=== design 1 ===
Design 1, floorplan with the power grid:
Scale bar: 20 µm. Pins as bars on the die edge.
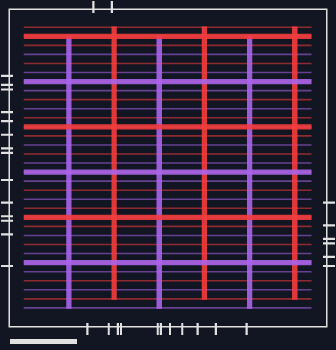

## src/rtl/an_encoder_seq.sv

```systemverilog
`default_nettype none
// ============================================================================
//  Module   : an_encoder_seq
//  Purpose  : Sequential AN-code encoder. Accepts an NW-bit data word N and
//             produces the CW-bit arithmetic codeword A*N with an iterative
//             shift-add multiplier that consumes one data bit per clock.
//             An optional single-bit error can be injected into the codeword
//             so the output can exercise AN decoders.
//  Revision : 1.0 - initial release
// ----------------------------------------------------------------------------
//  Ports
//    clk       in   1   clock, rising edge
//    rst       in   1   asynchronous active-high reset
//    in_valid  in   1   data word offered
//    in_ready  out  1   encoder idle and able to accept
//    in_data   in   NW  data word N
//    inj_en    in   1   request single-bit error injection (sampled with data)
//    inj_pos   in   PW  bit index to flip (sampled with data)
//    out_valid out  1   codeword available
//    out_ready in   1   consumer accepts codeword
//    out_data  out  CW  codeword A*N, possibly with one bit flipped
//    out_inj   out  1   a bit flip was applied to out_data
//    busy      out  1   multiplying or holding a result
// ============================================================================
module an_encoder_seq #(
  parameter int A  = 13,
  parameter int NW = 8,
  parameter int CW = 12,
  parameter int PW = 4
) (
  input  logic          clk,
  input  logic          rst,
  input  logic          in_valid,
  output logic          in_ready,
  input  logic [NW-1:0] in_data,
  input  logic          inj_en,
  input  logic [PW-1:0] inj_pos,
  output logic          out_valid,
  input  logic          out_ready,
  output logic [CW-1:0] out_data,
  output logic          out_inj,
  output logic          busy
);

  // --------------------------------------------------------------------------
  // Elaboration-time parameter checks
  // --------------------------------------------------------------------------
  generate
    if (((A % 2) == 0) || (A <= 1)) begin : g_chk_a
      $error("an_encoder_seq: A must be odd and greater than 1");
    end
    // The largest codeword A*(2^NW-1) must fit in CW bits, otherwise the
    // truncating accumulator would silently wrap.
    if ((longint'(A) * ((longint'(1) << NW) - 1)) > ((longint'(1) << CW) - 1))
    begin : g_chk_cw
      $error("an_encoder_seq: CW too narrow for A*(2^NW-1)");
    end
    if ((longint'(1) << PW) < longint'(CW)) begin : g_chk_pw
      $error("an_encoder_seq: PW too narrow to address every codeword bit");
    end
  endgenerate

  // --------------------------------------------------------------------------
  // Constants
  // --------------------------------------------------------------------------
  localparam int CNTW = $clog2(NW + 1);

  localparam logic [1:0] c_ST_IDLE = 2'd0;
  localparam logic [1:0] c_ST_MUL  = 2'd1;
  localparam logic [1:0] c_ST_DONE = 2'd2;

  localparam logic [CNTW-1:0] c_CNT_LAST = CNTW'(NW - 1);
  localparam logic [CNTW-1:0] c_CNT_ONE  = CNTW'(1);
  localparam logic [CW-1:0]   c_A_CW     = CW'(A);
  localparam logic [CW-1:0]   c_ONE_CW   = CW'(1);

  // --------------------------------------------------------------------------
  // Registers
  // --------------------------------------------------------------------------
  logic [1:0]      r_state;
  logic [NW-1:0]   r_n;        // remaining multiplier bits, LSB is current
  logic [CW-1:0]   r_mult;     // A << i for the bit currently processed
  logic [CW-1:0]   r_acc;
  logic [CNTW-1:0] r_cnt;
  logic            r_inj_en;
  logic [PW-1:0]   r_inj_pos;
  logic            r_out_valid;
  logic [CW-1:0]   r_out_data;
  logic            r_out_inj;

  // --------------------------------------------------------------------------
  // Datapath
  // --------------------------------------------------------------------------
  logic [CW-1:0] w_addend;
  logic [CW-1:0] w_acc_next;
  logic          w_last;
  logic          w_pos_ok;
  logic [CW-1:0] w_mask;

  // Instead of indexing N by the counter, N shifts right and A shifts left,
  // so bit i of N always lines up with A << i at bit 0 / in r_mult.
  assign w_addend   = r_n[0] ? r_mult : '0;
  assign w_acc_next = r_acc + w_addend;
  assign w_last     = (r_cnt == c_CNT_LAST);

  // Positions past the codeword width are a legal request that yields no flip.
  assign w_pos_ok   = (32'(r_inj_pos) < 32'(CW));
  assign w_mask     = (r_inj_en && w_pos_ok) ? (c_ONE_CW << r_inj_pos) : '0;

  // --------------------------------------------------------------------------
  // Control FSM and registers
  // --------------------------------------------------------------------------
  always_ff @(posedge clk or posedge rst) begin
    if (rst) begin
      r_state     <= c_ST_IDLE;
      r_n         <= '0;
      r_mult      <= '0;
      r_acc       <= '0;
      r_cnt       <= '0;
      r_inj_en    <= 1'b0;
      r_inj_pos   <= '0;
      r_out_valid <= 1'b0;
      r_out_data  <= '0;
      r_out_inj   <= 1'b0;
    end else begin
      case (r_state)
        c_ST_IDLE: begin
          if (in_valid) begin
            r_n       <= in_data;
            r_mult    <= c_A_CW;
            r_acc     <= '0;
            r_cnt     <= '0;
            r_inj_en  <= inj_en;
            r_inj_pos <= inj_pos;
            r_state   <= c_ST_MUL;
          end
        end

        c_ST_MUL: begin
          r_acc  <= w_acc_next;
          r_n    <= r_n >> 1;
          r_mult <= r_mult << 1;
          r_cnt  <= r_cnt + c_CNT_ONE;
          if (w_last) begin
            // The final partial product is folded in on the same edge that
            // publishes the result, so latency is exactly NW clocks.
            r_out_data  <= w_acc_next ^ w_mask;
            r_out_inj   <= |w_mask;
            r_out_valid <= 1'b1;
            r_state     <= c_ST_DONE;
          end
        end

        c_ST_DONE: begin
          // out_data/out_inj keep their value after handoff; only out_valid
          // qualifies them.
          if (out_ready) begin
            r_out_valid <= 1'b0;
            r_state     <= c_ST_IDLE;
          end
        end

        default: begin
          r_out_valid <= 1'b0;
          r_state     <= c_ST_IDLE;
        end
      endcase
    end
  end

  // --------------------------------------------------------------------------
  // Outputs: in_ready/busy decode the state only, never out_ready.
  // --------------------------------------------------------------------------
  assign in_ready  = (r_state == c_ST_IDLE);
  assign busy      = (r_state == c_ST_MUL) || (r_state == c_ST_DONE);
  assign out_valid = r_out_valid;
  assign out_data  = r_out_data;
  assign out_inj   = r_out_inj;

endmodule
`default_nettype wire

```

## config.mk

```make
export PLATFORM = sky130hd
export DESIGN_NAME = an_encoder_seq
export DESIGN_NICKNAME = d
export VERILOG_FILES = /design/src/rtl/an_encoder_seq.sv
export SDC_FILE = /design/constraint.sdc
export NUM_CORES = 1
export LEC_CHECK = 0
export CORE_MARGIN = 4
export CORE_UTILIZATION = 41
export CTS_CLUSTER_DIAMETER = 120
export CTS_CLUSTER_SIZE = 24
export DETAILED_ROUTE_END_ITERATION = 16
export PLACE_DENSITY = 0.64
export SYNTH_ARGS = -nofsm -noshare
export SYNTH_HDL_FRONTEND = slang
export SYNTH_SLANG_ARGS = --single-unit
```

## constraint.sdc

```tcl
create_clock -name clk -period 3.4 [get_ports clk]
set_clock_uncertainty 0.05 [all_clocks]
set_input_delay 0.51 -clock clk [delete_from_list [all_inputs] [get_ports clk]]
set_output_delay 0.51 -clock clk [all_outputs]
set_load 0.05 [all_outputs]
```

=== design 2 ===
--- src/rtl/writeback_unit_pkg.sv ---
// Shared definitions for the writeback unit: widths, load funct3 codes, FSM states.
package writeback_unit_pkg;

  localparam int DATAW_DEF = 32;
  localparam int ADDRW_DEF = 5;

  typedef enum logic [2:0] {
    F3_LB  = 3'b000,
    F3_LH  = 3'b001,
    F3_LW  = 3'b010,
    F3_LBU = 3'b100,
    F3_LHU = 3'b101
  } load_f3_t;

  typedef enum logic {
    S_IDLE     = 1'b0,
    S_WAIT_MEM = 1'b1
  } state_t;

endpackage

--- src/rtl/writeback_unit_if.sv ---
// Bus bundle between the pipeline (master) and the writeback unit (slave).
// Handshakes: a transfer happens on a rising clock edge where both valid
// and ready are 1; a producer holds its payload stable while valid && !ready.
interface writeback_unit_if
  import writeback_unit_pkg::*;
#(
  parameter int DATAW = DATAW_DEF,
  parameter int ADDRW = ADDRW_DEF
) ();

  logic             alu_valid;
  logic             alu_ready;
  logic [ADDRW-1:0] alu_rd;
  logic [DATAW-1:0] alu_data;

  logic             ld_issue_valid;
  logic             ld_issue_ready;
  logic [ADDRW-1:0] ld_rd;
  logic [2:0]       ld_funct3;
  logic [1:0]       ld_offset;

  logic             mem_rvalid;
  logic [DATAW-1:0] mem_rdata;

  logic             rf_write_enable;
  logic [ADDRW-1:0] rf_addr_rd;
  logic [DATAW-1:0] rf_data_rd;

  logic             load_busy;
  logic [ADDRW-1:0] load_pending_rd;

  logic             fwd_valid;
  logic [ADDRW-1:0] fwd_addr;
  logic [DATAW-1:0] fwd_data;

  logic             err_misaligned;
  logic             err_timeout;
  logic             err_unexpected;

  state_t           dbg_state;

  modport master (
    output alu_valid, alu_rd, alu_data,
    output ld_issue_valid, ld_rd, ld_funct3, ld_offset,
    output mem_rvalid, mem_rdata,
    input  alu_ready, ld_issue_ready,
    input  rf_write_enable, rf_addr_rd, rf_data_rd,
    input  load_busy, load_pending_rd,
    input  fwd_valid, fwd_addr, fwd_data,
    input  err_misaligned, err_timeout, err_unexpected,
    input  dbg_state
  );

  modport slave (
    input  alu_valid, alu_rd, alu_data,
    input  ld_issue_valid, ld_rd, ld_funct3, ld_offset,
    input  mem_rvalid, mem_rdata,
    output alu_ready, ld_issue_ready,
    output rf_write_enable, rf_addr_rd, rf_data_rd,
    output load_busy, load_pending_rd,
    output fwd_valid, fwd_addr, fwd_data,
    output err_misaligned, err_timeout, err_unexpected,
    output dbg_state
  );

endinterface

--- src/rtl/writeback_unit_load_formatter.sv ---
// Combinational load data extraction and alignment check for one memory word.
module writeback_unit_load_formatter
  import writeback_unit_pkg::*;
#(
  parameter int DATAW = DATAW_DEF
) (
  input  logic [2:0]       funct3,
  input  logic [1:0]       offset,
  input  logic [DATAW-1:0] rdata,
  output logic [DATAW-1:0] data,
  output logic             misaligned
);

  logic [7:0]  byte_sel;
  logic [15:0] half_sel;

  // Pick the addressed byte/half and extend it according to the load type.
  always_comb begin
    byte_sel   = rdata[{offset, 3'b000} +: 8];
    half_sel   = rdata[{offset[1], 4'b0000} +: 16];
    data       = '0;
    misaligned = 1'b0;
    case (funct3)
      F3_LB:  data = {{(DATAW-8){byte_sel[7]}}, byte_sel};
      F3_LBU: data = {{(DATAW-8){1'b0}}, byte_sel};
      F3_LH: begin
        data       = {{(DATAW-16){half_sel[15]}}, half_sel};
        misaligned = offset[0];
      end
      F3_LHU: begin
        data       = {{(DATAW-16){1'b0}}, half_sel};
        misaligned = offset[0];
      end
      F3_LW: begin
        data       = rdata;
        misaligned = (offset != 2'b00);
      end
      default: misaligned = 1'b1;
    endcase
  end

endmodule

--- src/rtl/writeback_unit.sv ---
// Register-file writeback: arbitrates ALU results against load responses,
// tracks one outstanding load with a timeout, and forwards each write.
module writeback_unit
  import writeback_unit_pkg::*;
#(
  parameter int DATAW       = DATAW_DEF,
  parameter int ADDRW       = ADDRW_DEF,
  parameter int MEM_TIMEOUT = 255
) (
  input logic            clock,
  input logic            reset_n,
  writeback_unit_if.slave bus
);

  localparam int              CNTW     = $clog2(MEM_TIMEOUT + 1);
  localparam logic [CNTW-1:0] CNT_LAST = CNTW'(MEM_TIMEOUT - 1);

  state_t           state;
  logic [CNTW-1:0]  counter;
  logic [ADDRW-1:0] cap_rd;
  logic [2:0]       cap_funct3;
  logic [1:0]       cap_offset;

  logic             rf_we_q;
  logic [ADDRW-1:0] rf_addr_q;
  logic [DATAW-1:0] rf_data_q;
  logic             fwd_valid_q;
  logic [ADDRW-1:0] fwd_addr_q;
  logic [DATAW-1:0] fwd_data_q;
  logic             err_mis_q;
  logic             err_to_q;
  logic             err_unx_q;

  logic [2:0]       fmt_funct3;
  logic [1:0]       fmt_offset;
  logic [DATAW-1:0] fmt_data;
  logic             fmt_misaligned;
  logic             load_resp;
  logic             alu_accept;

  // In IDLE the formatter checks alignment of the load being issued;
  // in WAIT_MEM it formats the response using the captured attributes.
  assign fmt_funct3 = (state == S_IDLE) ? bus.ld_funct3 : cap_funct3;
  assign fmt_offset = (state == S_IDLE) ? bus.ld_offset : cap_offset;

  writeback_unit_load_formatter #(.DATAW(DATAW)) u_fmt (
    .funct3     (fmt_funct3),
    .offset     (fmt_offset),
    .rdata      (bus.mem_rdata),
    .data       (fmt_data),
    .misaligned (fmt_misaligned)
  );

  assign load_resp  = (state == S_WAIT_MEM) && bus.mem_rvalid;
  assign alu_accept = bus.alu_valid && !load_resp;

  // FSM, timeout counter, write/forward registers and sticky errors.
  always_ff @(posedge clock) begin
    if (!reset_n) begin
      state       <= S_IDLE;
      counter     <= '0;
      cap_rd      <= '0;
      cap_funct3  <= '0;
      cap_offset  <= '0;
      rf_we_q     <= 1'b0;
      rf_addr_q   <= '0;
      rf_data_q   <= '0;
      fwd_valid_q <= 1'b0;
      fwd_addr_q  <= '0;
      fwd_data_q  <= '0;
      err_mis_q   <= 1'b0;
      err_to_q    <= 1'b0;
      err_unx_q   <= 1'b0;
    end else begin
      rf_we_q     <= 1'b0;
      fwd_valid_q <= rf_we_q;
      fwd_addr_q  <= rf_addr_q;
      fwd_data_q  <= rf_data_q;

      // A load response blocks the ALU this cycle, so these never collide.
      if (alu_accept && (bus.alu_rd != '0)) begin
        rf_we_q   <= 1'b1;
        rf_addr_q <= bus.alu_rd;
        rf_data_q <= bus.alu_data;
      end

      case (state)
        S_IDLE: begin
          if (bus.mem_rvalid) err_unx_q <= 1'b1;
          if (bus.ld_issue_valid) begin
            if (fmt_misaligned) begin
              err_mis_q <= 1'b1;
            end else begin
              state      <= S_WAIT_MEM;
              counter    <= '0;
              cap_rd     <= bus.ld_rd;
              cap_funct3 <= bus.ld_funct3;
              cap_offset <= bus.ld_offset;
            end
          end
        end
        S_WAIT_MEM: begin
          if (bus.mem_rvalid) begin
            state  <= S_IDLE;
            cap_rd <= '0;
            if (cap_rd != '0) begin
              rf_we_q   <= 1'b1;
              rf_addr_q <= cap_rd;
              rf_data_q <= fmt_data;
            end
          end else if (counter == CNT_LAST) begin
            err_to_q <= 1'b1;
            state    <= S_IDLE;
            cap_rd   <= '0;
          end else begin
            counter <= counter + CNTW'(1);
          end
        end
        default: state <= S_IDLE;
      endcase
    end
  end

  assign bus.alu_ready       = !load_resp;
  assign bus.ld_issue_ready  = (state == S_IDLE);
  assign bus.load_busy       = (state == S_WAIT_MEM);
  assign bus.load_pending_rd = cap_rd;
  assign bus.rf_write_enable = rf_we_q;
  assign bus.rf_addr_rd      = rf_addr_q;
  assign bus.rf_data_rd      = rf_data_q;
  assign bus.fwd_valid       = fwd_valid_q;
  assign bus.fwd_addr        = fwd_addr_q;
  assign bus.fwd_data        = fwd_data_q;
  assign bus.err_misaligned  = err_mis_q;
  assign bus.err_timeout     = err_to_q;
  assign bus.err_unexpected  = err_unx_q;
  assign bus.dbg_state       = state;

endmodule

--- src/flat_wrapper.sv ---
// flat-port wrapper written by rule: the top's interface ports become plain ports
module writeback_unit_flat import writeback_unit_pkg::*;
#(
  parameter int DATAW       = DATAW_DEF,
  parameter int ADDRW       = ADDRW_DEF,
  parameter int MEM_TIMEOUT = 255
)
  (clock, reset_n, bus_alu_valid, bus_alu_rd, bus_alu_data, bus_ld_issue_valid, bus_ld_rd, bus_ld_funct3, bus_ld_offset, bus_mem_rvalid, bus_mem_rdata, bus_alu_ready, bus_ld_issue_ready, bus_rf_write_enable, bus_rf_addr_rd, bus_rf_data_rd, bus_load_busy, bus_load_pending_rd, bus_fwd_valid, bus_fwd_addr, bus_fwd_data, bus_err_misaligned, bus_err_timeout, bus_err_unexpected, bus_dbg_state);
  writeback_unit_if #(.DATAW(DATAW), .ADDRW(ADDRW)) bus_i ();
  input logic clock;
  input logic reset_n;
  input wire logic [$bits(bus_i.alu_valid)-1:0] bus_alu_valid;
  input wire logic [$bits(bus_i.alu_rd)-1:0] bus_alu_rd;
  input wire logic [$bits(bus_i.alu_data)-1:0] bus_alu_data;
  input wire logic [$bits(bus_i.ld_issue_valid)-1:0] bus_ld_issue_valid;
  input wire logic [$bits(bus_i.ld_rd)-1:0] bus_ld_rd;
  input wire logic [$bits(bus_i.ld_funct3)-1:0] bus_ld_funct3;
  input wire logic [$bits(bus_i.ld_offset)-1:0] bus_ld_offset;
  input wire logic [$bits(bus_i.mem_rvalid)-1:0] bus_mem_rvalid;
  input wire logic [$bits(bus_i.mem_rdata)-1:0] bus_mem_rdata;
  output wire logic [$bits(bus_i.alu_ready)-1:0] bus_alu_ready;
  output wire logic [$bits(bus_i.ld_issue_ready)-1:0] bus_ld_issue_ready;
  output wire logic [$bits(bus_i.rf_write_enable)-1:0] bus_rf_write_enable;
  output wire logic [$bits(bus_i.rf_addr_rd)-1:0] bus_rf_addr_rd;
  output wire logic [$bits(bus_i.rf_data_rd)-1:0] bus_rf_data_rd;
  output wire logic [$bits(bus_i.load_busy)-1:0] bus_load_busy;
  output wire logic [$bits(bus_i.load_pending_rd)-1:0] bus_load_pending_rd;
  output wire logic [$bits(bus_i.fwd_valid)-1:0] bus_fwd_valid;
  output wire logic [$bits(bus_i.fwd_addr)-1:0] bus_fwd_addr;
  output wire logic [$bits(bus_i.fwd_data)-1:0] bus_fwd_data;
  output wire logic [$bits(bus_i.err_misaligned)-1:0] bus_err_misaligned;
  output wire logic [$bits(bus_i.err_timeout)-1:0] bus_err_timeout;
  output wire logic [$bits(bus_i.err_unexpected)-1:0] bus_err_unexpected;
  output wire logic [$bits(bus_i.dbg_state)-1:0] bus_dbg_state;
  assign bus_i.alu_valid = bus_alu_valid;
  assign bus_i.alu_rd = bus_alu_rd;
  assign bus_i.alu_data = bus_alu_data;
  assign bus_i.ld_issue_valid = bus_ld_issue_valid;
  assign bus_i.ld_rd = bus_ld_rd;
  assign bus_i.ld_funct3 = bus_ld_funct3;
  assign bus_i.ld_offset = bus_ld_offset;
  assign bus_i.mem_rvalid = bus_mem_rvalid;
  assign bus_i.mem_rdata = bus_mem_rdata;
  assign bus_alu_ready = bus_i.alu_ready;
  assign bus_ld_issue_ready = bus_i.ld_issue_ready;
  assign bus_rf_write_enable = bus_i.rf_write_enable;
  assign bus_rf_addr_rd = bus_i.rf_addr_rd;
  assign bus_rf_data_rd = bus_i.rf_data_rd;
  assign bus_load_busy = bus_i.load_busy;
  assign bus_load_pending_rd = bus_i.load_pending_rd;
  assign bus_fwd_valid = bus_i.fwd_valid;
  assign bus_fwd_addr = bus_i.fwd_addr;
  assign bus_fwd_data = bus_i.fwd_data;
  assign bus_err_misaligned = bus_i.err_misaligned;
  assign bus_err_timeout = bus_i.err_timeout;
  assign bus_err_unexpected = bus_i.err_unexpected;
  assign bus_dbg_state = bus_i.dbg_state;
  writeback_unit #(.DATAW(DATAW), .ADDRW(ADDRW), .MEM_TIMEOUT(MEM_TIMEOUT)) u_core (.clock(clock), .reset_n(reset_n), .bus(bus_i));
endmodule
--- config.mk ---
export PLATFORM = sky130hd
export DESIGN_NAME = writeback_unit_flat
export DESIGN_NICKNAME = d
export VERILOG_FILES = /design/src/rtl/writeback_unit_pkg.sv /design/src/rtl/writeback_unit_if.sv /design/src/rtl/writeback_unit_load_formatter.sv /design/src/rtl/writeback_unit.sv /design/src/flat_wrapper.sv
export SDC_FILE = /design/constraint.sdc
export NUM_CORES = 1
export LEC_CHECK = 0
export CORE_MARGIN = 2
export CORE_UTILIZATION = 30
export CTS_CLUSTER_DIAMETER = 100
export DETAILED_ROUTE_END_ITERATION = 8
export SETUP_SLACK_MARGIN = 0.02
export SLEW_MARGIN = 20
export SYNTH_ARGS = -nofsm -noshare
export SYNTH_HDL_FRONTEND = slang
export SYNTH_SLANG_ARGS = --single-unit
--- constraint.sdc ---
create_clock -name clock -period 2.16 [get_ports clock]
set_clock_uncertainty 0.1 [all_clocks]
set_input_delay 0.432 -clock clock [delete_from_list [all_inputs] [get_ports clock]]
set_output_delay 0.432 -clock clock [all_outputs]
set_load 0.02 [all_outputs]
=== design 3 ===
<file path="src/rtl/dnn_layer.sv">
// dnn_layer: one fully-connected neural-network layer with activation.
// For each output j it fetches bias[j], then N weight/input pairs over an
// Avalon-MM master, multiply-accumulates them in signed fixed point, applies
// the selected activation and writes out[j] back through the master.
//
// Ports:
//   clk, rst_n          - rising-edge clock, synchronous active-low reset
//   slave_*             - Avalon-MM configuration/status slave (word index)
//     0: write = start, read = {30'b0, done, busy}
//     1: bias base, 2: weight base, 3: input base, 4: output base
//     5: N, 6: M, 7: activation mode [1:0], 8-15: read 0
//   master_*            - Avalon-MM memory master (byte addresses)
module dnn_layer #(
  parameter int FRAC_BITS = 16,
  parameter int MAX_N     = 1024
) (
  input  logic        clk,
  input  logic        rst_n,
  output logic        slave_waitrequest,
  input  logic        slave_read,
  input  logic        slave_write,
  input  logic [3:0]  slave_address,
  output logic [31:0] slave_readdata,
  input  logic [31:0] slave_writedata,
  input  logic        master_waitrequest,
  output logic [31:0] master_address,
  output logic        master_read,
  input  logic [31:0] master_readdata,
  input  logic        master_readdatavalid,
  output logic        master_write,
  output logic [31:0] master_writedata
);

  localparam int CNT_W = $clog2(MAX_N + 1);

  localparam logic [3:0] S_IDLE     = 4'd0;
  localparam logic [3:0] S_REQ_BIAS = 4'd1;
  localparam logic [3:0] S_RCV_BIAS = 4'd2;
  localparam logic [3:0] S_REQ_W    = 4'd3;
  localparam logic [3:0] S_RCV_W    = 4'd4;
  localparam logic [3:0] S_REQ_IN   = 4'd5;
  localparam logic [3:0] S_RCV_IN   = 4'd6;
  localparam logic [3:0] S_MAC      = 4'd7;
  localparam logic [3:0] S_ACT      = 4'd8;
  localparam logic [3:0] S_WR_OUT   = 4'd9;

  logic [3:0]        state_r;
  logic [31:0]       bias_base_r, weight_base_r, in_base_r, out_base_r;
  logic [31:0]       n_r, m_r;
  logic [1:0]        mode_r;
  logic              busy_r, done_r;
  logic [CNT_W-1:0]  i_r;
  logic [31:0]       j_r;
  logic [31:0]       w_ptr_r;
  logic [31:0]       acc_r, w_r, x_r;
  logic              master_read_r, master_write_r;
  logic [31:0]       master_address_r, master_writedata_r;

  logic              start_s, cfg_we_s;
  logic [CNT_W-1:0]  n_eff_s, i_next_s;
  logic [31:0]       i_ext_s, j_next_s;
  logic signed [63:0] prod_s;
  logic [31:0]       mac_s, act_s;

  assign slave_waitrequest = 1'b0;
  assign master_read       = master_read_r;
  assign master_write      = master_write_r;
  assign master_address    = master_address_r;
  assign master_writedata  = master_writedata_r;

  // Configuration is frozen while a layer is running.
  assign cfg_we_s = slave_write && !busy_r;
  assign start_s  = cfg_we_s && (slave_address == 4'd0);

  // Lengths beyond MAX_N are clamped so the loop counter cannot overflow.
  assign n_eff_s  = (n_r > 32'(MAX_N)) ? CNT_W'(MAX_N) : n_r[CNT_W-1:0];
  assign i_next_s = i_r + CNT_W'(1);
  assign i_ext_s  = {{(32-CNT_W){1'b0}}, i_r};
  assign j_next_s = j_r + 32'd1;

  // Q-format product: keep the 32 bits aligned with the accumulator, wrap on add.
  assign prod_s = $signed(w_r) * $signed(x_r);
  assign mac_s  = acc_r + prod_s[FRAC_BITS+31:FRAC_BITS];

  // Activation function applied to the finished accumulator.
  always_comb begin
    act_s = acc_r;
    case (mode_r)
      2'd1:    act_s = acc_r[31] ? 32'd0 : acc_r;
      2'd2:    act_s = acc_r[31] ? 32'($signed(acc_r) >>> 2'd3) : acc_r;
      default: act_s = acc_r;
    endcase
  end

  // Slave read mux (combinational, no wait states).
  always_comb begin
    slave_readdata = 32'd0;
    case (slave_address)
      4'd0:    slave_readdata = {30'd0, done_r, busy_r};
      4'd1:    slave_readdata = bias_base_r;
      4'd2:    slave_readdata = weight_base_r;
      4'd3:    slave_readdata = in_base_r;
      4'd4:    slave_readdata = out_base_r;
      4'd5:    slave_readdata = n_r;
      4'd6:    slave_readdata = m_r;
      4'd7:    slave_readdata = {30'd0, mode_r};
      default: slave_readdata = 32'd0;
    endcase
  end

  // Configuration register file.
  always_ff @(posedge clk) begin
    if (!rst_n) begin
      bias_base_r   <= 32'd0;
      weight_base_r <= 32'd0;
      in_base_r     <= 32'd0;
      out_base_r    <= 32'd0;
      n_r           <= 32'd0;
      m_r           <= 32'd0;
      mode_r        <= 2'd0;
    end else if (cfg_we_s) begin
      case (slave_address)
        4'd1:    bias_base_r   <= slave_writedata;
        4'd2:    weight_base_r <= slave_writedata;
        4'd3:    in_base_r     <= slave_writedata;
        4'd4:    out_base_r    <= slave_writedata;
        4'd5:    n_r           <= slave_writedata;
        4'd6:    m_r           <= slave_writedata;
        4'd7:    mode_r        <= slave_writedata[1:0];
        default: ;
      endcase
    end
  end

  // Layer sequencer; master outputs are registered and set on entry to each REQ/WR state.
  always_ff @(posedge clk) begin
    if (!rst_n) begin
      state_r            <= S_IDLE;
      busy_r             <= 1'b0;
      done_r             <= 1'b0;
      i_r                <= '0;
      j_r                <= 32'd0;
      w_ptr_r            <= 32'd0;
      acc_r              <= 32'd0;
      w_r                <= 32'd0;
      x_r                <= 32'd0;
      master_read_r      <= 1'b0;
      master_write_r     <= 1'b0;
      master_address_r   <= 32'd0;
      master_writedata_r <= 32'd0;
    end else begin
      case (state_r)
        S_IDLE: begin
          // busy set while idle only happens for M=0: finish after one cycle.
          if (busy_r) begin
            busy_r <= 1'b0;
            done_r <= 1'b1;
          end else if (start_s) begin
            busy_r  <= 1'b1;
            done_r  <= 1'b0;
            j_r     <= 32'd0;
            w_ptr_r <= weight_base_r;
            if (m_r != 32'd0) begin
              state_r          <= S_REQ_BIAS;
              master_read_r    <= 1'b1;
              master_address_r <= bias_base_r;
            end
          end
        end
        S_REQ_BIAS: begin
          if (!master_waitrequest) begin
            master_read_r <= 1'b0;
            state_r       <= S_RCV_BIAS;
          end
        end
        S_RCV_BIAS: begin
          if (master_readdatavalid) begin
            acc_r <= master_readdata;
            i_r   <= '0;
            if (n_eff_s == '0) begin
              state_r <= S_ACT;
            end else begin
              state_r          <= S_REQ_W;
              master_read_r    <= 1'b1;
              master_address_r <= w_ptr_r;
            end
          end
        end
        S_REQ_W: begin
          if (!master_waitrequest) begin
            master_read_r <= 1'b0;
            state_r       <= S_RCV_W;
          end
        end
        S_RCV_W: begin
          if (master_readdatavalid) begin
            w_r              <= master_readdata;
            w_ptr_r          <= w_ptr_r + 32'd4;
            state_r          <= S_REQ_IN;
            master_read_r    <= 1'b1;
            master_address_r <= in_base_r + {i_ext_s[29:0], 2'b00};
          end
        end
        S_REQ_IN: begin
          if (!master_waitrequest) begin
            master_read_r <= 1'b0;
            state_r       <= S_RCV_IN;
          end
        end
        S_RCV_IN: begin
          if (master_readdatavalid) begin
            x_r     <= master_readdata;
            state_r <= S_MAC;
          end
        end
        S_MAC: begin
          acc_r <= mac_s;
          i_r   <= i_next_s;
          if (i_next_s == n_eff_s) begin
            state_r <= S_ACT;
          end else begin
            // Weights for consecutive j are contiguous, so w_ptr just keeps counting.
            state_r          <= S_REQ_W;
            master_read_r    <= 1'b1;
            master_address_r <= w_ptr_r;
          end
        end
        S_ACT: begin
          master_writedata_r <= act_s;
          master_address_r   <= out_base_r + {j_r[29:0], 2'b00};
          master_write_r     <= 1'b1;
          state_r            <= S_WR_OUT;
        end
        S_WR_OUT: begin
          if (!master_waitrequest) begin
            master_write_r <= 1'b0;
            if (j_next_s == m_r) begin
              state_r <= S_IDLE;
              busy_r  <= 1'b0;
              done_r  <= 1'b1;
            end else begin
              j_r              <= j_next_s;
              state_r          <= S_REQ_BIAS;
              master_read_r    <= 1'b1;
              master_address_r <= bias_base_r + {j_next_s[29:0], 2'b00};
            end
          end
        end
        default: begin
          state_r        <= S_IDLE;
          master_read_r  <= 1'b0;
          master_write_r <= 1'b0;
        end
      endcase
    end
  end

endmodule

</file>
<file path="config.mk">
export PLATFORM = sky130hd
export DESIGN_NAME = dnn_layer
export DESIGN_NICKNAME = d
export VERILOG_FILES = /design/src/rtl/dnn_layer.sv
export SDC_FILE = /design/constraint.sdc
export NUM_CORES = 2
export LEC_CHECK = 0
export ABC_AREA = 1
export CAP_MARGIN = 0
export CORE_MARGIN = 4
export CORE_UTILIZATION = 30
export DETAILED_ROUTE_END_ITERATION = 12
export GPL_ROUTABILITY_DRIVEN = 0
export SKIP_CTS_REPAIR_TIMING = 1
export SYNTH_ARGS = -nofsm -noshare
export SYNTH_HDL_FRONTEND = slang
export SYNTH_SLANG_ARGS = --single-unit
</file>
<file path="constraint.sdc">
create_clock -name clk -period 10.6 [get_ports clk]
set_input_delay 2.12 -clock clk [delete_from_list [all_inputs] [get_ports clk]]
set_output_delay 2.12 -clock clk [all_outputs]
set_load 0.01 [all_outputs]
</file>
Design 1, clock wires, drivers and flops:
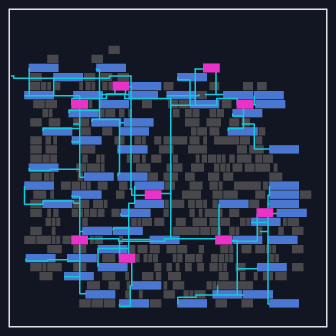
[blue] flip-flops | count: 57
[magenta] clock drivers | count: 9
[cyan] clock wires | length: 765 µm
flops lie	spread over the die
routed clock nets	10

Design 1, wiring by layer:
Scale bar: 20 µm. Two of the layers only.
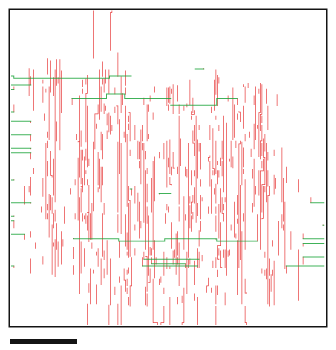
color	layer	wire length
green	metal 3	275 µm
red	metal 2	2,830 µm
aggregate global-route resource usage: 0.1549
Vias: 2,167
final wirelength: 5995 µm
drt wl/cell: 13.75 µm

Notes on 'floorplan with the power grid' of design 1 above:
color	net
red	VDD
purple	VSS
met1 rails	32
rows	31
met4 straps	6
Die X-Extent: 94.94 µm
CORE AREA: 7292 µm²
Die Y-Extent: 94.94 µm

==> impl_metrics.toml, design 1 <==
# flow metrics
[layout]
nFillCells = 708
final_area_um2 = 3735
buf_share = 0.09581
ff_count = 57

[critical_path]
r2r-start = "r_n[0]"
slowest_stage = "clkdlybuf4s50_1"
criticalPathCategory = "flip-flop to output pin"
slowest_delay_ns = 0.88
required_ns = 2.84

[clock_network]
cts_made_buffers = 9
cts-root-buf = "clkbuf_8"
cts_setup_buffers = 0

[grt]
met2_usage = 0.2443
grt_overflow = 0
grt_busiest_layer = "met2"

[yosys]
ff_type = "dfrtp_1"
compound_area_frac = 0.1724
synth.cellmix.simpleShare = 0.1328

[drt]
wl_met1_um = 2807

[timing]
setup_viol = 0

[power]
pwr-share-clk = 0.227
p_leak_nw = 1.665
ir_worst_vdd_mv = 0.5858
swShare = 0.3959
powerComb_mw = 1.18

[outcome]
status = "finished, final reports clean"
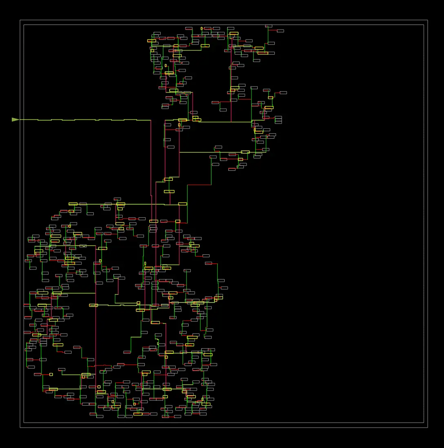
Design 3: clock wiring as the flow saved it
worst-skew pair later-pin latency: 0.64 ns
clkbuf count: 68
Power Clock: 1.92 mW
CTS buffer count: 49

Design 3, wiring by layer:
Scale bar: 100 µm. Two of the layers only.
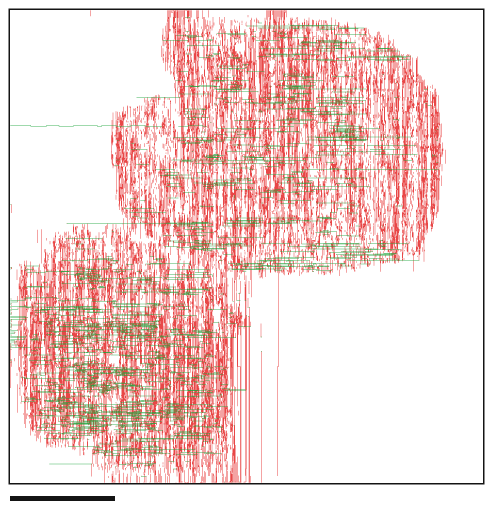
color	layer	wire length
green	metal 3	18,500 µm
red	metal 2	96.9 mm

==> impl_metrics.toml, design 3 <==
# flow metrics
[outcome]
status = "finished, final reports clean"

[drt]
ant_nets = 0
drt-wirelength-per-cell_um = 19.83
drt_pass1_iterations = 8
highest_layer = "met4"
drt-initial-drc-count = 5519
vias = 55379

[yosys]
ys_warn_count = 0
synth_cells = 8338
edf_count = 0
ys_ff = 437
ys_sh_adder = 0.3481

[hold_path]
min_path_cells = 2
hold_path_class = "flip-flop to flip-flop"

[floorplanning]
core_area_um2 = 192800
die_w_um = 448.6
tap_cells = 2526

[timing]
min_period_ns = 9.833
worstMarginPinSlew_ns = 1.393
fin_skew_ns = 0.03833

[power]
powerComb_mw = 0.577
top_power_group = "clock"
pwr-share-clk = 0.453
p_leak_nw = 32.91
p_seq_frac = 0.411
comb_power_share = 0.136

[layout]
final_area_um2 = 64490
most-common-layout-cells = "nand2_1 (2,060), inv_1 (1,824), fa_1 (842), a21oi_1 (616), nor2_1 (510)"
fin_nets = 9487
seq-cell-share = 0.1357
area_growth_pct = 10.73
nFillCells = 20405
comb_area_um2 = 41020

[clock_network]
clock_sinks = 437
cts-root-buf = "clkbuf_16"

[grt]
use_met1 = 0.2676
met2_usage = 0.3367
antenna_found_initial = 11
grt_max_degree = 140

[run]
drv_cap = 0

[critical_path]
r2r_end = "acc_r[31]"
Design 2, clock wires, drivers and flops:
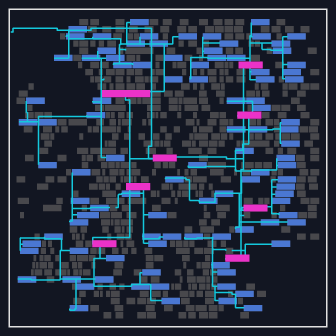
[cyan] clock wires | length: 1,220 µm
[blue] flip-flops | count: 98
[magenta] clock drivers | count: 9
routed clock nets	10
flops lie	spread over the die

==> impl_metrics.toml, design 2 <==
# flow metrics
[yosys]
compound_area_frac = 0.2322
ys_types = 57
fp_nets = 501
area_leaders = "dfxtp_1 (48%), and2_1 (6.9%), a21oi_1 (6.2%), o221ai_1 (5.6%), mux2i_1 (4.2%)"
syn_area_per_cell_um2 = 9.762
synth.cellmix.simpleShare = 0.1606
async_reset_ff_frac = 0
ff_type = "dfxtp_1"
synth.most_common_cell = "dfxtp_1"
ys_seq_share = 0.4842
yosysTopAreaCellShare = 0.4842
syn-cell-area_um2 = 4051

[critical_path]
slowest_stage = "clkdlybuf4s50_1"
crit_start = "u_core.bus.dbg_state"

[layout]
largest_class = "non-clock buffers"
seq-cell-share = 0.2927
layout_top_cell = "clkdlybuf4s50_1"
seqCellArea_um2 = 1966
n_all_buffers = 218

[grt]
grt_overflow = 0
grt_max_degree = 40

[drt]
wl_met2_um = 6595
highest_layer = "met4"
drt_pass1_iterations = 4
drt-initial-drc-count = 164

[placement]
place_hpwl_um = 10340
postPlaceCellArea_um2 = 6235
io_buffers = 171
dp_slack_ns = -0.4078

[power]
p_leak_nw = 2.627
ir_worst_vdd_mv = 0.4096
p_total_mw = 4.743

[clock_network]
ctsLongestPathBuffers = 2
cts_made_buffers = 9

[floorplanning]
tap_cells = 176
die_h_um = 120.2
fp_util = 0.3072

[timing]
setup_viol = 0
worst_hold_slack_ns = 0.3734
max_freq_mhz = 480.1
rsz0062_at_grt = "yes"

[outcome]
status = "finished, final reports clean"

[hold_path]
hold_start = "u_core.bus.err_timeout"

=== design 4 ===
Design 4, clock wiring as the flow saved it:
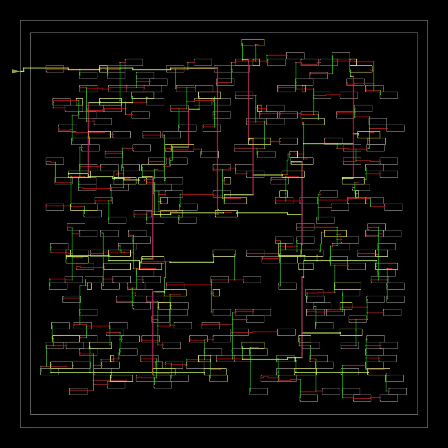

==> src/rtl/multi_unit_arbiter_pkg.sv <==
// Shared ALU definitions for the MultiUnit arbiter: FSM states, requester
// indices and the default operand width.
package alu_pkg;

  localparam int DW_DEF = 32;

  localparam logic REQ_MULTI = 1'b0;
  localparam logic REQ_DIV   = 1'b1;

  typedef enum logic [1:0] {
    IDLE  = 2'd0,
    ISSUE = 2'd1,
    WAIT  = 2'd2,
    DONE  = 2'd3
  } state_t;

endpackage

==> src/rtl/multi_unit_arbiter_if.sv <==
// Request/grant/return bundle between the Multi/Div engines, the arbiter and
// the shared MultiUnit. The arbiter uses the slave side, everything else the master side.
interface multi_unit_arbiter_if
  import alu_pkg::*;
#(
  parameter int DW = DW_DEF
);
  logic [DW-1:0] multi_data1_in;
  logic [DW-1:0] multi_data2_in;
  logic          multi_trig;
  logic          multi_vld;
  logic [DW-1:0] div_data1_in;
  logic [DW-1:0] div_data2_in;
  logic          div_trig;
  logic          div_vld;
  logic [DW-1:0] result_out;
  logic [DW-1:0] unit_data1;
  logic [DW-1:0] unit_data2;
  logic          unit_trig;
  logic [DW-1:0] unit_result;
  logic          unit_vld;
  logic          unit_sel;
  logic          busy;
  logic [1:0]    ovf;

  modport slave (
    input  multi_data1_in, multi_data2_in, multi_trig,
    input  div_data1_in, div_data2_in, div_trig,
    input  unit_result, unit_vld,
    output multi_vld, div_vld, result_out,
    output unit_data1, unit_data2, unit_trig, unit_sel,
    output busy, ovf
  );

  modport master (
    output multi_data1_in, multi_data2_in, multi_trig,
    output div_data1_in, div_data2_in, div_trig,
    output unit_result, unit_vld,
    input  multi_vld, div_vld, result_out,
    input  unit_data1, unit_data2, unit_trig, unit_sel,
    input  busy, ovf
  );
endinterface

==> src/rtl/multi_unit_arbiter_req_buf.sv <==
// One-deep request slot per requester: pending bit, operand buffer and a
// sticky overrun flag for triggers that arrive while the slot is still full.
module arb_req_buf
  import alu_pkg::*;
#(
  parameter int DW = DW_DEF
) (
  input  logic          sys_clk,
  input  logic          sys_rst,
  input  logic          trig,
  input  logic          clr,
  input  logic [DW-1:0] data1_in,
  input  logic [DW-1:0] data2_in,
  output logic          pending,
  output logic [DW-1:0] data1,
  output logic [DW-1:0] data2,
  output logic          ovf
);

  // A grant in the same cycle frees the slot, so a coincident trigger is kept.
  always_ff @(posedge sys_clk) begin
    if (sys_rst) begin
      pending <= 1'b0;
      data1   <= {DW{1'b0}};
      data2   <= {DW{1'b0}};
      ovf     <= 1'b0;
    end else if (trig && pending && !clr) begin
      ovf <= 1'b1;
    end else if (trig) begin
      pending <= 1'b1;
      data1   <= data1_in;
      data2   <= data2_in;
    end else if (clr) begin
      pending <= 1'b0;
    end
  end

endmodule

==> src/rtl/multi_unit_arbiter.sv <==
// Sequencing arbiter sharing the single MultiUnit between Multi and Div.
// Optional MU_ARB_RR_EN: round-robin on ties instead of fixed Multi priority.
module multi_unit_arbiter
  import alu_pkg::*;
#(
  parameter int DW = DW_DEF
) (
  input  logic               sys_clk,
  input  logic               sys_rst,
  multi_unit_arbiter_if.slave bus
);

  state_t        state_r;
  logic          m_pend_s;
  logic          d_pend_s;
  logic          m_ovf_s;
  logic          d_ovf_s;
  logic [DW-1:0] m_d1_s;
  logic [DW-1:0] m_d2_s;
  logic [DW-1:0] d_d1_s;
  logic [DW-1:0] d_d2_s;
  logic          grant_s;
  logic          winner_s;
  logic          m_clr_s;
  logic          d_clr_s;
`ifdef MU_ARB_RR_EN
  logic          last_grant_r;
`endif

  assign grant_s = (state_r == IDLE) && (m_pend_s || d_pend_s);
  assign m_clr_s = grant_s && (winner_s == REQ_MULTI);
  assign d_clr_s = grant_s && (winner_s == REQ_DIV);
  assign bus.ovf = {d_ovf_s, m_ovf_s};

  arb_req_buf #(.DW(DW)) u_multi_buf (
    .sys_clk  (sys_clk),
    .sys_rst  (sys_rst),
    .trig     (bus.multi_trig),
    .clr      (m_clr_s),
    .data1_in (bus.multi_data1_in),
    .data2_in (bus.multi_data2_in),
    .pending  (m_pend_s),
    .data1    (m_d1_s),
    .data2    (m_d2_s),
    .ovf      (m_ovf_s)
  );

  arb_req_buf #(.DW(DW)) u_div_buf (
    .sys_clk  (sys_clk),
    .sys_rst  (sys_rst),
    .trig     (bus.div_trig),
    .clr      (d_clr_s),
    .data1_in (bus.div_data1_in),
    .data2_in (bus.div_data2_in),
    .pending  (d_pend_s),
    .data1    (d_d1_s),
    .data2    (d_d2_s),
    .ovf      (d_ovf_s)
  );

  // Winner selection: a lone requester always wins; ties go by the configured policy.
  always_comb begin
    winner_s = REQ_MULTI;
    if (m_pend_s && d_pend_s) begin
`ifdef MU_ARB_RR_EN
      winner_s = ~last_grant_r;
`else
      winner_s = REQ_MULTI;
`endif
    end else if (d_pend_s) begin
      winner_s = REQ_DIV;
    end else begin
      winner_s = REQ_MULTI;
    end
  end

`ifdef MU_ARB_RR_EN
  // Last-grant pointer; starts at Div so the first tie after reset goes to Multi.
  always_ff @(posedge sys_clk) begin
    if (sys_rst) begin
      last_grant_r <= REQ_DIV;
    end else if (grant_s) begin
      last_grant_r <= winner_s;
    end
  end
`endif

  // Issue/wait/return sequencer; operands stay on the unit bus until the next grant.
  always_ff @(posedge sys_clk) begin
    if (sys_rst) begin
      state_r        <= IDLE;
      bus.unit_data1 <= {DW{1'b0}};
      bus.unit_data2 <= {DW{1'b0}};
      bus.unit_sel   <= 1'b0;
      bus.unit_trig  <= 1'b0;
      bus.result_out <= {DW{1'b0}};
      bus.multi_vld  <= 1'b0;
      bus.div_vld    <= 1'b0;
      bus.busy       <= 1'b0;
    end else begin
      case (state_r)
        IDLE: begin
          bus.multi_vld <= 1'b0;
          bus.div_vld   <= 1'b0;
          if (grant_s) begin
            state_r        <= ISSUE;
            bus.unit_sel   <= winner_s;
            bus.unit_data1 <= (winner_s == REQ_DIV) ? d_d1_s : m_d1_s;
            bus.unit_data2 <= (winner_s == REQ_DIV) ? d_d2_s : m_d2_s;
            bus.unit_trig  <= 1'b1;
            bus.busy       <= 1'b1;
          end
        end
        ISSUE: begin
          bus.unit_trig <= 1'b0;
          state_r       <= WAIT;
        end
        WAIT: begin
          if (bus.unit_vld) begin
            bus.result_out <= bus.unit_result;
            bus.multi_vld  <= (bus.unit_sel == REQ_MULTI);
            bus.div_vld    <= (bus.unit_sel == REQ_DIV);
            state_r        <= DONE;
          end
        end
        DONE: begin
          bus.multi_vld <= 1'b0;
          bus.div_vld   <= 1'b0;
          bus.busy      <= 1'b0;
          state_r       <= IDLE;
        end
        default: begin
          state_r <= IDLE;
        end
      endcase
    end
  end

endmodule

==> src/flat_wrapper.sv <==
// flat-port wrapper written by rule: the top's interface ports become plain ports
module multi_unit_arbiter_flat import alu_pkg::*;
#(
  parameter int DW = DW_DEF
)
  (sys_clk, sys_rst, bus_multi_data1_in, bus_multi_data2_in, bus_multi_trig, bus_div_data1_in, bus_div_data2_in, bus_div_trig, bus_unit_result, bus_unit_vld, bus_multi_vld, bus_div_vld, bus_result_out, bus_unit_data1, bus_unit_data2, bus_unit_trig, bus_unit_sel, bus_busy, bus_ovf);
  multi_unit_arbiter_if #(.DW(DW)) bus_i ();
  input  logic sys_clk;
  input  logic sys_rst;
  input wire logic [$bits(bus_i.multi_data1_in)-1:0] bus_multi_data1_in;
  input wire logic [$bits(bus_i.multi_data2_in)-1:0] bus_multi_data2_in;
  input wire logic [$bits(bus_i.multi_trig)-1:0] bus_multi_trig;
  input wire logic [$bits(bus_i.div_data1_in)-1:0] bus_div_data1_in;
  input wire logic [$bits(bus_i.div_data2_in)-1:0] bus_div_data2_in;
  input wire logic [$bits(bus_i.div_trig)-1:0] bus_div_trig;
  input wire logic [$bits(bus_i.unit_result)-1:0] bus_unit_result;
  input wire logic [$bits(bus_i.unit_vld)-1:0] bus_unit_vld;
  output wire logic [$bits(bus_i.multi_vld)-1:0] bus_multi_vld;
  output wire logic [$bits(bus_i.div_vld)-1:0] bus_div_vld;
  output wire logic [$bits(bus_i.result_out)-1:0] bus_result_out;
  output wire logic [$bits(bus_i.unit_data1)-1:0] bus_unit_data1;
  output wire logic [$bits(bus_i.unit_data2)-1:0] bus_unit_data2;
  output wire logic [$bits(bus_i.unit_trig)-1:0] bus_unit_trig;
  output wire logic [$bits(bus_i.unit_sel)-1:0] bus_unit_sel;
  output wire logic [$bits(bus_i.busy)-1:0] bus_busy;
  output wire logic [$bits(bus_i.ovf)-1:0] bus_ovf;
  assign bus_i.multi_data1_in = bus_multi_data1_in;
  assign bus_i.multi_data2_in = bus_multi_data2_in;
  assign bus_i.multi_trig = bus_multi_trig;
  assign bus_i.div_data1_in = bus_div_data1_in;
  assign bus_i.div_data2_in = bus_div_data2_in;
  assign bus_i.div_trig = bus_div_trig;
  assign bus_i.unit_result = bus_unit_result;
  assign bus_i.unit_vld = bus_unit_vld;
  assign bus_multi_vld = bus_i.multi_vld;
  assign bus_div_vld = bus_i.div_vld;
  assign bus_result_out = bus_i.result_out;
  assign bus_unit_data1 = bus_i.unit_data1;
  assign bus_unit_data2 = bus_i.unit_data2;
  assign bus_unit_trig = bus_i.unit_trig;
  assign bus_unit_sel = bus_i.unit_sel;
  assign bus_busy = bus_i.busy;
  assign bus_ovf = bus_i.ovf;
  multi_unit_arbiter #(.DW(DW)) u_core (.sys_clk(sys_clk), .sys_rst(sys_rst), .bus(bus_i));
endmodule
==> config.mk <==
export PLATFORM = sky130hd
export DESIGN_NAME = multi_unit_arbiter_flat
export DESIGN_NICKNAME = d
export VERILOG_FILES = /design/src/rtl/multi_unit_arbiter_pkg.sv /design/src/rtl/multi_unit_arbiter_if.sv /design/src/rtl/multi_unit_arbiter_req_buf.sv /design/src/rtl/multi_unit_arbiter.sv /design/src/flat_wrapper.sv
export SDC_FILE = /design/constraint.sdc
export NUM_CORES = 1
export LEC_CHECK = 0
export CAP_MARGIN = 40
export CORE_MARGIN = 4
export CORE_UTILIZATION = 40
export CTS_CLUSTER_DIAMETER = 40
export DETAILED_ROUTE_END_ITERATION = 10
export GPL_ROUTABILITY_DRIVEN = 0
export PLACE_DENSITY = 0.65
export SLEW_MARGIN = 20
export SYNTH_ARGS = -nofsm -noshare
export SYNTH_HDL_FRONTEND = slang
export SYNTH_HIERARCHICAL = 1
export SYNTH_SLANG_ARGS = --single-unit
==> constraint.sdc <==
create_clock -name sys_clk -period 2.25 [get_ports sys_clk]
set_clock_uncertainty 0.2 [all_clocks]
set_input_delay 0.3375 -clock sys_clk [delete_from_list [all_inputs] [get_ports sys_clk]]
set_output_delay 0.3375 -clock sys_clk [all_outputs]
set_load 0.005 [all_outputs]
=== design 5 ===
--- src/rtl/y86_pkg.sv ---
// Shared types for the y86 memory arbiter: FSM states, default bus widths
// and the request payload steered onto the memory port.
package y86_pkg;

    localparam int unsigned Y86_AW = 32;
    localparam int unsigned Y86_DW = 32;

    typedef enum logic {
        ARB_IDLE,
        ARB_WAIT
    } arb_state_e;

    typedef struct packed {
        logic [Y86_AW-1:0] addr;
        logic [Y86_DW-1:0] wdata;
        logic              re;
        logic              we;
    } bus_req_t;

endpackage

--- src/rtl/y86_mem_arbiter_if.sv ---
// Bundle of core bus, host handshake and memory port signals around the arbiter.
interface y86_mem_arbiter_if #(
    parameter int unsigned AW    = 32,
    parameter int unsigned DW    = 32,
    parameter int unsigned CNT_W = 16
);

    logic [AW-1:0]    cpu_A;
    logic             cpu_RE;
    logic             cpu_WE;
    logic [DW-1:0]    cpu_wdata;
    logic [DW-1:0]    cpu_rdata;

    logic             host_valid;
    logic             host_ready;
    logic             host_we;
    logic [AW-1:0]    host_addr;
    logic [DW-1:0]    host_wdata;
    logic             host_rvalid;
    logic [DW-1:0]    host_rdata;

    logic [AW-1:0]    mem_A;
    logic             mem_RE;
    logic             mem_WE;
    logic [DW-1:0]    mem_wdata;
    logic [DW-1:0]    mem_rdata;

    logic             host_starved;
    logic [CNT_W-1:0] host_wait_max;

    // Arbiter side
    modport slave (
        input  cpu_A, cpu_RE, cpu_WE, cpu_wdata,
        input  host_valid, host_we, host_addr, host_wdata,
        input  mem_rdata,
        output cpu_rdata, host_ready, host_rvalid, host_rdata,
        output mem_A, mem_RE, mem_WE, mem_wdata,
        output host_starved, host_wait_max
    );

    // Requesters and memory side
    modport master (
        output cpu_A, cpu_RE, cpu_WE, cpu_wdata,
        output host_valid, host_we, host_addr, host_wdata,
        output mem_rdata,
        input  cpu_rdata, host_ready, host_rvalid, host_rdata,
        input  mem_A, mem_RE, mem_WE, mem_wdata,
        input  host_starved, host_wait_max
    );

endinterface

--- src/rtl/y86_sat_counter.sv ---
// Saturating up-counter with synchronous clear; clear wins over increment.
module y86_sat_counter #(
    parameter int unsigned W = 16
) (
    input  logic         clk,
    input  logic         rst,
    input  logic         inc_i,
    input  logic         clr_i,
    output logic [W-1:0] count_o
);

    logic [W-1:0] count_q;

    always_ff @(posedge clk) begin
        if (rst) begin
            count_q <= '0;
        end else if (clr_i) begin
            count_q <= '0;
        end else if (inc_i && (count_q != {W{1'b1}})) begin
            count_q <= count_q + W'(1);
        end
    end

    assign count_o = count_q;

endmodule

--- src/rtl/y86_mem_arbiter.sv ---
// Single-port memory arbiter: the y86 core always wins, the host port is
// granted in core-idle cycles and its wait time is tracked for starvation.
module y86_mem_arbiter
    import y86_pkg::*;
#(
    parameter int unsigned AW           = Y86_AW,
    parameter int unsigned DW           = Y86_DW,
    parameter int unsigned STARVE_LIMIT = 16,
    parameter int unsigned CNT_W        = 16
) (
    input  logic                 clk,
    input  logic                 rst,
    y86_mem_arbiter_if.slave     bus
);

    logic             cpu_busy;
    logic             accept;
    logic             wait_inc;
    logic             wait_clr;
    logic             starve_hit;
    logic [CNT_W-1:0] wcnt;
    bus_req_t         req;

    arb_state_e       state_q;
    logic             host_rvalid_q;
    logic [DW-1:0]    host_rdata_q;
    logic             host_starved_q;
    logic [CNT_W-1:0] host_wait_max_q;

    assign cpu_busy       = bus.cpu_RE | bus.cpu_WE;
    assign bus.host_ready = bus.host_valid & ~cpu_busy & ~rst;
    assign accept         = bus.host_ready;
    assign bus.cpu_rdata  = bus.mem_rdata;

    // Memory port steering: core, then granted host, otherwise quiet bus
    always_comb begin
        req = '0;
        if (cpu_busy) begin
            req.addr  = Y86_AW'(bus.cpu_A);
            req.wdata = Y86_DW'(bus.cpu_wdata);
            req.re    = bus.cpu_RE;
            req.we    = bus.cpu_WE;
        end else if (accept) begin
            req.addr  = Y86_AW'(bus.host_addr);
            req.wdata = Y86_DW'(bus.host_wdata);
            req.re    = ~bus.host_we;
            req.we    = bus.host_we;
        end
    end

    assign bus.mem_A     = AW'(req.addr);
    assign bus.mem_wdata = DW'(req.wdata);
    assign bus.mem_RE    = req.re;
    assign bus.mem_WE    = req.we;

    // A withdrawn request also clears the count, so a violation leaves no trace
    assign wait_inc = bus.host_valid & ~bus.host_ready;
    assign wait_clr = bus.host_ready | ~bus.host_valid;

    y86_sat_counter #(
        .W (CNT_W)
    ) u_wcnt (
        .clk     (clk),
        .rst     (rst),
        .inc_i   (wait_inc),
        .clr_i   (wait_clr),
        .count_o (wcnt)
    );

    // Flag rises on the same edge the count reaches the limit
    assign starve_hit = (32'(wcnt) >= STARVE_LIMIT) ||
                        (wait_inc && ((32'(wcnt) + 32'd1) == STARVE_LIMIT));

    always_ff @(posedge clk) begin
        if (rst) begin
            state_q <= ARB_IDLE;
        end else begin
            case (state_q)
                ARB_IDLE: if (bus.host_valid && cpu_busy)      state_q <= ARB_WAIT;
                ARB_WAIT: if (accept || !bus.host_valid)       state_q <= ARB_IDLE;
                default:                                       state_q <= ARB_IDLE;
            endcase
        end
    end

    always_ff @(posedge clk) begin
        if (rst) begin
            host_rvalid_q   <= 1'b0;
            host_rdata_q    <= '0;
            host_starved_q  <= 1'b0;
            host_wait_max_q <= '0;
        end else begin
            host_rvalid_q <= accept & ~bus.host_we;
            if (accept && !bus.host_we) begin
                host_rdata_q <= bus.mem_rdata;
            end
            if (starve_hit) begin
                host_starved_q <= 1'b1;
            end
            if (accept && (wcnt > host_wait_max_q)) begin
                host_wait_max_q <= wcnt;
            end
        end
    end

    assign bus.host_rvalid   = host_rvalid_q;
    assign bus.host_rdata    = host_rdata_q;
    assign bus.host_starved  = host_starved_q;
    assign bus.host_wait_max = host_wait_max_q;

endmodule

--- src/flat_wrapper.sv ---
// flat-port wrapper written by rule: the top's interface ports become plain ports
module y86_mem_arbiter_flat import y86_pkg::*;
#(
    parameter int unsigned AW           = Y86_AW,
    parameter int unsigned DW           = Y86_DW,
    parameter int unsigned STARVE_LIMIT = 16,
    parameter int unsigned CNT_W        = 16
)
  (clk, rst, bus_cpu_A, bus_cpu_RE, bus_cpu_WE, bus_cpu_wdata, bus_host_valid, bus_host_we, bus_host_addr, bus_host_wdata, bus_mem_rdata, bus_cpu_rdata, bus_host_ready, bus_host_rvalid, bus_host_rdata, bus_mem_A, bus_mem_RE, bus_mem_WE, bus_mem_wdata, bus_host_starved, bus_host_wait_max);
  y86_mem_arbiter_if #(.AW(AW), .DW(DW), .CNT_W(CNT_W)) bus_i ();
  input  logic clk;
  input  logic rst;
  input wire logic [$bits(bus_i.cpu_A)-1:0] bus_cpu_A;
  input wire logic [$bits(bus_i.cpu_RE)-1:0] bus_cpu_RE;
  input wire logic [$bits(bus_i.cpu_WE)-1:0] bus_cpu_WE;
  input wire logic [$bits(bus_i.cpu_wdata)-1:0] bus_cpu_wdata;
  input wire logic [$bits(bus_i.host_valid)-1:0] bus_host_valid;
  input wire logic [$bits(bus_i.host_we)-1:0] bus_host_we;
  input wire logic [$bits(bus_i.host_addr)-1:0] bus_host_addr;
  input wire logic [$bits(bus_i.host_wdata)-1:0] bus_host_wdata;
  input wire logic [$bits(bus_i.mem_rdata)-1:0] bus_mem_rdata;
  output wire logic [$bits(bus_i.cpu_rdata)-1:0] bus_cpu_rdata;
  output wire logic [$bits(bus_i.host_ready)-1:0] bus_host_ready;
  output wire logic [$bits(bus_i.host_rvalid)-1:0] bus_host_rvalid;
  output wire logic [$bits(bus_i.host_rdata)-1:0] bus_host_rdata;
  output wire logic [$bits(bus_i.mem_A)-1:0] bus_mem_A;
  output wire logic [$bits(bus_i.mem_RE)-1:0] bus_mem_RE;
  output wire logic [$bits(bus_i.mem_WE)-1:0] bus_mem_WE;
  output wire logic [$bits(bus_i.mem_wdata)-1:0] bus_mem_wdata;
  output wire logic [$bits(bus_i.host_starved)-1:0] bus_host_starved;
  output wire logic [$bits(bus_i.host_wait_max)-1:0] bus_host_wait_max;
  assign bus_i.cpu_A = bus_cpu_A;
  assign bus_i.cpu_RE = bus_cpu_RE;
  assign bus_i.cpu_WE = bus_cpu_WE;
  assign bus_i.cpu_wdata = bus_cpu_wdata;
  assign bus_i.host_valid = bus_host_valid;
  assign bus_i.host_we = bus_host_we;
  assign bus_i.host_addr = bus_host_addr;
  assign bus_i.host_wdata = bus_host_wdata;
  assign bus_i.mem_rdata = bus_mem_rdata;
  assign bus_cpu_rdata = bus_i.cpu_rdata;
  assign bus_host_ready = bus_i.host_ready;
  assign bus_host_rvalid = bus_i.host_rvalid;
  assign bus_host_rdata = bus_i.host_rdata;
  assign bus_mem_A = bus_i.mem_A;
  assign bus_mem_RE = bus_i.mem_RE;
  assign bus_mem_WE = bus_i.mem_WE;
  assign bus_mem_wdata = bus_i.mem_wdata;
  assign bus_host_starved = bus_i.host_starved;
  assign bus_host_wait_max = bus_i.host_wait_max;
  y86_mem_arbiter #(.AW(AW), .DW(DW), .STARVE_LIMIT(STARVE_LIMIT), .CNT_W(CNT_W)) u_core (.clk(clk), .rst(rst), .bus(bus_i));
endmodule
--- config.mk ---
export PLATFORM = sky130hd
export DESIGN_NAME = y86_mem_arbiter_flat
export DESIGN_NICKNAME = d
export VERILOG_FILES = /design/src/rtl/y86_pkg.sv /design/src/rtl/y86_mem_arbiter_if.sv /design/src/rtl/y86_sat_counter.sv /design/src/rtl/y86_mem_arbiter.sv /design/src/flat_wrapper.sv
export SDC_FILE = /design/constraint.sdc
export NUM_CORES = 1
export LEC_CHECK = 0
export CAP_MARGIN = 20
export CORE_AREA = 2 2 121 123
export DETAILED_ROUTE_END_ITERATION = 8
export DIE_AREA = 0 0 123 125
export PLACE_DENSITY = 0.72
export RECOVER_POWER = 25
export SLEW_MARGIN = 20
export SYNTH_ARGS = -nofsm -noshare
export SYNTH_HDL_FRONTEND = slang
export SYNTH_SLANG_ARGS = --single-unit
--- constraint.sdc ---
create_clock -name clk -period 2.95 [get_ports clk]
set_input_delay 0.59 -clock clk [delete_from_list [all_inputs] [get_ports clk]]
set_output_delay 0.59 -clock clk [all_outputs]
set_load 0.005 [all_outputs]
=== design 6 ===
===== src/rtl/cpu_subsys_arb_pkg.sv =====
// Shared types and constants for the CPU subsystem memory arbiter.
package cpu_subsys_arb_pkg;

    typedef enum logic [1:0] {
        IDLE = 2'd0,
        BUSY = 2'd1,
        RESP = 2'd2
    } arb_state_e;

    typedef enum logic {
        PORT_INSTR = 1'b0,
        PORT_DATA  = 1'b1
    } arb_port_e;

    // Default number of BUSY cycles before a stalled access is aborted.
    localparam int unsigned ARB_TIMEOUT_DEFAULT = 255;

endpackage


===== src/rtl/cpu_subsys_mem_arbiter_if.sv =====
// Bus bundle for the memory arbiter: instruction port, data port and the
// shared memory port. The slave modport is the arbiter's view; the master
// modport is the view of the CPU requesters plus the memory macro.
interface cpu_subsys_mem_arbiter_if #(
    parameter int unsigned ADDR_W = 32,
    parameter int unsigned DATA_W = 32
);
    // Port 0: instruction fetch (read-only)
    logic                  instr_req_i;
    logic                  instr_gnt_o;
    logic                  instr_rvalid_o;
    logic                  instr_err_o;
    logic [ADDR_W-1:0]     instr_addr_i;
    logic [DATA_W-1:0]     instr_rdata_o;

    // Port 1: data load/store
    logic                  data_req_i;
    logic                  data_gnt_o;
    logic                  data_rvalid_o;
    logic                  data_err_o;
    logic [ADDR_W-1:0]     data_addr_i;
    logic                  data_we_i;
    logic [DATA_W/8-1:0]   data_be_i;
    logic [DATA_W-1:0]     data_wdata_i;
    logic [DATA_W-1:0]     data_rdata_o;

    // Shared memory port
    logic                  mem_valid;
    logic                  mem_ready;
    logic [ADDR_W-1:0]     mem_addr;
    logic [DATA_W-1:0]     mem_wdata;
    logic [DATA_W/8-1:0]   mem_wstrb;
    logic [DATA_W-1:0]     mem_rdata;

    modport slave (
        input  instr_req_i, instr_addr_i,
        output instr_gnt_o, instr_rvalid_o, instr_err_o, instr_rdata_o,
        input  data_req_i, data_addr_i, data_we_i, data_be_i, data_wdata_i,
        output data_gnt_o, data_rvalid_o, data_err_o, data_rdata_o,
        output mem_valid, mem_addr, mem_wdata, mem_wstrb,
        input  mem_ready, mem_rdata
    );

    modport master (
        output instr_req_i, instr_addr_i,
        input  instr_gnt_o, instr_rvalid_o, instr_err_o, instr_rdata_o,
        output data_req_i, data_addr_i, data_we_i, data_be_i, data_wdata_i,
        input  data_gnt_o, data_rvalid_o, data_err_o, data_rdata_o,
        input  mem_valid, mem_addr, mem_wdata, mem_wstrb,
        output mem_ready, mem_rdata
    );

endinterface


===== src/rtl/cpu_subsys_arb_watchdog.sv =====
// Bus watchdog: counts enabled cycles and flags expiry on the TIMEOUT-th
// enabled cycle since the last clear. TIMEOUT=0 disables it (expired tied low).
module cpu_subsys_arb_watchdog
    import cpu_subsys_arb_pkg::*;
#(
    parameter int unsigned TIMEOUT = ARB_TIMEOUT_DEFAULT
) (
    input  logic i_clk,
    input  logic i_rst_n,
    input  logic i_clear,
    input  logic i_enable,
    output logic o_expired
);

    generate
        if (TIMEOUT == 0) begin : g_off
            logic w_unused;
            assign w_unused  = ^{i_clk, i_rst_n, i_clear, i_enable};
            assign o_expired = 1'b0;
        end else begin : g_on
            localparam int unsigned CW = $clog2(TIMEOUT + 1);
            logic [CW-1:0] r_cnt;

            // The register holds completed cycles, so the current cycle is
            // r_cnt+1; expiry fires when that reaches TIMEOUT.
            assign o_expired = i_enable && (r_cnt == CW'(TIMEOUT - 1));

            // Count enabled cycles; clear restarts the count from zero.
            always_ff @(posedge i_clk or negedge i_rst_n) begin
                if (!i_rst_n) begin
                    r_cnt <= '0;
                end else if (i_clear) begin
                    r_cnt <= '0;
                end else if (i_enable && !o_expired) begin
                    r_cnt <= r_cnt + CW'(1);
                end
            end
        end
    endgenerate

endmodule


===== src/rtl/cpu_subsys_mem_arbiter.sv =====
// Two-requester memory arbiter: instruction fetch (port 0) and data
// load/store (port 1) share one valid/ready memory port, one transaction
// outstanding at a time, with a watchdog that aborts stalled accesses.
// Optional macro CPU_SUBSYS_ARB_ROUND_ROBIN_EN: ties go to the port not
// granted last; otherwise data always wins ties.
module cpu_subsys_mem_arbiter
    import cpu_subsys_arb_pkg::*;
#(
    parameter int unsigned ADDR_W  = 32,
    parameter int unsigned DATA_W  = 32,
    parameter int unsigned TIMEOUT = ARB_TIMEOUT_DEFAULT
) (
    input  logic                     sys_clk,
    input  logic                     rst_n,
    cpu_subsys_mem_arbiter_if.slave  bus
);

    arb_state_e            r_state;
    arb_state_e            w_state_nxt;
    arb_port_e             w_winner;
    arb_port_e             r_owner;
    logic                  w_grant;
    logic                  w_tie_to_instr;
    logic                  w_wd_expired;

    logic [ADDR_W-1:0]     r_addr;
    logic [DATA_W-1:0]     r_wdata;
    logic [DATA_W/8-1:0]   r_wstrb;
    logic                  r_mem_valid;
    logic [DATA_W-1:0]     r_rdata;
    logic                  r_err;
    logic                  r_instr_rvalid;
    logic                  r_data_rvalid;

`ifdef CPU_SUBSYS_ARB_ROUND_ROBIN_EN
    arb_port_e             r_last;

    // Remember the most recently granted port; reset points at instr so the
    // first tie goes to data.
    always_ff @(posedge sys_clk or negedge rst_n) begin
        if (!rst_n) begin
            r_last <= PORT_INSTR;
        end else if (w_grant) begin
            r_last <= w_winner;
        end
    end

    assign w_tie_to_instr = (r_last == PORT_DATA);
`else
    assign w_tie_to_instr = 1'b0;
`endif

    // Pick the winner among current requests.
    always_comb begin
        w_winner = PORT_INSTR;
        if (bus.data_req_i && !(bus.instr_req_i && w_tie_to_instr)) begin
            w_winner = PORT_DATA;
        end
    end

    // FSM state register.
    always_ff @(posedge sys_clk or negedge rst_n) begin
        if (!rst_n) begin
            r_state <= IDLE;
        end else begin
            r_state <= w_state_nxt;
        end
    end

    // Next-state and combinational grant; grant is held off during reset.
    always_comb begin
        w_state_nxt = r_state;
        w_grant     = 1'b0;
        case (r_state)
            IDLE: begin
                if (rst_n && (bus.instr_req_i || bus.data_req_i)) begin
                    w_grant     = 1'b1;
                    w_state_nxt = BUSY;
                end
            end
            BUSY: begin
                if (bus.mem_ready || w_wd_expired) begin
                    w_state_nxt = RESP;
                end
            end
            RESP:    w_state_nxt = IDLE;
            default: w_state_nxt = IDLE;
        endcase
    end

    assign bus.instr_gnt_o = w_grant && (w_winner == PORT_INSTR);
    assign bus.data_gnt_o  = w_grant && (w_winner == PORT_DATA);

    cpu_subsys_arb_watchdog #(
        .TIMEOUT (TIMEOUT)
    ) u_watchdog (
        .i_clk     (sys_clk),
        .i_rst_n   (rst_n),
        .i_clear   (r_state != BUSY),
        .i_enable  (r_state == BUSY),
        .o_expired (w_wd_expired)
    );

    // Request capture, memory-side drive and response registers.
    always_ff @(posedge sys_clk or negedge rst_n) begin
        if (!rst_n) begin
            r_owner        <= PORT_INSTR;
            r_addr         <= '0;
            r_wdata        <= '0;
            r_wstrb        <= '0;
            r_mem_valid    <= 1'b0;
            r_rdata        <= '0;
            r_err          <= 1'b0;
            r_instr_rvalid <= 1'b0;
            r_data_rvalid  <= 1'b0;
        end else begin
            r_instr_rvalid <= 1'b0;
            r_data_rvalid  <= 1'b0;
            case (r_state)
                IDLE: begin
                    if (w_grant) begin
                        r_owner     <= w_winner;
                        r_mem_valid <= 1'b1;
                        if (w_winner == PORT_DATA) begin
                            r_addr  <= bus.data_addr_i;
                            r_wdata <= bus.data_wdata_i;
                            r_wstrb <= bus.data_we_i ? bus.data_be_i : '0;
                        end else begin
                            r_addr  <= bus.instr_addr_i;
                            r_wdata <= '0;
                            r_wstrb <= '0;
                        end
                    end
                end
                BUSY: begin
                    // mem_ready takes precedence over a coincident timeout.
                    if (bus.mem_ready) begin
                        r_mem_valid    <= 1'b0;
                        r_rdata        <= bus.mem_rdata;
                        r_err          <= 1'b0;
                        r_instr_rvalid <= (r_owner == PORT_INSTR);
                        r_data_rvalid  <= (r_owner == PORT_DATA);
                    end else if (w_wd_expired) begin
                        r_mem_valid    <= 1'b0;
                        r_rdata        <= '0;
                        r_err          <= 1'b1;
                        r_instr_rvalid <= (r_owner == PORT_INSTR);
                        r_data_rvalid  <= (r_owner == PORT_DATA);
                    end
                end
                default: ;
            endcase
        end
    end

    assign bus.mem_valid      = r_mem_valid;
    assign bus.mem_addr       = r_addr;
    assign bus.mem_wdata      = r_wdata;
    assign bus.mem_wstrb      = r_wstrb;
    assign bus.instr_rvalid_o = r_instr_rvalid;
    assign bus.data_rvalid_o  = r_data_rvalid;
    assign bus.instr_rdata_o  = r_rdata;
    assign bus.data_rdata_o   = r_rdata;
    assign bus.instr_err_o    = r_err;
    assign bus.data_err_o     = r_err;

endmodule


===== src/flat_wrapper.sv =====
// flat-port wrapper written by rule: the top's interface ports become plain ports
module cpu_subsys_mem_arbiter_flat import cpu_subsys_arb_pkg::*;
#(
    parameter int unsigned ADDR_W  = 32,
    parameter int unsigned DATA_W  = 32,
    parameter int unsigned TIMEOUT = ARB_TIMEOUT_DEFAULT
)
  (sys_clk, rst_n, bus_instr_req_i, bus_instr_addr_i, bus_instr_gnt_o, bus_instr_rvalid_o, bus_instr_err_o, bus_instr_rdata_o, bus_data_req_i, bus_data_addr_i, bus_data_we_i, bus_data_be_i, bus_data_wdata_i, bus_data_gnt_o, bus_data_rvalid_o, bus_data_err_o, bus_data_rdata_o, bus_mem_valid, bus_mem_addr, bus_mem_wdata, bus_mem_wstrb, bus_mem_ready, bus_mem_rdata);
  cpu_subsys_mem_arbiter_if #(.ADDR_W(ADDR_W), .DATA_W(DATA_W)) bus_i ();
  input  logic sys_clk;
  input  logic rst_n;
  input wire logic [$bits(bus_i.instr_req_i)-1:0] bus_instr_req_i;
  input wire logic [$bits(bus_i.instr_addr_i)-1:0] bus_instr_addr_i;
  output wire logic [$bits(bus_i.instr_gnt_o)-1:0] bus_instr_gnt_o;
  output wire logic [$bits(bus_i.instr_rvalid_o)-1:0] bus_instr_rvalid_o;
  output wire logic [$bits(bus_i.instr_err_o)-1:0] bus_instr_err_o;
  output wire logic [$bits(bus_i.instr_rdata_o)-1:0] bus_instr_rdata_o;
  input wire logic [$bits(bus_i.data_req_i)-1:0] bus_data_req_i;
  input wire logic [$bits(bus_i.data_addr_i)-1:0] bus_data_addr_i;
  input wire logic [$bits(bus_i.data_we_i)-1:0] bus_data_we_i;
  input wire logic [$bits(bus_i.data_be_i)-1:0] bus_data_be_i;
  input wire logic [$bits(bus_i.data_wdata_i)-1:0] bus_data_wdata_i;
  output wire logic [$bits(bus_i.data_gnt_o)-1:0] bus_data_gnt_o;
  output wire logic [$bits(bus_i.data_rvalid_o)-1:0] bus_data_rvalid_o;
  output wire logic [$bits(bus_i.data_err_o)-1:0] bus_data_err_o;
  output wire logic [$bits(bus_i.data_rdata_o)-1:0] bus_data_rdata_o;
  output wire logic [$bits(bus_i.mem_valid)-1:0] bus_mem_valid;
  output wire logic [$bits(bus_i.mem_addr)-1:0] bus_mem_addr;
  output wire logic [$bits(bus_i.mem_wdata)-1:0] bus_mem_wdata;
  output wire logic [$bits(bus_i.mem_wstrb)-1:0] bus_mem_wstrb;
  input wire logic [$bits(bus_i.mem_ready)-1:0] bus_mem_ready;
  input wire logic [$bits(bus_i.mem_rdata)-1:0] bus_mem_rdata;
  assign bus_i.instr_req_i = bus_instr_req_i;
  assign bus_i.instr_addr_i = bus_instr_addr_i;
  assign bus_instr_gnt_o = bus_i.instr_gnt_o;
  assign bus_instr_rvalid_o = bus_i.instr_rvalid_o;
  assign bus_instr_err_o = bus_i.instr_err_o;
  assign bus_instr_rdata_o = bus_i.instr_rdata_o;
  assign bus_i.data_req_i = bus_data_req_i;
  assign bus_i.data_addr_i = bus_data_addr_i;
  assign bus_i.data_we_i = bus_data_we_i;
  assign bus_i.data_be_i = bus_data_be_i;
  assign bus_i.data_wdata_i = bus_data_wdata_i;
  assign bus_data_gnt_o = bus_i.data_gnt_o;
  assign bus_data_rvalid_o = bus_i.data_rvalid_o;
  assign bus_data_err_o = bus_i.data_err_o;
  assign bus_data_rdata_o = bus_i.data_rdata_o;
  assign bus_mem_valid = bus_i.mem_valid;
  assign bus_mem_addr = bus_i.mem_addr;
  assign bus_mem_wdata = bus_i.mem_wdata;
  assign bus_mem_wstrb = bus_i.mem_wstrb;
  assign bus_i.mem_ready = bus_mem_ready;
  assign bus_i.mem_rdata = bus_mem_rdata;
  cpu_subsys_mem_arbiter #(.ADDR_W(ADDR_W), .DATA_W(DATA_W), .TIMEOUT(TIMEOUT)) u_core (.sys_clk(sys_clk), .rst_n(rst_n), .bus(bus_i));
endmodule

===== config.mk =====
export PLATFORM = sky130hd
export DESIGN_NAME = cpu_subsys_mem_arbiter_flat
export DESIGN_NICKNAME = d
export VERILOG_FILES = /design/src/rtl/cpu_subsys_arb_pkg.sv /design/src/rtl/cpu_subsys_mem_arbiter_if.sv /design/src/rtl/cpu_subsys_arb_watchdog.sv /design/src/rtl/cpu_subsys_mem_arbiter.sv /design/src/flat_wrapper.sv
export SDC_FILE = /design/constraint.sdc
export NUM_CORES = 1
export LEC_CHECK = 0
export CAP_MARGIN = 30
export CORE_ASPECT_RATIO = 0.6
export CORE_MARGIN = 2
export CORE_UTILIZATION = 31
export CTS_CLUSTER_DIAMETER = 30
export CTS_CLUSTER_SIZE = 20
export DETAILED_ROUTE_END_ITERATION = 7
export PLACE_DENSITY = 0.68
export REMOVE_ABC_BUFFERS = 1
export SYNTH_ARGS = -nofsm -noshare
export SYNTH_HDL_FRONTEND = slang
export SYNTH_SLANG_ARGS = --single-unit

===== constraint.sdc =====
create_clock -name sys_clk -period 4.1 [get_ports sys_clk]
set_input_delay 0.82 -clock sys_clk [delete_from_list [all_inputs] [get_ports sys_clk]]
set_output_delay 0.82 -clock sys_clk [all_outputs]
set_load 0.02 [all_outputs]

Design 5, clock wiring as the flow saved it:
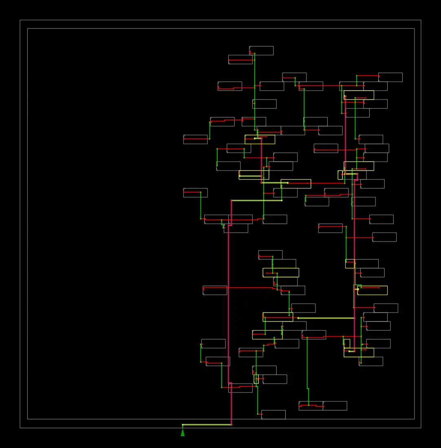
clk sinks: 66
Power Clock: 1.01 mW

==> impl_metrics.toml, design 5 <==
# flow metrics
[yosys]
syn-cell-area_um2 = 4141
ff_type = "dfxtp_1"

[timing]
max_freq_mhz = 340.8
min_period_ns = 2.934
setup_viol = 0

[power]
ir_worst_vdd_mv = 0.2207
top_power_group = "clock"
p_seq_frac = 0.349

[layout]
comb-cell-share = 0.3034
n_all_buffers = 351

[floorplanning]
tap_cells = 184

[outcome]
status = "finished, final reports clean"

[critical_path]
worstSetupEndpoint = "bus_mem_wdata[10]"
cp_num_cells = 8

[grt]
met2_usage = 0.4391
grt_max_degree = 66
grt_overflow = 0

[drt]
vias = 4780

[placement]
dp_slack_ns = -0.3372

[clock_network]
clkLatencyLatePin_ns = 0.32
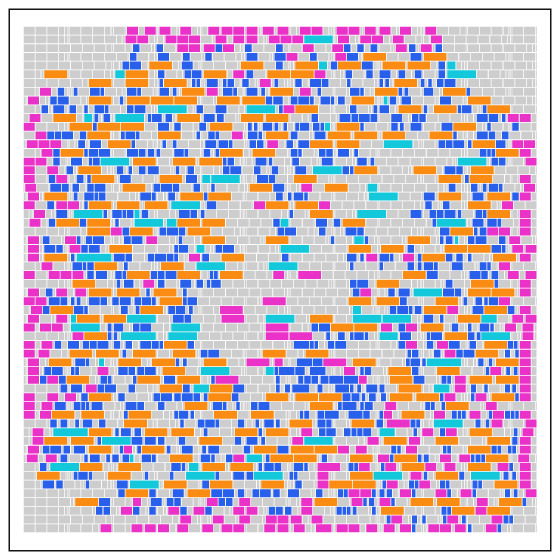
Design 4: cells colored by class
Fill, decap, tap and diode cells in gray.
color	class	cells	share of their area
cyan	clock drivers and dummy loads	68	9.3%
orange	flops	235	34%
magenta	other buffers and delay cells	284	21%
blue	combinational and other logic	789	36%

Notes on 'clock wiring as the flow saved it' of design 4 above:
worst-skew pair later-pin latency: 0.50 ns
clk sinks: 235
FF+latch count: 235
Power Clock: 5.78 mW
CTS buffer count: 38

==> impl_metrics.toml, design 4 <==
# flow metrics
[yosys]
async_reset_ff_frac = 0
synth.most_common_cell = "nand2b_1"
synth.cellmix.simpleShare = 0.2698
ys_types = 30
area_leaders = "dfxtp_1 (46%), nand2b_1 (16%), mux2i_1 (12%), nand2_1 (7.0%), a311oi_1 (5.5%)"

[floorplanning]
core_area_um2 = 25250
fp_util = 0.4069
num_rows = 58

[critical_path]
crit_fanout = 49
r2r_cells = 7
arrival_ns = 2.28
criticalPathCategory = "flip-flop to flip-flop"
ff2ff_setup_slack_ns = 0.19

[layout]
fin_nets = 1519
seqCellArea_um2 = 4705
clock_buffers = 46

[clock_network]
ctsHoldBuffers = 0

[hold_path]
hold_start = "sys_rst"

[placement]
dp_slack_ns = 0.2320

[outcome]
status = "finished, final reports clean"

[timing]
setup_viol = 0

[drt]
drc_errors = 0

[grt]
use_met3 = 0.04320
use_met1 = 0.2382
met2_usage = 0.2979

[power]
top_power_group = "clock"
Design 6, cells colored by class:
Fill, decap, tap and diode cells in gray.
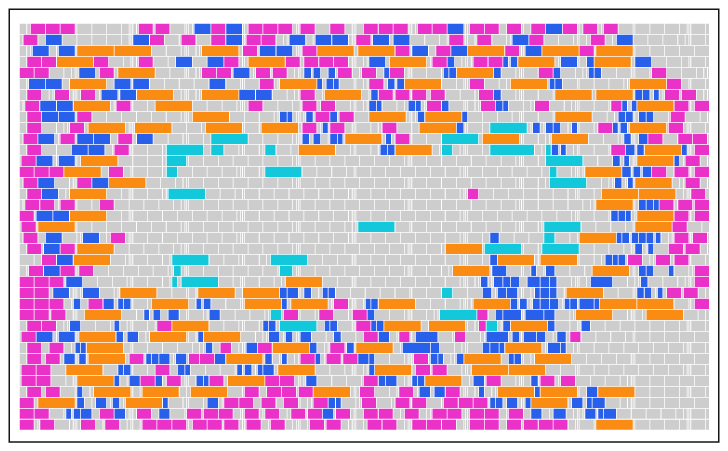
color	class	cells	share of their area
cyan	clock drivers and dummy loads	32	6.7%
magenta	other buffers and delay cells	283	34%
blue	combinational and other logic	321	25%
orange	flops	115	34%
fin area: 8650 µm²
fraction of area in registers: 0.3327
row count: 37

==> impl_metrics.toml, design 6 <==
# flow metrics
[clock_network]
cts_resized = 0
cts-root-buf = "clkbuf_16"
cts_tree = "built"
cts_made_buffers = 17

[yosys]
ys_cells = 501
ys_ff = 115
yosysTopAreaCellShare = 0.5285

[critical_path]
path_cells = "clkdlybuf4s50_1, o21ai_0, nor2_1, clkdlybuf4s50_1"
criticalPathCategory = "input port to output pin"
r2r_end = "u_core.bus.mem_addr[11]"
crit_fanout = 3
slowest_delay_ns = 0.62
required_ns = 3.28
arrival_ns = 2.18

[power]
p_sw_mw = 2.011
powerComb_mw = 2.41
p_total_mw = 5.583
power.internal_mw = 3.573

[drt]
wl_met2_um = 7036
wl_um = 15510

[placement]
io_buffers = 276
postPlaceCellArea_um2 = 8093
place_inst = 953

[grt]
grt_overflow = 0
met2_usage = 0.2539
grtUsageTotal = 0.1689
grt_pass1_vias = 4552

[layout]
diodes = 0
fin_util = 0.5036
largest_class = "sequential cells"
comb_area_um2 = 1852
final-clk-cell-share = 0.06437
clock_buffers = 20
most-common-layout-cells = "clkdlybuf4s50_1 (274), dfrtp_1 (115), inv_1 (70), mux2_2 (64), o21ai_0 (44)"

[timing]
period_used_share = 0.7314
max_freq_mhz = 333.5
timing.final.ws_setup_ns = 1.101

[floorplanning]
die_h_um = 106.7

[outcome]
status = "finished, final reports clean"

[hold_path]
min_path_cells = 1
hold_path_class = "flip-flop to flip-flop"

==> screenshots <==
Clock wires, drivers and flops.
picture 1
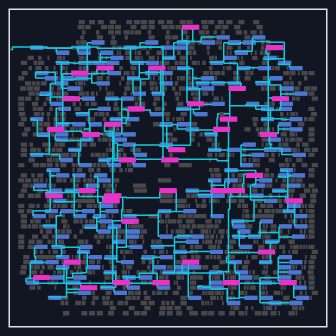
picture 2
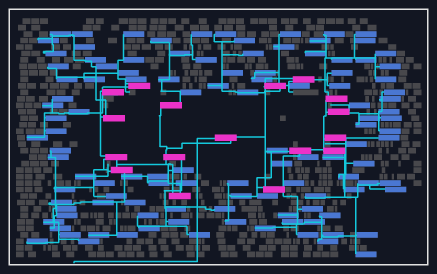
picture 3
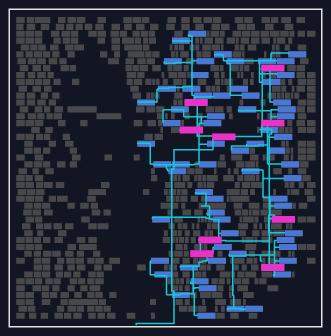
Of these, fewest sequential cells: picture 3
Picture 3 comes from design 5.
Picture 1 comes from design 4.
Picture 2 comes from design 6.

Key to picture 1:
[magenta] clock drivers | count: 38
[cyan] clock wires | length: 3,190 µm
[blue] flip-flops | count: 235
flops lie	spread over the die
routed clock nets	39


=== design 7 ===
## src/rtl/hazard_pkg.sv

```systemverilog
// Shared types and constants for the pipeline hazard unit.
//   fwd_sel_t  : E-stage operand forward select (RD file, M, W or long-unit result)
//   PCSRC_SEQ  : Ei_prePCSrc encoding for sequential fetch (no redirect)
package hazard_pkg;

    typedef enum logic [1:0] {
        FWD_RD = 2'b00,
        FWD_M  = 2'b01,
        FWD_W  = 2'b10,
        FWD_L  = 2'b11
    } fwd_sel_t;

    localparam logic [1:0] PCSRC_SEQ = 2'b00;

endpackage

```

## src/rtl/hazard_scoreboard_if.sv

```systemverilog
// Bundle of pipeline-stage signals exchanged between the controller/datapath and the
// hazard unit.
//   master : controller side, drives stage information, receives stall/flush/forward selects
//   slave  : hazard unit side
// Parameter REG_AW : register index width.
interface hazard_scoreboard_if #(
    parameter int unsigned REG_AW = 5
);
    // D stage
    logic [REG_AW-1:0] Di_rs1, Di_rs2, Di_rd;
    logic              Di_regWrite, Di_longOp, Di_jal, Di_mret;
    // E stage
    logic [REG_AW-1:0] Ei_rs1, Ei_rs2, Ei_rd;
    logic [1:0]        Ei_prePCSrc;
    logic              Ei_resultWSrc, Ei_longOp;
    // M / W stages
    logic [REG_AW-1:0] Mi_rd, Wi_rd;
    logic              Mi_regWrite, Wi_regWrite;
    // long-latency unit writeback
    logic              Li_done;
    logic [REG_AW-1:0] Li_rd;
    // hazard unit outputs
    logic [1:0]        Eo_forwardIn1Src, Eo_forwardIn2Src;
    logic              Fo_stall, Do_stall, Do_flush, Eo_flush;
    logic              Lo_issue, Lo_full;

    modport master (
        output Di_rs1, Di_rs2, Di_rd, Di_regWrite, Di_longOp, Di_jal, Di_mret,
        output Ei_rs1, Ei_rs2, Ei_rd, Ei_prePCSrc, Ei_resultWSrc, Ei_longOp,
        output Mi_rd, Wi_rd, Mi_regWrite, Wi_regWrite, Li_done, Li_rd,
        input  Eo_forwardIn1Src, Eo_forwardIn2Src, Fo_stall, Do_stall, Do_flush, Eo_flush,
        input  Lo_issue, Lo_full
    );

    modport slave (
        input  Di_rs1, Di_rs2, Di_rd, Di_regWrite, Di_longOp, Di_jal, Di_mret,
        input  Ei_rs1, Ei_rs2, Ei_rd, Ei_prePCSrc, Ei_resultWSrc, Ei_longOp,
        input  Mi_rd, Wi_rd, Mi_regWrite, Wi_regWrite, Li_done, Li_rd,
        output Eo_forwardIn1Src, Eo_forwardIn2Src, Fo_stall, Do_stall, Do_flush, Eo_flush,
        output Lo_issue, Lo_full
    );

endinterface

```

## src/rtl/hazard_fwd_sel.sv

```systemverilog
// Forward-source priority for one E-stage source register. Purely combinational.
//   rs_i              : E-stage source register
//   m_rd_i, m_we_i    : M-stage destination / write enable
//   w_rd_i, w_we_i    : W-stage destination / write enable
//   l_done_i, l_rd_i  : long unit writeback this cycle / its destination
//   sel_o             : selected source (r0 always reads the register file)
module hazard_fwd_sel
    import hazard_pkg::*;
#(
    parameter int unsigned REG_AW = 5
) (
    input  logic [REG_AW-1:0] rs_i,
    input  logic [REG_AW-1:0] m_rd_i,
    input  logic              m_we_i,
    input  logic [REG_AW-1:0] w_rd_i,
    input  logic              w_we_i,
    input  logic              l_done_i,
    input  logic [REG_AW-1:0] l_rd_i,
    output fwd_sel_t          sel_o
);

    // Youngest producer wins: M, then the long unit, then W.
    always_comb begin
        sel_o = FWD_RD;
        if (rs_i != '0) begin
            if (m_we_i && (m_rd_i == rs_i)) begin
                sel_o = FWD_M;
            end else if (l_done_i && (l_rd_i == rs_i)) begin
                sel_o = FWD_L;
            end else if (w_we_i && (w_rd_i == rs_i)) begin
                sel_o = FWD_W;
            end
        end
    end

endmodule

```

## src/rtl/hazard_scoreboard.sv

```systemverilog
// Pipeline hazard unit: E-stage forwarding, load-use stall, redirect flush and a register
// scoreboard for a multi-cycle long-latency unit with up to LONG_DEPTH ops in flight.
// Ports:
//   clk          : clock, all state on rising edge
//   reset_x      : asynchronous active-low reset, clears scoreboard and counters
//   bus          : hazard_scoreboard_if.slave, stage inputs and stall/flush/forward outputs
//   So_stallCnt  : saturating count of F-stall cycles (only with HAZARD_STALL_CNT_EN)
// Optional feature macro: HAZARD_STALL_CNT_EN enables the stall counter and its port.
module hazard_scoreboard
    import hazard_pkg::*;
#(
    parameter int unsigned REG_AW     = 5,
    parameter int unsigned LONG_DEPTH = 2,
    parameter int unsigned CNT_W      = 32
) (
    input  logic              clk,
    input  logic              reset_x,
`ifdef HAZARD_STALL_CNT_EN
    output logic [CNT_W-1:0]  So_stallCnt,
`endif
    hazard_scoreboard_if.slave bus
);

    localparam int unsigned NREG   = 1 << REG_AW;
    localparam logic [2:0]  DEPTH3 = 3'(LONG_DEPTH);
    localparam logic [3:0]  DEPTH4 = 4'(LONG_DEPTH);

    if (CNT_W == 0 || LONG_DEPTH == 0 || LONG_DEPTH > 7) begin : g_param_check
        $error("hazard_scoreboard: CNT_W must be >0 and LONG_DEPTH in 1..7");
    end

    logic [NREG-1:0] busy_q, busy_d;
    logic [2:0]      outst_q, outst_d;

    // A register is pending if a long op owns it, unless that op writes back this cycle,
    // or if a long op targeting it issues this cycle.
    function automatic logic is_pend(
        input logic [REG_AW-1:0] r,
        input logic [NREG-1:0]   busy,
        input logic              issue,
        input logic [REG_AW-1:0] issue_rd,
        input logic              done,
        input logic [REG_AW-1:0] done_rd
    );
        return (r != '0) && ((busy[r] && !(done && (done_rd == r))) ||
                             (issue && (issue_rd == r)));
    endfunction

    // ---------------- forwarding ----------------
    fwd_sel_t fwd1, fwd2;

    hazard_fwd_sel #(.REG_AW(REG_AW)) u_fwd1 (
        .rs_i     (bus.Ei_rs1),
        .m_rd_i   (bus.Mi_rd),
        .m_we_i   (bus.Mi_regWrite),
        .w_rd_i   (bus.Wi_rd),
        .w_we_i   (bus.Wi_regWrite),
        .l_done_i (bus.Li_done),
        .l_rd_i   (bus.Li_rd),
        .sel_o    (fwd1)
    );

    hazard_fwd_sel #(.REG_AW(REG_AW)) u_fwd2 (
        .rs_i     (bus.Ei_rs2),
        .m_rd_i   (bus.Mi_rd),
        .m_we_i   (bus.Mi_regWrite),
        .w_rd_i   (bus.Wi_rd),
        .w_we_i   (bus.Wi_regWrite),
        .l_done_i (bus.Li_done),
        .l_rd_i   (bus.Li_rd),
        .sel_o    (fwd2)
    );

    assign bus.Eo_forwardIn1Src = fwd1;
    assign bus.Eo_forwardIn2Src = fwd2;

    // ---------------- stall / flush ----------------
    logic       issue, done_ok, redir;
    logic       lw_stall, sb_stall, struct_stall, stall;
    logic [3:0] long_cnt;

    assign issue = bus.Ei_longOp;
    // Spurious completions never decrement. r0 ops are never marked busy, so their
    // completion only needs an outstanding op to retire.
    assign done_ok = bus.Li_done && (outst_q != '0) &&
                     (busy_q[bus.Li_rd] || (bus.Li_rd == '0));

    assign redir    = bus.Ei_prePCSrc != PCSRC_SEQ;
    assign lw_stall = bus.Ei_resultWSrc && (bus.Ei_rd != '0) &&
                      ((bus.Di_rs1 == bus.Ei_rd) || (bus.Di_rs2 == bus.Ei_rd));

    assign long_cnt     = {1'b0, outst_q} + {3'b000, issue};
    assign struct_stall = bus.Di_longOp && (long_cnt >= DEPTH4);

    assign sb_stall =
        is_pend(bus.Di_rs1, busy_q, issue, bus.Ei_rd, bus.Li_done, bus.Li_rd) ||
        is_pend(bus.Di_rs2, busy_q, issue, bus.Ei_rd, bus.Li_done, bus.Li_rd) ||
        (bus.Di_regWrite &&
         is_pend(bus.Di_rd, busy_q, issue, bus.Ei_rd, bus.Li_done, bus.Li_rd)) ||
        struct_stall;

    assign stall        = lw_stall || sb_stall;
    assign bus.Fo_stall = stall && !redir;
    assign bus.Do_stall = stall && !redir;
    assign bus.Do_flush = redir || bus.Di_jal || bus.Di_mret;
    assign bus.Eo_flush = redir || stall;
    assign bus.Lo_issue = issue;
    assign bus.Lo_full  = outst_q == DEPTH3;

    // ---------------- scoreboard ----------------
    always_comb begin
        busy_d  = busy_q;
        outst_d = outst_q;
        case ({issue, done_ok})
            2'b10:   outst_d = outst_q + 3'd1;
            2'b01:   outst_d = outst_q - 3'd1;
            default: outst_d = outst_q;
        endcase
        if (bus.Li_done) begin
            busy_d[bus.Li_rd] = 1'b0;
        end
        // Set after clear so an issue to the completing rd keeps it busy.
        if (issue && (bus.Ei_rd != '0)) begin
            busy_d[bus.Ei_rd] = 1'b1;
        end
    end

    always_ff @(posedge clk or negedge reset_x) begin
        if (!reset_x) begin
            busy_q  <= '0;
            outst_q <= '0;
        end else begin
            busy_q  <= busy_d;
            outst_q <= outst_d;
        end
    end

`ifdef HAZARD_STALL_CNT_EN
    logic [CNT_W-1:0] stall_cnt_q;

    always_ff @(posedge clk or negedge reset_x) begin
        if (!reset_x) begin
            stall_cnt_q <= '0;
        end else if (bus.Fo_stall && (stall_cnt_q != '1)) begin
            stall_cnt_q <= stall_cnt_q + 1'b1;
        end
    end

    assign So_stallCnt = stall_cnt_q;
`endif

    // ---------------- protocol checks ----------------
    a_done_valid : assert property (@(posedge clk) disable iff (!reset_x)
        bus.Li_done |-> done_ok);

    // A completion in the same cycle frees the slot the new issue takes.
    a_issue_room : assert property (@(posedge clk) disable iff (!reset_x)
        issue |-> ((outst_q != DEPTH3) || done_ok));

endmodule

```

## src/flat_wrapper.sv

```systemverilog
// flat-port wrapper written by rule: the top's interface ports become plain ports
module hazard_scoreboard_flat import hazard_pkg::*;
#(
    parameter int unsigned REG_AW     = 5,
    parameter int unsigned LONG_DEPTH = 2,
    parameter int unsigned CNT_W      = 32
)
  (clk, reset_x, bus_Di_rs1, bus_Di_rs2, bus_Di_rd, bus_Di_regWrite, bus_Di_longOp, bus_Di_jal, bus_Di_mret, bus_Ei_rs1, bus_Ei_rs2, bus_Ei_rd, bus_Ei_prePCSrc, bus_Ei_resultWSrc, bus_Ei_longOp, bus_Mi_rd, bus_Wi_rd, bus_Mi_regWrite, bus_Wi_regWrite, bus_Li_done, bus_Li_rd, bus_Eo_forwardIn1Src, bus_Eo_forwardIn2Src, bus_Fo_stall, bus_Do_stall, bus_Do_flush, bus_Eo_flush, bus_Lo_issue, bus_Lo_full);
  hazard_scoreboard_if #(.REG_AW(REG_AW)) bus_i ();
  input  logic clk;
  input  logic reset_x;
  input wire logic [$bits(bus_i.Di_rs1)-1:0] bus_Di_rs1;
  input wire logic [$bits(bus_i.Di_rs2)-1:0] bus_Di_rs2;
  input wire logic [$bits(bus_i.Di_rd)-1:0] bus_Di_rd;
  input wire logic [$bits(bus_i.Di_regWrite)-1:0] bus_Di_regWrite;
  input wire logic [$bits(bus_i.Di_longOp)-1:0] bus_Di_longOp;
  input wire logic [$bits(bus_i.Di_jal)-1:0] bus_Di_jal;
  input wire logic [$bits(bus_i.Di_mret)-1:0] bus_Di_mret;
  input wire logic [$bits(bus_i.Ei_rs1)-1:0] bus_Ei_rs1;
  input wire logic [$bits(bus_i.Ei_rs2)-1:0] bus_Ei_rs2;
  input wire logic [$bits(bus_i.Ei_rd)-1:0] bus_Ei_rd;
  input wire logic [$bits(bus_i.Ei_prePCSrc)-1:0] bus_Ei_prePCSrc;
  input wire logic [$bits(bus_i.Ei_resultWSrc)-1:0] bus_Ei_resultWSrc;
  input wire logic [$bits(bus_i.Ei_longOp)-1:0] bus_Ei_longOp;
  input wire logic [$bits(bus_i.Mi_rd)-1:0] bus_Mi_rd;
  input wire logic [$bits(bus_i.Wi_rd)-1:0] bus_Wi_rd;
  input wire logic [$bits(bus_i.Mi_regWrite)-1:0] bus_Mi_regWrite;
  input wire logic [$bits(bus_i.Wi_regWrite)-1:0] bus_Wi_regWrite;
  input wire logic [$bits(bus_i.Li_done)-1:0] bus_Li_done;
  input wire logic [$bits(bus_i.Li_rd)-1:0] bus_Li_rd;
  output wire logic [$bits(bus_i.Eo_forwardIn1Src)-1:0] bus_Eo_forwardIn1Src;
  output wire logic [$bits(bus_i.Eo_forwardIn2Src)-1:0] bus_Eo_forwardIn2Src;
  output wire logic [$bits(bus_i.Fo_stall)-1:0] bus_Fo_stall;
  output wire logic [$bits(bus_i.Do_stall)-1:0] bus_Do_stall;
  output wire logic [$bits(bus_i.Do_flush)-1:0] bus_Do_flush;
  output wire logic [$bits(bus_i.Eo_flush)-1:0] bus_Eo_flush;
  output wire logic [$bits(bus_i.Lo_issue)-1:0] bus_Lo_issue;
  output wire logic [$bits(bus_i.Lo_full)-1:0] bus_Lo_full;
  assign bus_i.Di_rs1 = bus_Di_rs1;
  assign bus_i.Di_rs2 = bus_Di_rs2;
  assign bus_i.Di_rd = bus_Di_rd;
  assign bus_i.Di_regWrite = bus_Di_regWrite;
  assign bus_i.Di_longOp = bus_Di_longOp;
  assign bus_i.Di_jal = bus_Di_jal;
  assign bus_i.Di_mret = bus_Di_mret;
  assign bus_i.Ei_rs1 = bus_Ei_rs1;
  assign bus_i.Ei_rs2 = bus_Ei_rs2;
  assign bus_i.Ei_rd = bus_Ei_rd;
  assign bus_i.Ei_prePCSrc = bus_Ei_prePCSrc;
  assign bus_i.Ei_resultWSrc = bus_Ei_resultWSrc;
  assign bus_i.Ei_longOp = bus_Ei_longOp;
  assign bus_i.Mi_rd = bus_Mi_rd;
  assign bus_i.Wi_rd = bus_Wi_rd;
  assign bus_i.Mi_regWrite = bus_Mi_regWrite;
  assign bus_i.Wi_regWrite = bus_Wi_regWrite;
  assign bus_i.Li_done = bus_Li_done;
  assign bus_i.Li_rd = bus_Li_rd;
  assign bus_Eo_forwardIn1Src = bus_i.Eo_forwardIn1Src;
  assign bus_Eo_forwardIn2Src = bus_i.Eo_forwardIn2Src;
  assign bus_Fo_stall = bus_i.Fo_stall;
  assign bus_Do_stall = bus_i.Do_stall;
  assign bus_Do_flush = bus_i.Do_flush;
  assign bus_Eo_flush = bus_i.Eo_flush;
  assign bus_Lo_issue = bus_i.Lo_issue;
  assign bus_Lo_full = bus_i.Lo_full;
  hazard_scoreboard #(.REG_AW(REG_AW), .LONG_DEPTH(LONG_DEPTH), .CNT_W(CNT_W)) u_core (.clk(clk), .reset_x(reset_x), .bus(bus_i));
endmodule
```

## config.mk

```make
export PLATFORM = sky130hd
export DESIGN_NAME = hazard_scoreboard_flat
export DESIGN_NICKNAME = d
export VERILOG_FILES = /design/src/rtl/hazard_pkg.sv /design/src/rtl/hazard_scoreboard_if.sv /design/src/rtl/hazard_fwd_sel.sv /design/src/rtl/hazard_scoreboard.sv /design/src/flat_wrapper.sv
export SDC_FILE = /design/constraint.sdc
export NUM_CORES = 1
export LEC_CHECK = 0
export CAP_MARGIN = 0
export CELL_PAD_IN_SITES_DETAIL_PLACEMENT = 1
export CELL_PAD_IN_SITES_GLOBAL_PLACEMENT = 1
export CORE_AREA = 2 2 114 94
export DETAILED_ROUTE_END_ITERATION = 16
export DIE_AREA = 0 0 116 96
export PLACE_DENSITY = 0.73
export SYNTH_ARGS = -nofsm -noshare
export SYNTH_HDL_FRONTEND = slang
export SYNTH_HIERARCHICAL = 1
export SYNTH_SLANG_ARGS = --single-unit
```

## constraint.sdc

```tcl
create_clock -name clk -period 4.43 [get_ports clk]
set_input_delay 1.329 -clock clk [delete_from_list [all_inputs] [get_ports clk]]
set_output_delay 1.329 -clock clk [all_outputs]
set_load 0.02 [all_outputs]
```

=== design 8 ===
## src/rtl/dcache_ctrl.sv

```systemverilog
// Direct-mapped, write-back, write-allocate data cache controller.
// Hits complete combinationally; misses write back a dirty victim, then refill the 128-bit line.
//
// state        | meaning
// -------------+-------------------------------------------------------------
// S_COMPARE    | idle / tag lookup; hits complete in the same cycle
// S_WRITE_BACK | dirty victim line being written to memory
// S_ALLOCATE   | requested line being read from memory into the set
module dcache_ctrl #(
   parameter int NUM_SETS = 16,
   parameter int LINE_W   = 128
) (
   input  logic              clock,
   input  logic              reset,
   input  logic              cpu_req_valid,
   input  logic              cpu_req_rw,
   input  logic              cpu_req_byte,
   input  logic [31:0]       cpu_req_addr,
   input  logic [31:0]       cpu_req_wdata,
   output logic [31:0]       cpu_res_data,
   output logic              cpu_res_ready,
   output logic              mem_req_valid,
   output logic              mem_req_rw,
   output logic [31:0]       mem_req_addr,
   output logic [LINE_W-1:0] mem_req_data,
   input  logic              mem_data_ready,
   input  logic [LINE_W-1:0] mem_data_data,
   output logic [31:0]       hit_count,
   output logic [31:0]       miss_count
);
   localparam int IDX_W = $clog2(NUM_SETS);
   localparam int TAG_W = 32 - 4 - IDX_W;

   typedef enum logic [1:0] {
      S_COMPARE    = 2'd0,
      S_WRITE_BACK = 2'd1,
      S_ALLOCATE   = 2'd2
   } state_t;

   state_t              state_q;
   logic [NUM_SETS-1:0] valid_q;
   logic [NUM_SETS-1:0] dirty_q;
   logic [TAG_W-1:0]    tag_q  [NUM_SETS];
   logic [LINE_W-1:0]   line_q [NUM_SETS];

   logic [IDX_W-1:0]    idx;
   logic [TAG_W-1:0]    req_tag;
   logic [6:0]          word_pos;
   logic [6:0]          byte_pos;
   logic [LINE_W-1:0]   cur_line;
   logic [LINE_W-1:0]   merged_line;
   logic                hit;

   assign idx      = cpu_req_addr[4 +: IDX_W];
   assign req_tag  = cpu_req_addr[31 -: TAG_W];
   assign word_pos = {cpu_req_addr[3:2], 5'd0};
   assign byte_pos = {cpu_req_addr[3:0], 3'd0};
   assign cur_line = line_q[idx];
   assign hit      = valid_q[idx] && (tag_q[idx] == req_tag);

   assign cpu_res_ready = (state_q == S_COMPARE) && cpu_req_valid && hit;

   always_comb begin
      cpu_res_data = '0;
      if (cpu_res_ready) begin
         cpu_res_data = cpu_req_byte ? {24'd0, cur_line[byte_pos +: 8]}
                                     : cur_line[word_pos +: 32];
      end
   end

   always_comb begin
      merged_line = cur_line;
      if (cpu_req_byte) merged_line[byte_pos +: 8]  = cpu_req_wdata[7:0];
      else              merged_line[word_pos +: 32] = cpu_req_wdata;
   end

   // Control state, status bits, counters and the registered memory request.
   always_ff @(posedge clock or posedge reset) begin
      if (reset) begin
         state_q       <= S_COMPARE;
         valid_q       <= '0;
         dirty_q       <= '0;
         mem_req_valid <= 1'b0;
         mem_req_rw    <= 1'b0;
         mem_req_addr  <= '0;
         mem_req_data  <= '0;
         hit_count     <= '0;
         miss_count    <= '0;
      end else begin
         case (state_q)
            S_COMPARE: begin
               if (cpu_req_valid) begin
                  if (hit) begin
                     hit_count <= hit_count + 32'd1;
                     if (cpu_req_rw) dirty_q[idx] <= 1'b1;
                  end else begin
                     miss_count    <= miss_count + 32'd1;
                     mem_req_valid <= 1'b1;
                     if (valid_q[idx] && dirty_q[idx]) begin
                        state_q      <= S_WRITE_BACK;
                        mem_req_rw   <= 1'b1;
                        mem_req_addr <= {tag_q[idx], idx, 4'd0};
                        mem_req_data <= cur_line;
                     end else begin
                        state_q      <= S_ALLOCATE;
                        mem_req_rw   <= 1'b0;
                        mem_req_addr <= {req_tag, idx, 4'd0};
                     end
                  end
               end
            end
            S_WRITE_BACK: begin
               if (mem_data_ready) begin
                  dirty_q[idx] <= 1'b0;
                  state_q      <= S_ALLOCATE;
                  mem_req_rw   <= 1'b0;
                  mem_req_addr <= {req_tag, idx, 4'd0};
               end
            end
            S_ALLOCATE: begin
               if (mem_data_ready) begin
                  valid_q[idx]  <= 1'b1;
                  dirty_q[idx]  <= 1'b0;
                  state_q       <= S_COMPARE;
                  mem_req_valid <= 1'b0;
               end
            end
            default: state_q <= S_COMPARE;
         endcase
      end
   end

   // Tag and data arrays; writes are gated by the reset-cleared state, so an
   // abandoned refill never lands in the array.
   always_ff @(posedge clock) begin
      if (cpu_res_ready && cpu_req_rw) begin
         line_q[idx] <= merged_line;
      end
      if ((state_q == S_ALLOCATE) && mem_data_ready) begin
         line_q[idx] <= mem_data_data;
         tag_q[idx]  <= req_tag;
      end
   end

   a_req_stable: assert property (@(posedge clock) disable iff (reset)
      (state_q != S_COMPARE) |-> ($stable(cpu_req_valid) && $stable(cpu_req_rw) &&
                                  $stable(cpu_req_byte) && $stable(cpu_req_addr) &&
                                  $stable(cpu_req_wdata)))
      else $error("core request changed while a miss was outstanding");

endmodule

```

## config.mk

```make
export PLATFORM = sky130hd
export DESIGN_NAME = dcache_ctrl
export DESIGN_NICKNAME = d
export VERILOG_FILES = /design/src/rtl/dcache_ctrl.sv
export SDC_FILE = /design/constraint.sdc
export NUM_CORES = 2
export LEC_CHECK = 0
export CAP_MARGIN = 20
export CORE_ASPECT_RATIO = 2
export CORE_MARGIN = 5
export CORE_UTILIZATION = 23
export CTS_BUF_LIST = sky130_fd_sc_hd__clkbuf_4 sky130_fd_sc_hd__clkbuf_8 sky130_fd_sc_hd__clkbuf_16
export DETAILED_ROUTE_END_ITERATION = 6
export PLACE_DENSITY_LB_ADDON = 0.08
export SLEW_MARGIN = 10
export SYNTH_ARGS = -nofsm -noshare
export SYNTH_HDL_FRONTEND = slang
export SYNTH_SLANG_ARGS = --single-unit
```

## constraint.sdc

```tcl
create_clock -name clock -period 22.2 [get_ports clock]
set_input_delay 6.66 -clock clock [delete_from_list [all_inputs] [get_ports clock]]
set_output_delay 6.66 -clock clock [all_outputs]
set_load 0.005 [all_outputs]
```

=== design 9 ===
$ cat src/rtl/uart_pkg.sv
// Shared UART definitions: receiver state encoding and oversampling constants.
// Used by the receiver, the baud generator and the transmitter.
package uart_pkg;

  localparam int unsigned OVERSAMPLE = 16;
  localparam int unsigned OS_W       = $clog2(OVERSAMPLE);

  // Tick index at which the start bit is qualified (middle of the start bit).
  localparam logic [OS_W-1:0] MID_SAMPLE  = OS_W'(OVERSAMPLE / 2 - 1);
  // Tick index at which data, parity and stop bits are sampled (one bit later).
  localparam logic [OS_W-1:0] LAST_SAMPLE = OS_W'(OVERSAMPLE - 1);

  typedef enum logic [2:0] {
    IDLE,
    START,
    DATA,
    PARITY,
    STOP
  } rx_state_t;

endpackage

$ cat src/rtl/uart_rx_sync.sv
// rx line synchroniser: SYNC_STAGES flop chain, idle-high reset, plus a
// falling-edge detector on the synchronised line.
module uart_rx_sync #(
  parameter int unsigned SYNC_STAGES = 2
) (
  input  logic clk,
  input  logic rst_n,
  input  logic rx,
  output logic rx_s,
  output logic rx_fall
);

  if (SYNC_STAGES < 2) begin : g_param_check
    $error("uart_rx_sync: SYNC_STAGES must be at least 2");
  end

  logic [SYNC_STAGES-1:0] sync_q;
  logic                   prev_q;

  // Shift the raw line through the synchroniser and keep one cycle of history.
  always_ff @(posedge clk or negedge rst_n) begin
    if (!rst_n) begin
      sync_q <= '1;
      prev_q <= 1'b1;
    end else begin
      sync_q <= {sync_q[SYNC_STAGES-2:0], rx};
      prev_q <= sync_q[SYNC_STAGES-1];
    end
  end

  assign rx_s    = sync_q[SYNC_STAGES-1];
  assign rx_fall = prev_q & ~rx_s;

endmodule

$ cat src/rtl/uart_rx_16x.sv
// UART receiver on a 16x oversampling tick: start-bit qualification at
// mid-bit, LSB-first data shift, stop-bit check, valid/ready holding register
// with framing/overrun reporting.
// Optional parity check is compiled in when UART_RX_PARITY_EN is defined.
module uart_rx_16x
  import uart_pkg::*;
#(
  parameter int unsigned DATA_BITS   = 8,
  parameter int unsigned SYNC_STAGES = 2,
  parameter int unsigned PARITY_ODD  = 0
) (
  input  logic                 clk,
  input  logic                 rst_n,
  input  logic                 baud_tick_16x,
  input  logic                 rx,
  input  logic                 rx_ready,
  output logic [DATA_BITS-1:0] rx_data,
  output logic                 rx_valid,
  output logic                 frame_err,
  output logic                 parity_err,
  output logic                 overrun_err,
  output logic                 rx_busy
);

  if (DATA_BITS < 5 || DATA_BITS > 8 || PARITY_ODD > 1) begin : g_param_check
    $error("uart_rx_16x: DATA_BITS must be 5..8 and PARITY_ODD 0 or 1");
  end

  localparam int unsigned BC_W = $clog2(DATA_BITS);
  localparam logic [BC_W-1:0] LAST_BIT = BC_W'(DATA_BITS - 1);

  rx_state_t            state;
  logic [OS_W-1:0]      os_cnt;
  logic [BC_W-1:0]      bit_cnt;
  logic [DATA_BITS-1:0] shreg;
  logic                 done;
  logic                 rx_s;
  logic                 rx_fall;

  uart_rx_sync #(
    .SYNC_STAGES(SYNC_STAGES)
  ) u_sync (
    .clk    (clk),
    .rst_n  (rst_n),
    .rx     (rx),
    .rx_s   (rx_s),
    .rx_fall(rx_fall)
  );

`ifdef UART_RX_PARITY_EN
  localparam logic ODD = (PARITY_ODD != 0);
  logic par_bad;
`else
  assign parity_err = 1'b0;
`endif

  // Frame FSM: oversample counting, bit sampling, shift register and error pulses.
  always_ff @(posedge clk or negedge rst_n) begin
    if (!rst_n) begin
      state     <= IDLE;
      os_cnt    <= '0;
      bit_cnt   <= '0;
      shreg     <= '0;
      done      <= 1'b0;
      frame_err <= 1'b0;
`ifdef UART_RX_PARITY_EN
      par_bad    <= 1'b0;
      parity_err <= 1'b0;
`endif
    end else begin
      done      <= 1'b0;
      frame_err <= 1'b0;
`ifdef UART_RX_PARITY_EN
      parity_err <= 1'b0;
`endif
      // Free-running tick count; state transitions below restart it where needed.
      if (baud_tick_16x) os_cnt <= os_cnt + 1'b1;
      case (state)
        IDLE: begin
          if (rx_fall) begin
            state  <= START;
            os_cnt <= '0;
          end
        end
        START: begin
          if (baud_tick_16x && os_cnt == MID_SAMPLE) begin
            os_cnt  <= '0;
            bit_cnt <= '0;
`ifdef UART_RX_PARITY_EN
            par_bad <= 1'b0;
`endif
            state   <= rx_s ? IDLE : DATA;
          end
        end
        DATA: begin
          if (baud_tick_16x && os_cnt == LAST_SAMPLE) begin
            shreg   <= {rx_s, shreg[DATA_BITS-1:1]};
            bit_cnt <= bit_cnt + 1'b1;
            if (bit_cnt == LAST_BIT) begin
`ifdef UART_RX_PARITY_EN
              state <= PARITY;
`else
              state <= STOP;
`endif
            end
          end
        end
`ifdef UART_RX_PARITY_EN
        PARITY: begin
          if (baud_tick_16x && os_cnt == LAST_SAMPLE) begin
            if (rx_s != ((^shreg) ^ ODD)) begin
              parity_err <= 1'b1;
              par_bad    <= 1'b1;
            end
            state <= STOP;
          end
        end
`endif
        STOP: begin
          if (baud_tick_16x && os_cnt == LAST_SAMPLE) begin
            state <= IDLE;
            if (rx_s) begin
`ifdef UART_RX_PARITY_EN
              done <= !par_bad;
`else
              done <= 1'b1;
`endif
            end else begin
              frame_err <= 1'b1;
            end
          end
        end
        default: state <= IDLE;
      endcase
    end
  end

  // Holding register: load a completed byte unless an unread one would be lost.
  always_ff @(posedge clk or negedge rst_n) begin
    if (!rst_n) begin
      rx_data     <= '0;
      rx_valid    <= 1'b0;
      overrun_err <= 1'b0;
    end else begin
      overrun_err <= 1'b0;
      if (done) begin
        if (rx_valid && !rx_ready) begin
          overrun_err <= 1'b1;
        end else begin
          rx_data  <= shreg;
          rx_valid <= 1'b1;
        end
      end else if (rx_ready) begin
        rx_valid <= 1'b0;
      end
    end
  end

  assign rx_busy = (state != IDLE);

endmodule
$ cat config.mk
export PLATFORM = sky130hd
export DESIGN_NAME = uart_rx_16x
export DESIGN_NICKNAME = d
export VERILOG_FILES = /design/src/rtl/uart_pkg.sv /design/src/rtl/uart_rx_sync.sv /design/src/rtl/uart_rx_16x.sv
export SDC_FILE = /design/constraint.sdc
export NUM_CORES = 1
export LEC_CHECK = 0
export ABC_AREA = 1
export CORE_MARGIN = 2
export CORE_UTILIZATION = 58
export DETAILED_ROUTE_END_ITERATION = 7
export PLACE_DENSITY = 0.83
export SLEW_MARGIN = 20
export SYNTH_ARGS = -nofsm -noshare
export SYNTH_HDL_FRONTEND = slang
export SYNTH_HIERARCHICAL = 1
export SYNTH_SLANG_ARGS = --single-unit
$ cat constraint.sdc
create_clock -name clk -period 2.55 [get_ports clk]
set_clock_uncertainty 0.2 [all_clocks]
set_input_delay 0.51 -clock clk [delete_from_list [all_inputs] [get_ports clk]]
set_output_delay 0.51 -clock clk [all_outputs]
set_load 0.02 [all_outputs]
Design 8, floorplan with the power grid:
Scale bar: 200 µm. Pins as bars on the die edge.
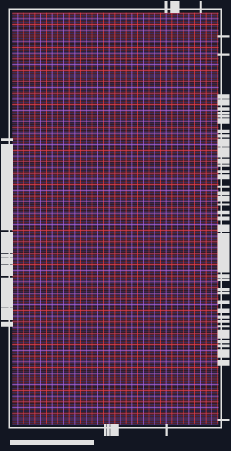
color	net
purple	VSS
red	VDD
met1 rails	361
met5 straps	72
met4 straps	36
signal pins	457
rows	360

==> impl_metrics.toml, design 8 <==
# flow metrics
[yosys]
ys_sh_adder = 0.001466
logic_family = "multiplexers"
yosysTopAreaCellShare = 0.6584
synth-xor-area-share = 0.006633

[drt]
wl_met3_um = 24550
wl_um = 458700
drt_pass1_iterations = 5
wl_met2_um = 235900

[run]
tool_warnings = 38
drv_cap = 0

[grt]
grt_pass1_vias = 64651
grtUsageTotal = 0.1803
met2_usage = 0.3228
grt_pass1_wl_um = 612400

[critical_path]
r2r-start = "tag_q[7][5]"

[layout]
ff_count = 2688
final_cells = 12743
comb-cell-share = 0.2235
reg_top3 = "line_q (2048), tag_q (384), mem_req_data (128)"

[hold_path]
hold_path_end = "valid_q[13]"
hold_start = "valid_q[13]"

[timing]
slew_headroom = 0.2158
worst_hold_slack_ns = 0.4662

[placement]
place_inst = 12212
place_hpwl_um = 288200

[floorplanning]
num_rows = 360
fp_util = 0.2308

[power]
swShare = 0.2679

[outcome]
status = "finished, final reports clean"

[clock_network]
cts_made_buffers = 281
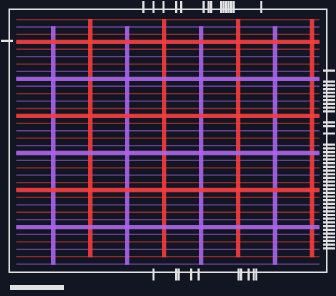
Design 7: floorplan with the power grid
Scale bar: 20 µm. Pins as bars on the die edge.
color	net
red	VDD
purple	VSS
rows	33
met4 straps	8
met1 rails	34
met5 straps	6
signal pins	68
Max VDD drop: 0.2539 mV
CORE AREA: 9992 µm²
Die X-Extent: 116 µm

Design 7, clock wiring as the flow saved it:
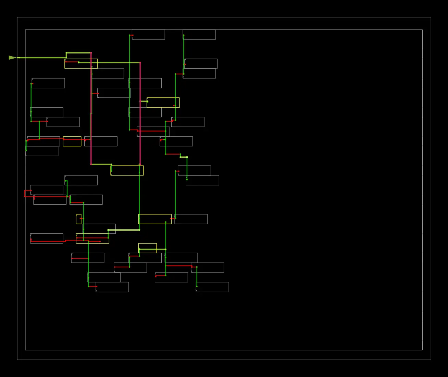
Power Clock: 0.362 mW
clkbuf count: 8
FF+latch count: 35

==> impl_metrics.toml, design 7 <==
# flow metrics
[outcome]
status = "finished, violations left"
violations = "setup timing"

[layout]
seq-cell-share = 0.1617
nNonClkInverters = 7
comb-cell-share = 0.5106

[timing]
slew_viol_final = 0
timing.final.ws_setup_ns = -0.2174
setup_viol = 3

[placement]
io_buffers = 67

[grt]
antenna_found_initial = 0
grt_overflow = 0
grt_max_degree = 36

[yosys]
synth.area.mux_share = 0.2219
compound_area_frac = 0.1598

[critical_path]
arrival_ns = 3.32
r2r-start = "u_core/busy_q[14]"

[clock_network]
cts_made_buffers = 5
cts_resized = 76
ctsHoldBuffers = 0

[power]
p_seq_frac = 0.343
Design 9, clock wiring as the flow saved it:
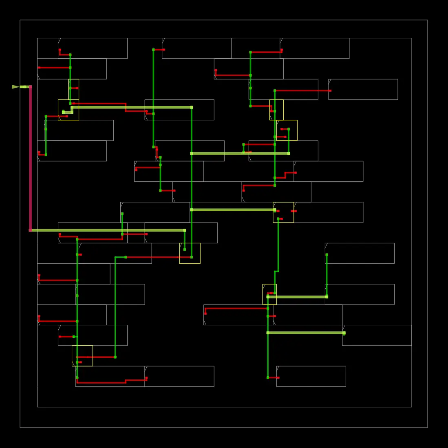
CTS buffer count: 5
Power Clock: 0.274 mW

Design 9, wiring by layer:
Scale bar: 20 µm. Two of the layers only.
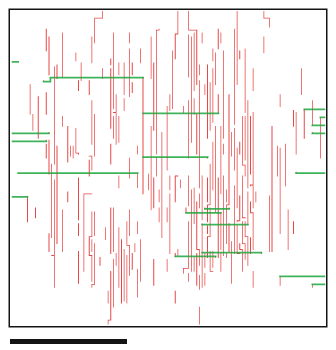
color	layer	wire length
red	metal 2	1,300 µm
green	metal 3	135 µm
Vias: 1,030
drt wl/cell: 12.30 µm
aggregate global-route resource usage: 0.2181
final wirelength: 2534 µm

==> impl_metrics.toml, design 9 <==
# flow metrics
[layout]
seqCellArea_um2 = 829.5
buf_share = 0.09926
fin_util = 0.6944
diodes = 0
comb-cell-share = 0.3059

[power]
ir_worst_vdd_mv = 0.7640

[drt]
via_per_inst = 5.000
wl_met1_um = 1081
drt_pass1_iterations = 4

[timing]
min_period_ns = 2.415
timing.final.ws_setup_ns = 0.1348

[floorplanning]
dieArea_um2 = 2926
tap_cells = 30
die_w_um = 54.09
core_area_um2 = 2432
num_rows = 18

[grt]
grt_pass1_wl_um = 4312
use_met3 = 0.06667
grt_pass1_vias = 971

[clock_network]
cts.clk_slew.worst_paths_ns = 0.10
htree_levels = 2
ctsHoldBuffers = 0
cts_resized = 0

[critical_path]
ff2ff_setup_slack_ns = 0.85
worstSetupEndpoint = "rx_busy"
arrival_ns = 1.71
cpLargestDelayFamily = "buffers and inverters"
criticalPathCategory = "flip-flop to output pin"

[run]
tool_warnings = 26

[yosys]
largest_area_cell = "dfrtp_1"
ys_types = 24
ys_ff = 33
async_reset_ff_frac = 1.000

[outcome]
status = "finished, final reports clean"

==> screenshots <==
Clock wires, drivers and flops.
(a)
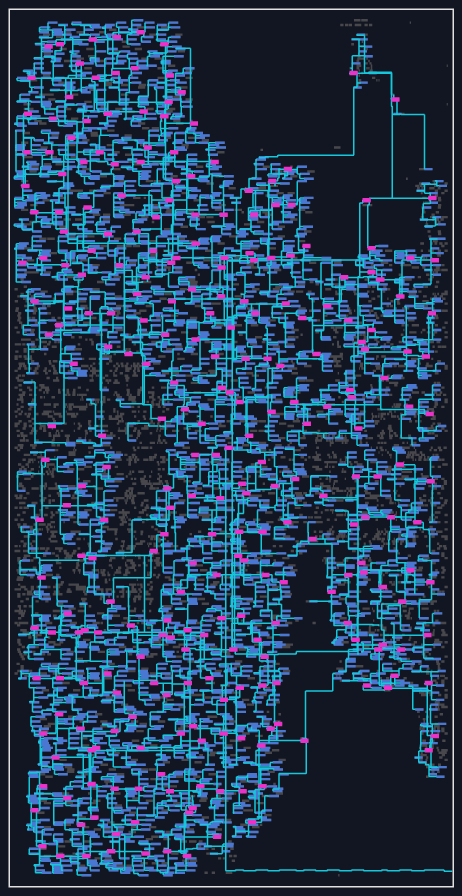
(b)
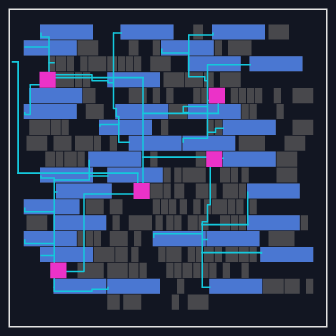
(c)
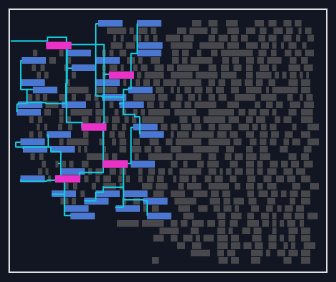
design 8 -> (a)
design 9 -> (b)
design 7 -> (c)
Of these, most sequential cells: (a)



==> gallery <==
Cells colored by class.
Fill, decap, tap and diode cells in gray.
shot_01.png
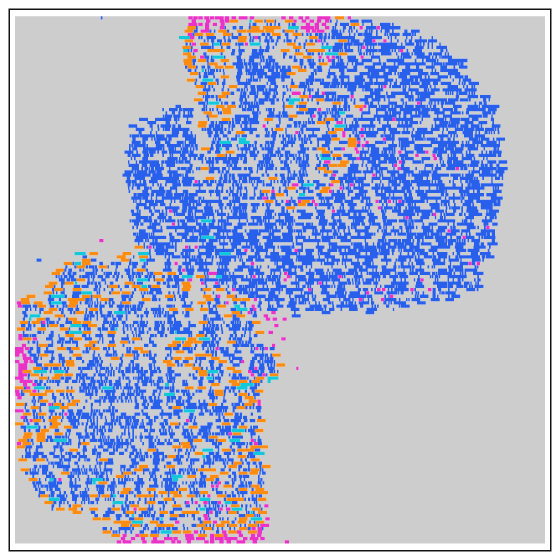
shot_02.png
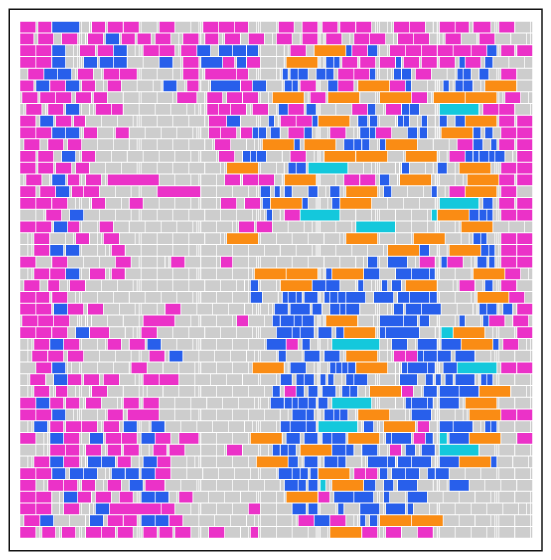
shot_03.png
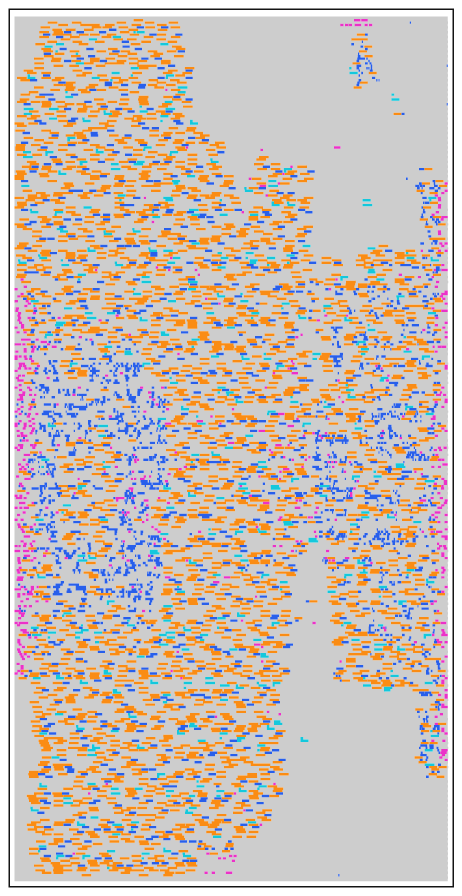
shot_04.png
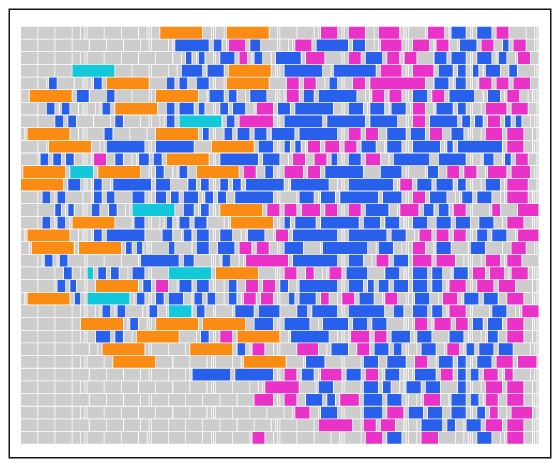
shot_05.png
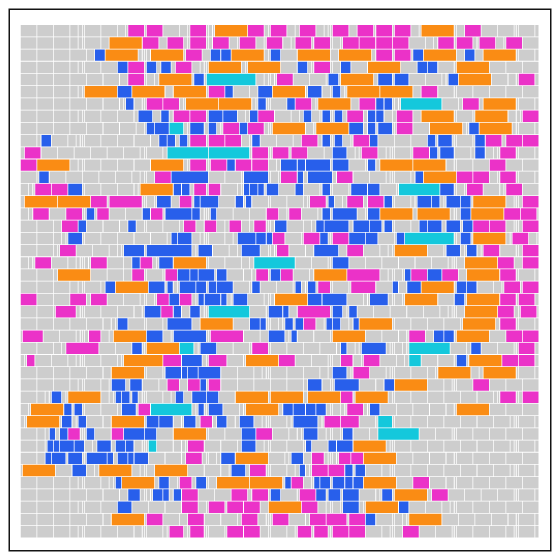
shot_06.png
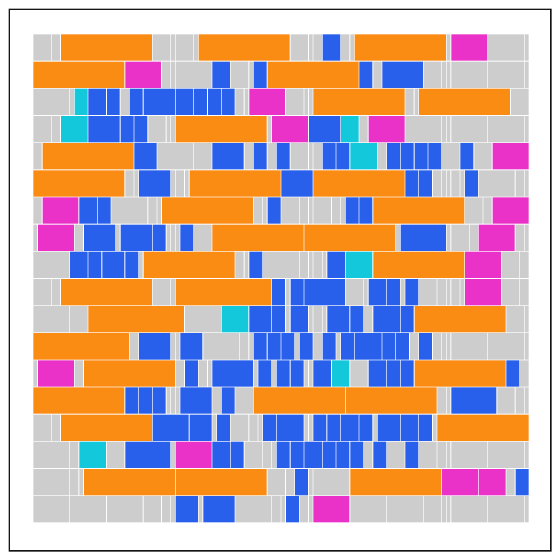
For design 7, see shot_04.png.
For design 8, see shot_03.png.
For design 5, see shot_02.png.
For design 9, see shot_06.png.
For design 2, see shot_05.png.
For design 3, see shot_01.png.


==> layout pictures side by side <==
Wiring by layer.
panel A
Scale bar: 50 µm. Two of the layers only.
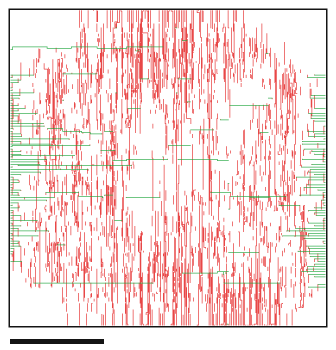
panel B
Scale bar: 50 µm. Two of the layers only.
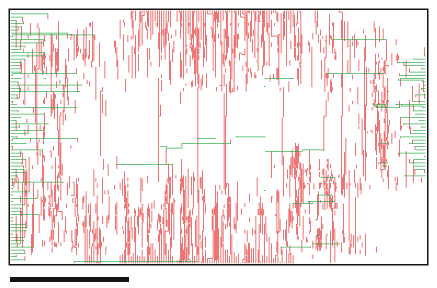
panel C
Scale bar: 20 µm. Two of the layers only.
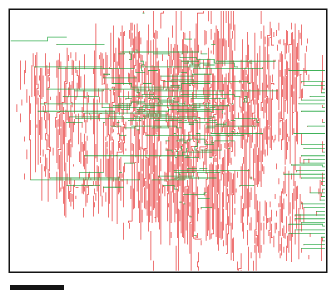
panel D
Scale bar: 200 µm. Two of the layers only.
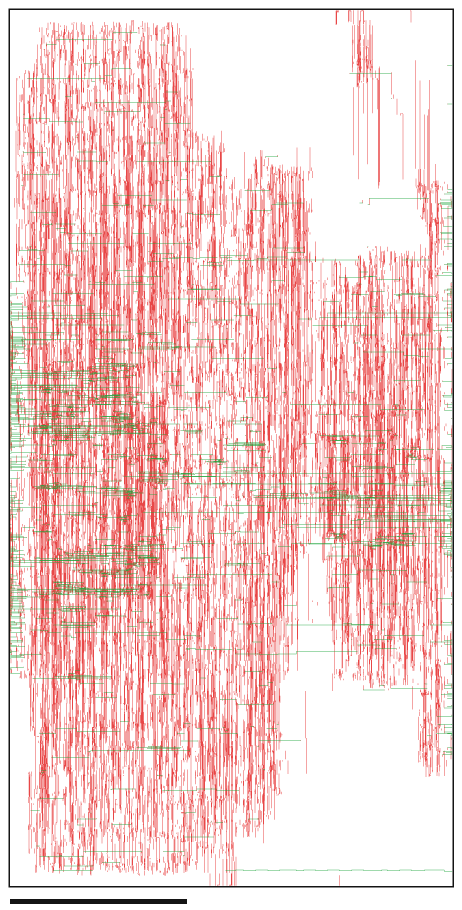
panel E
Scale bar: 20 µm. Two of the layers only.
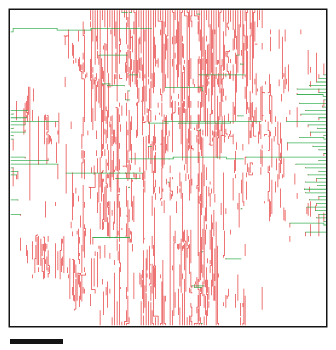
panel F
Scale bar: 20 µm. Two of the layers only.
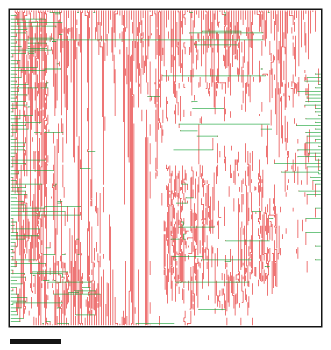
| from | picture |
|---|---|
| design 5 | panel F |
| design 7 | panel C |
| design 4 | panel A |
| design 2 | panel E |
| design 8 | panel D |
| design 6 | panel B |
Of these, smallest die: panel C
Of these, largest die: panel D

No activity file was given, so power comes from the tool's default toggle rates.
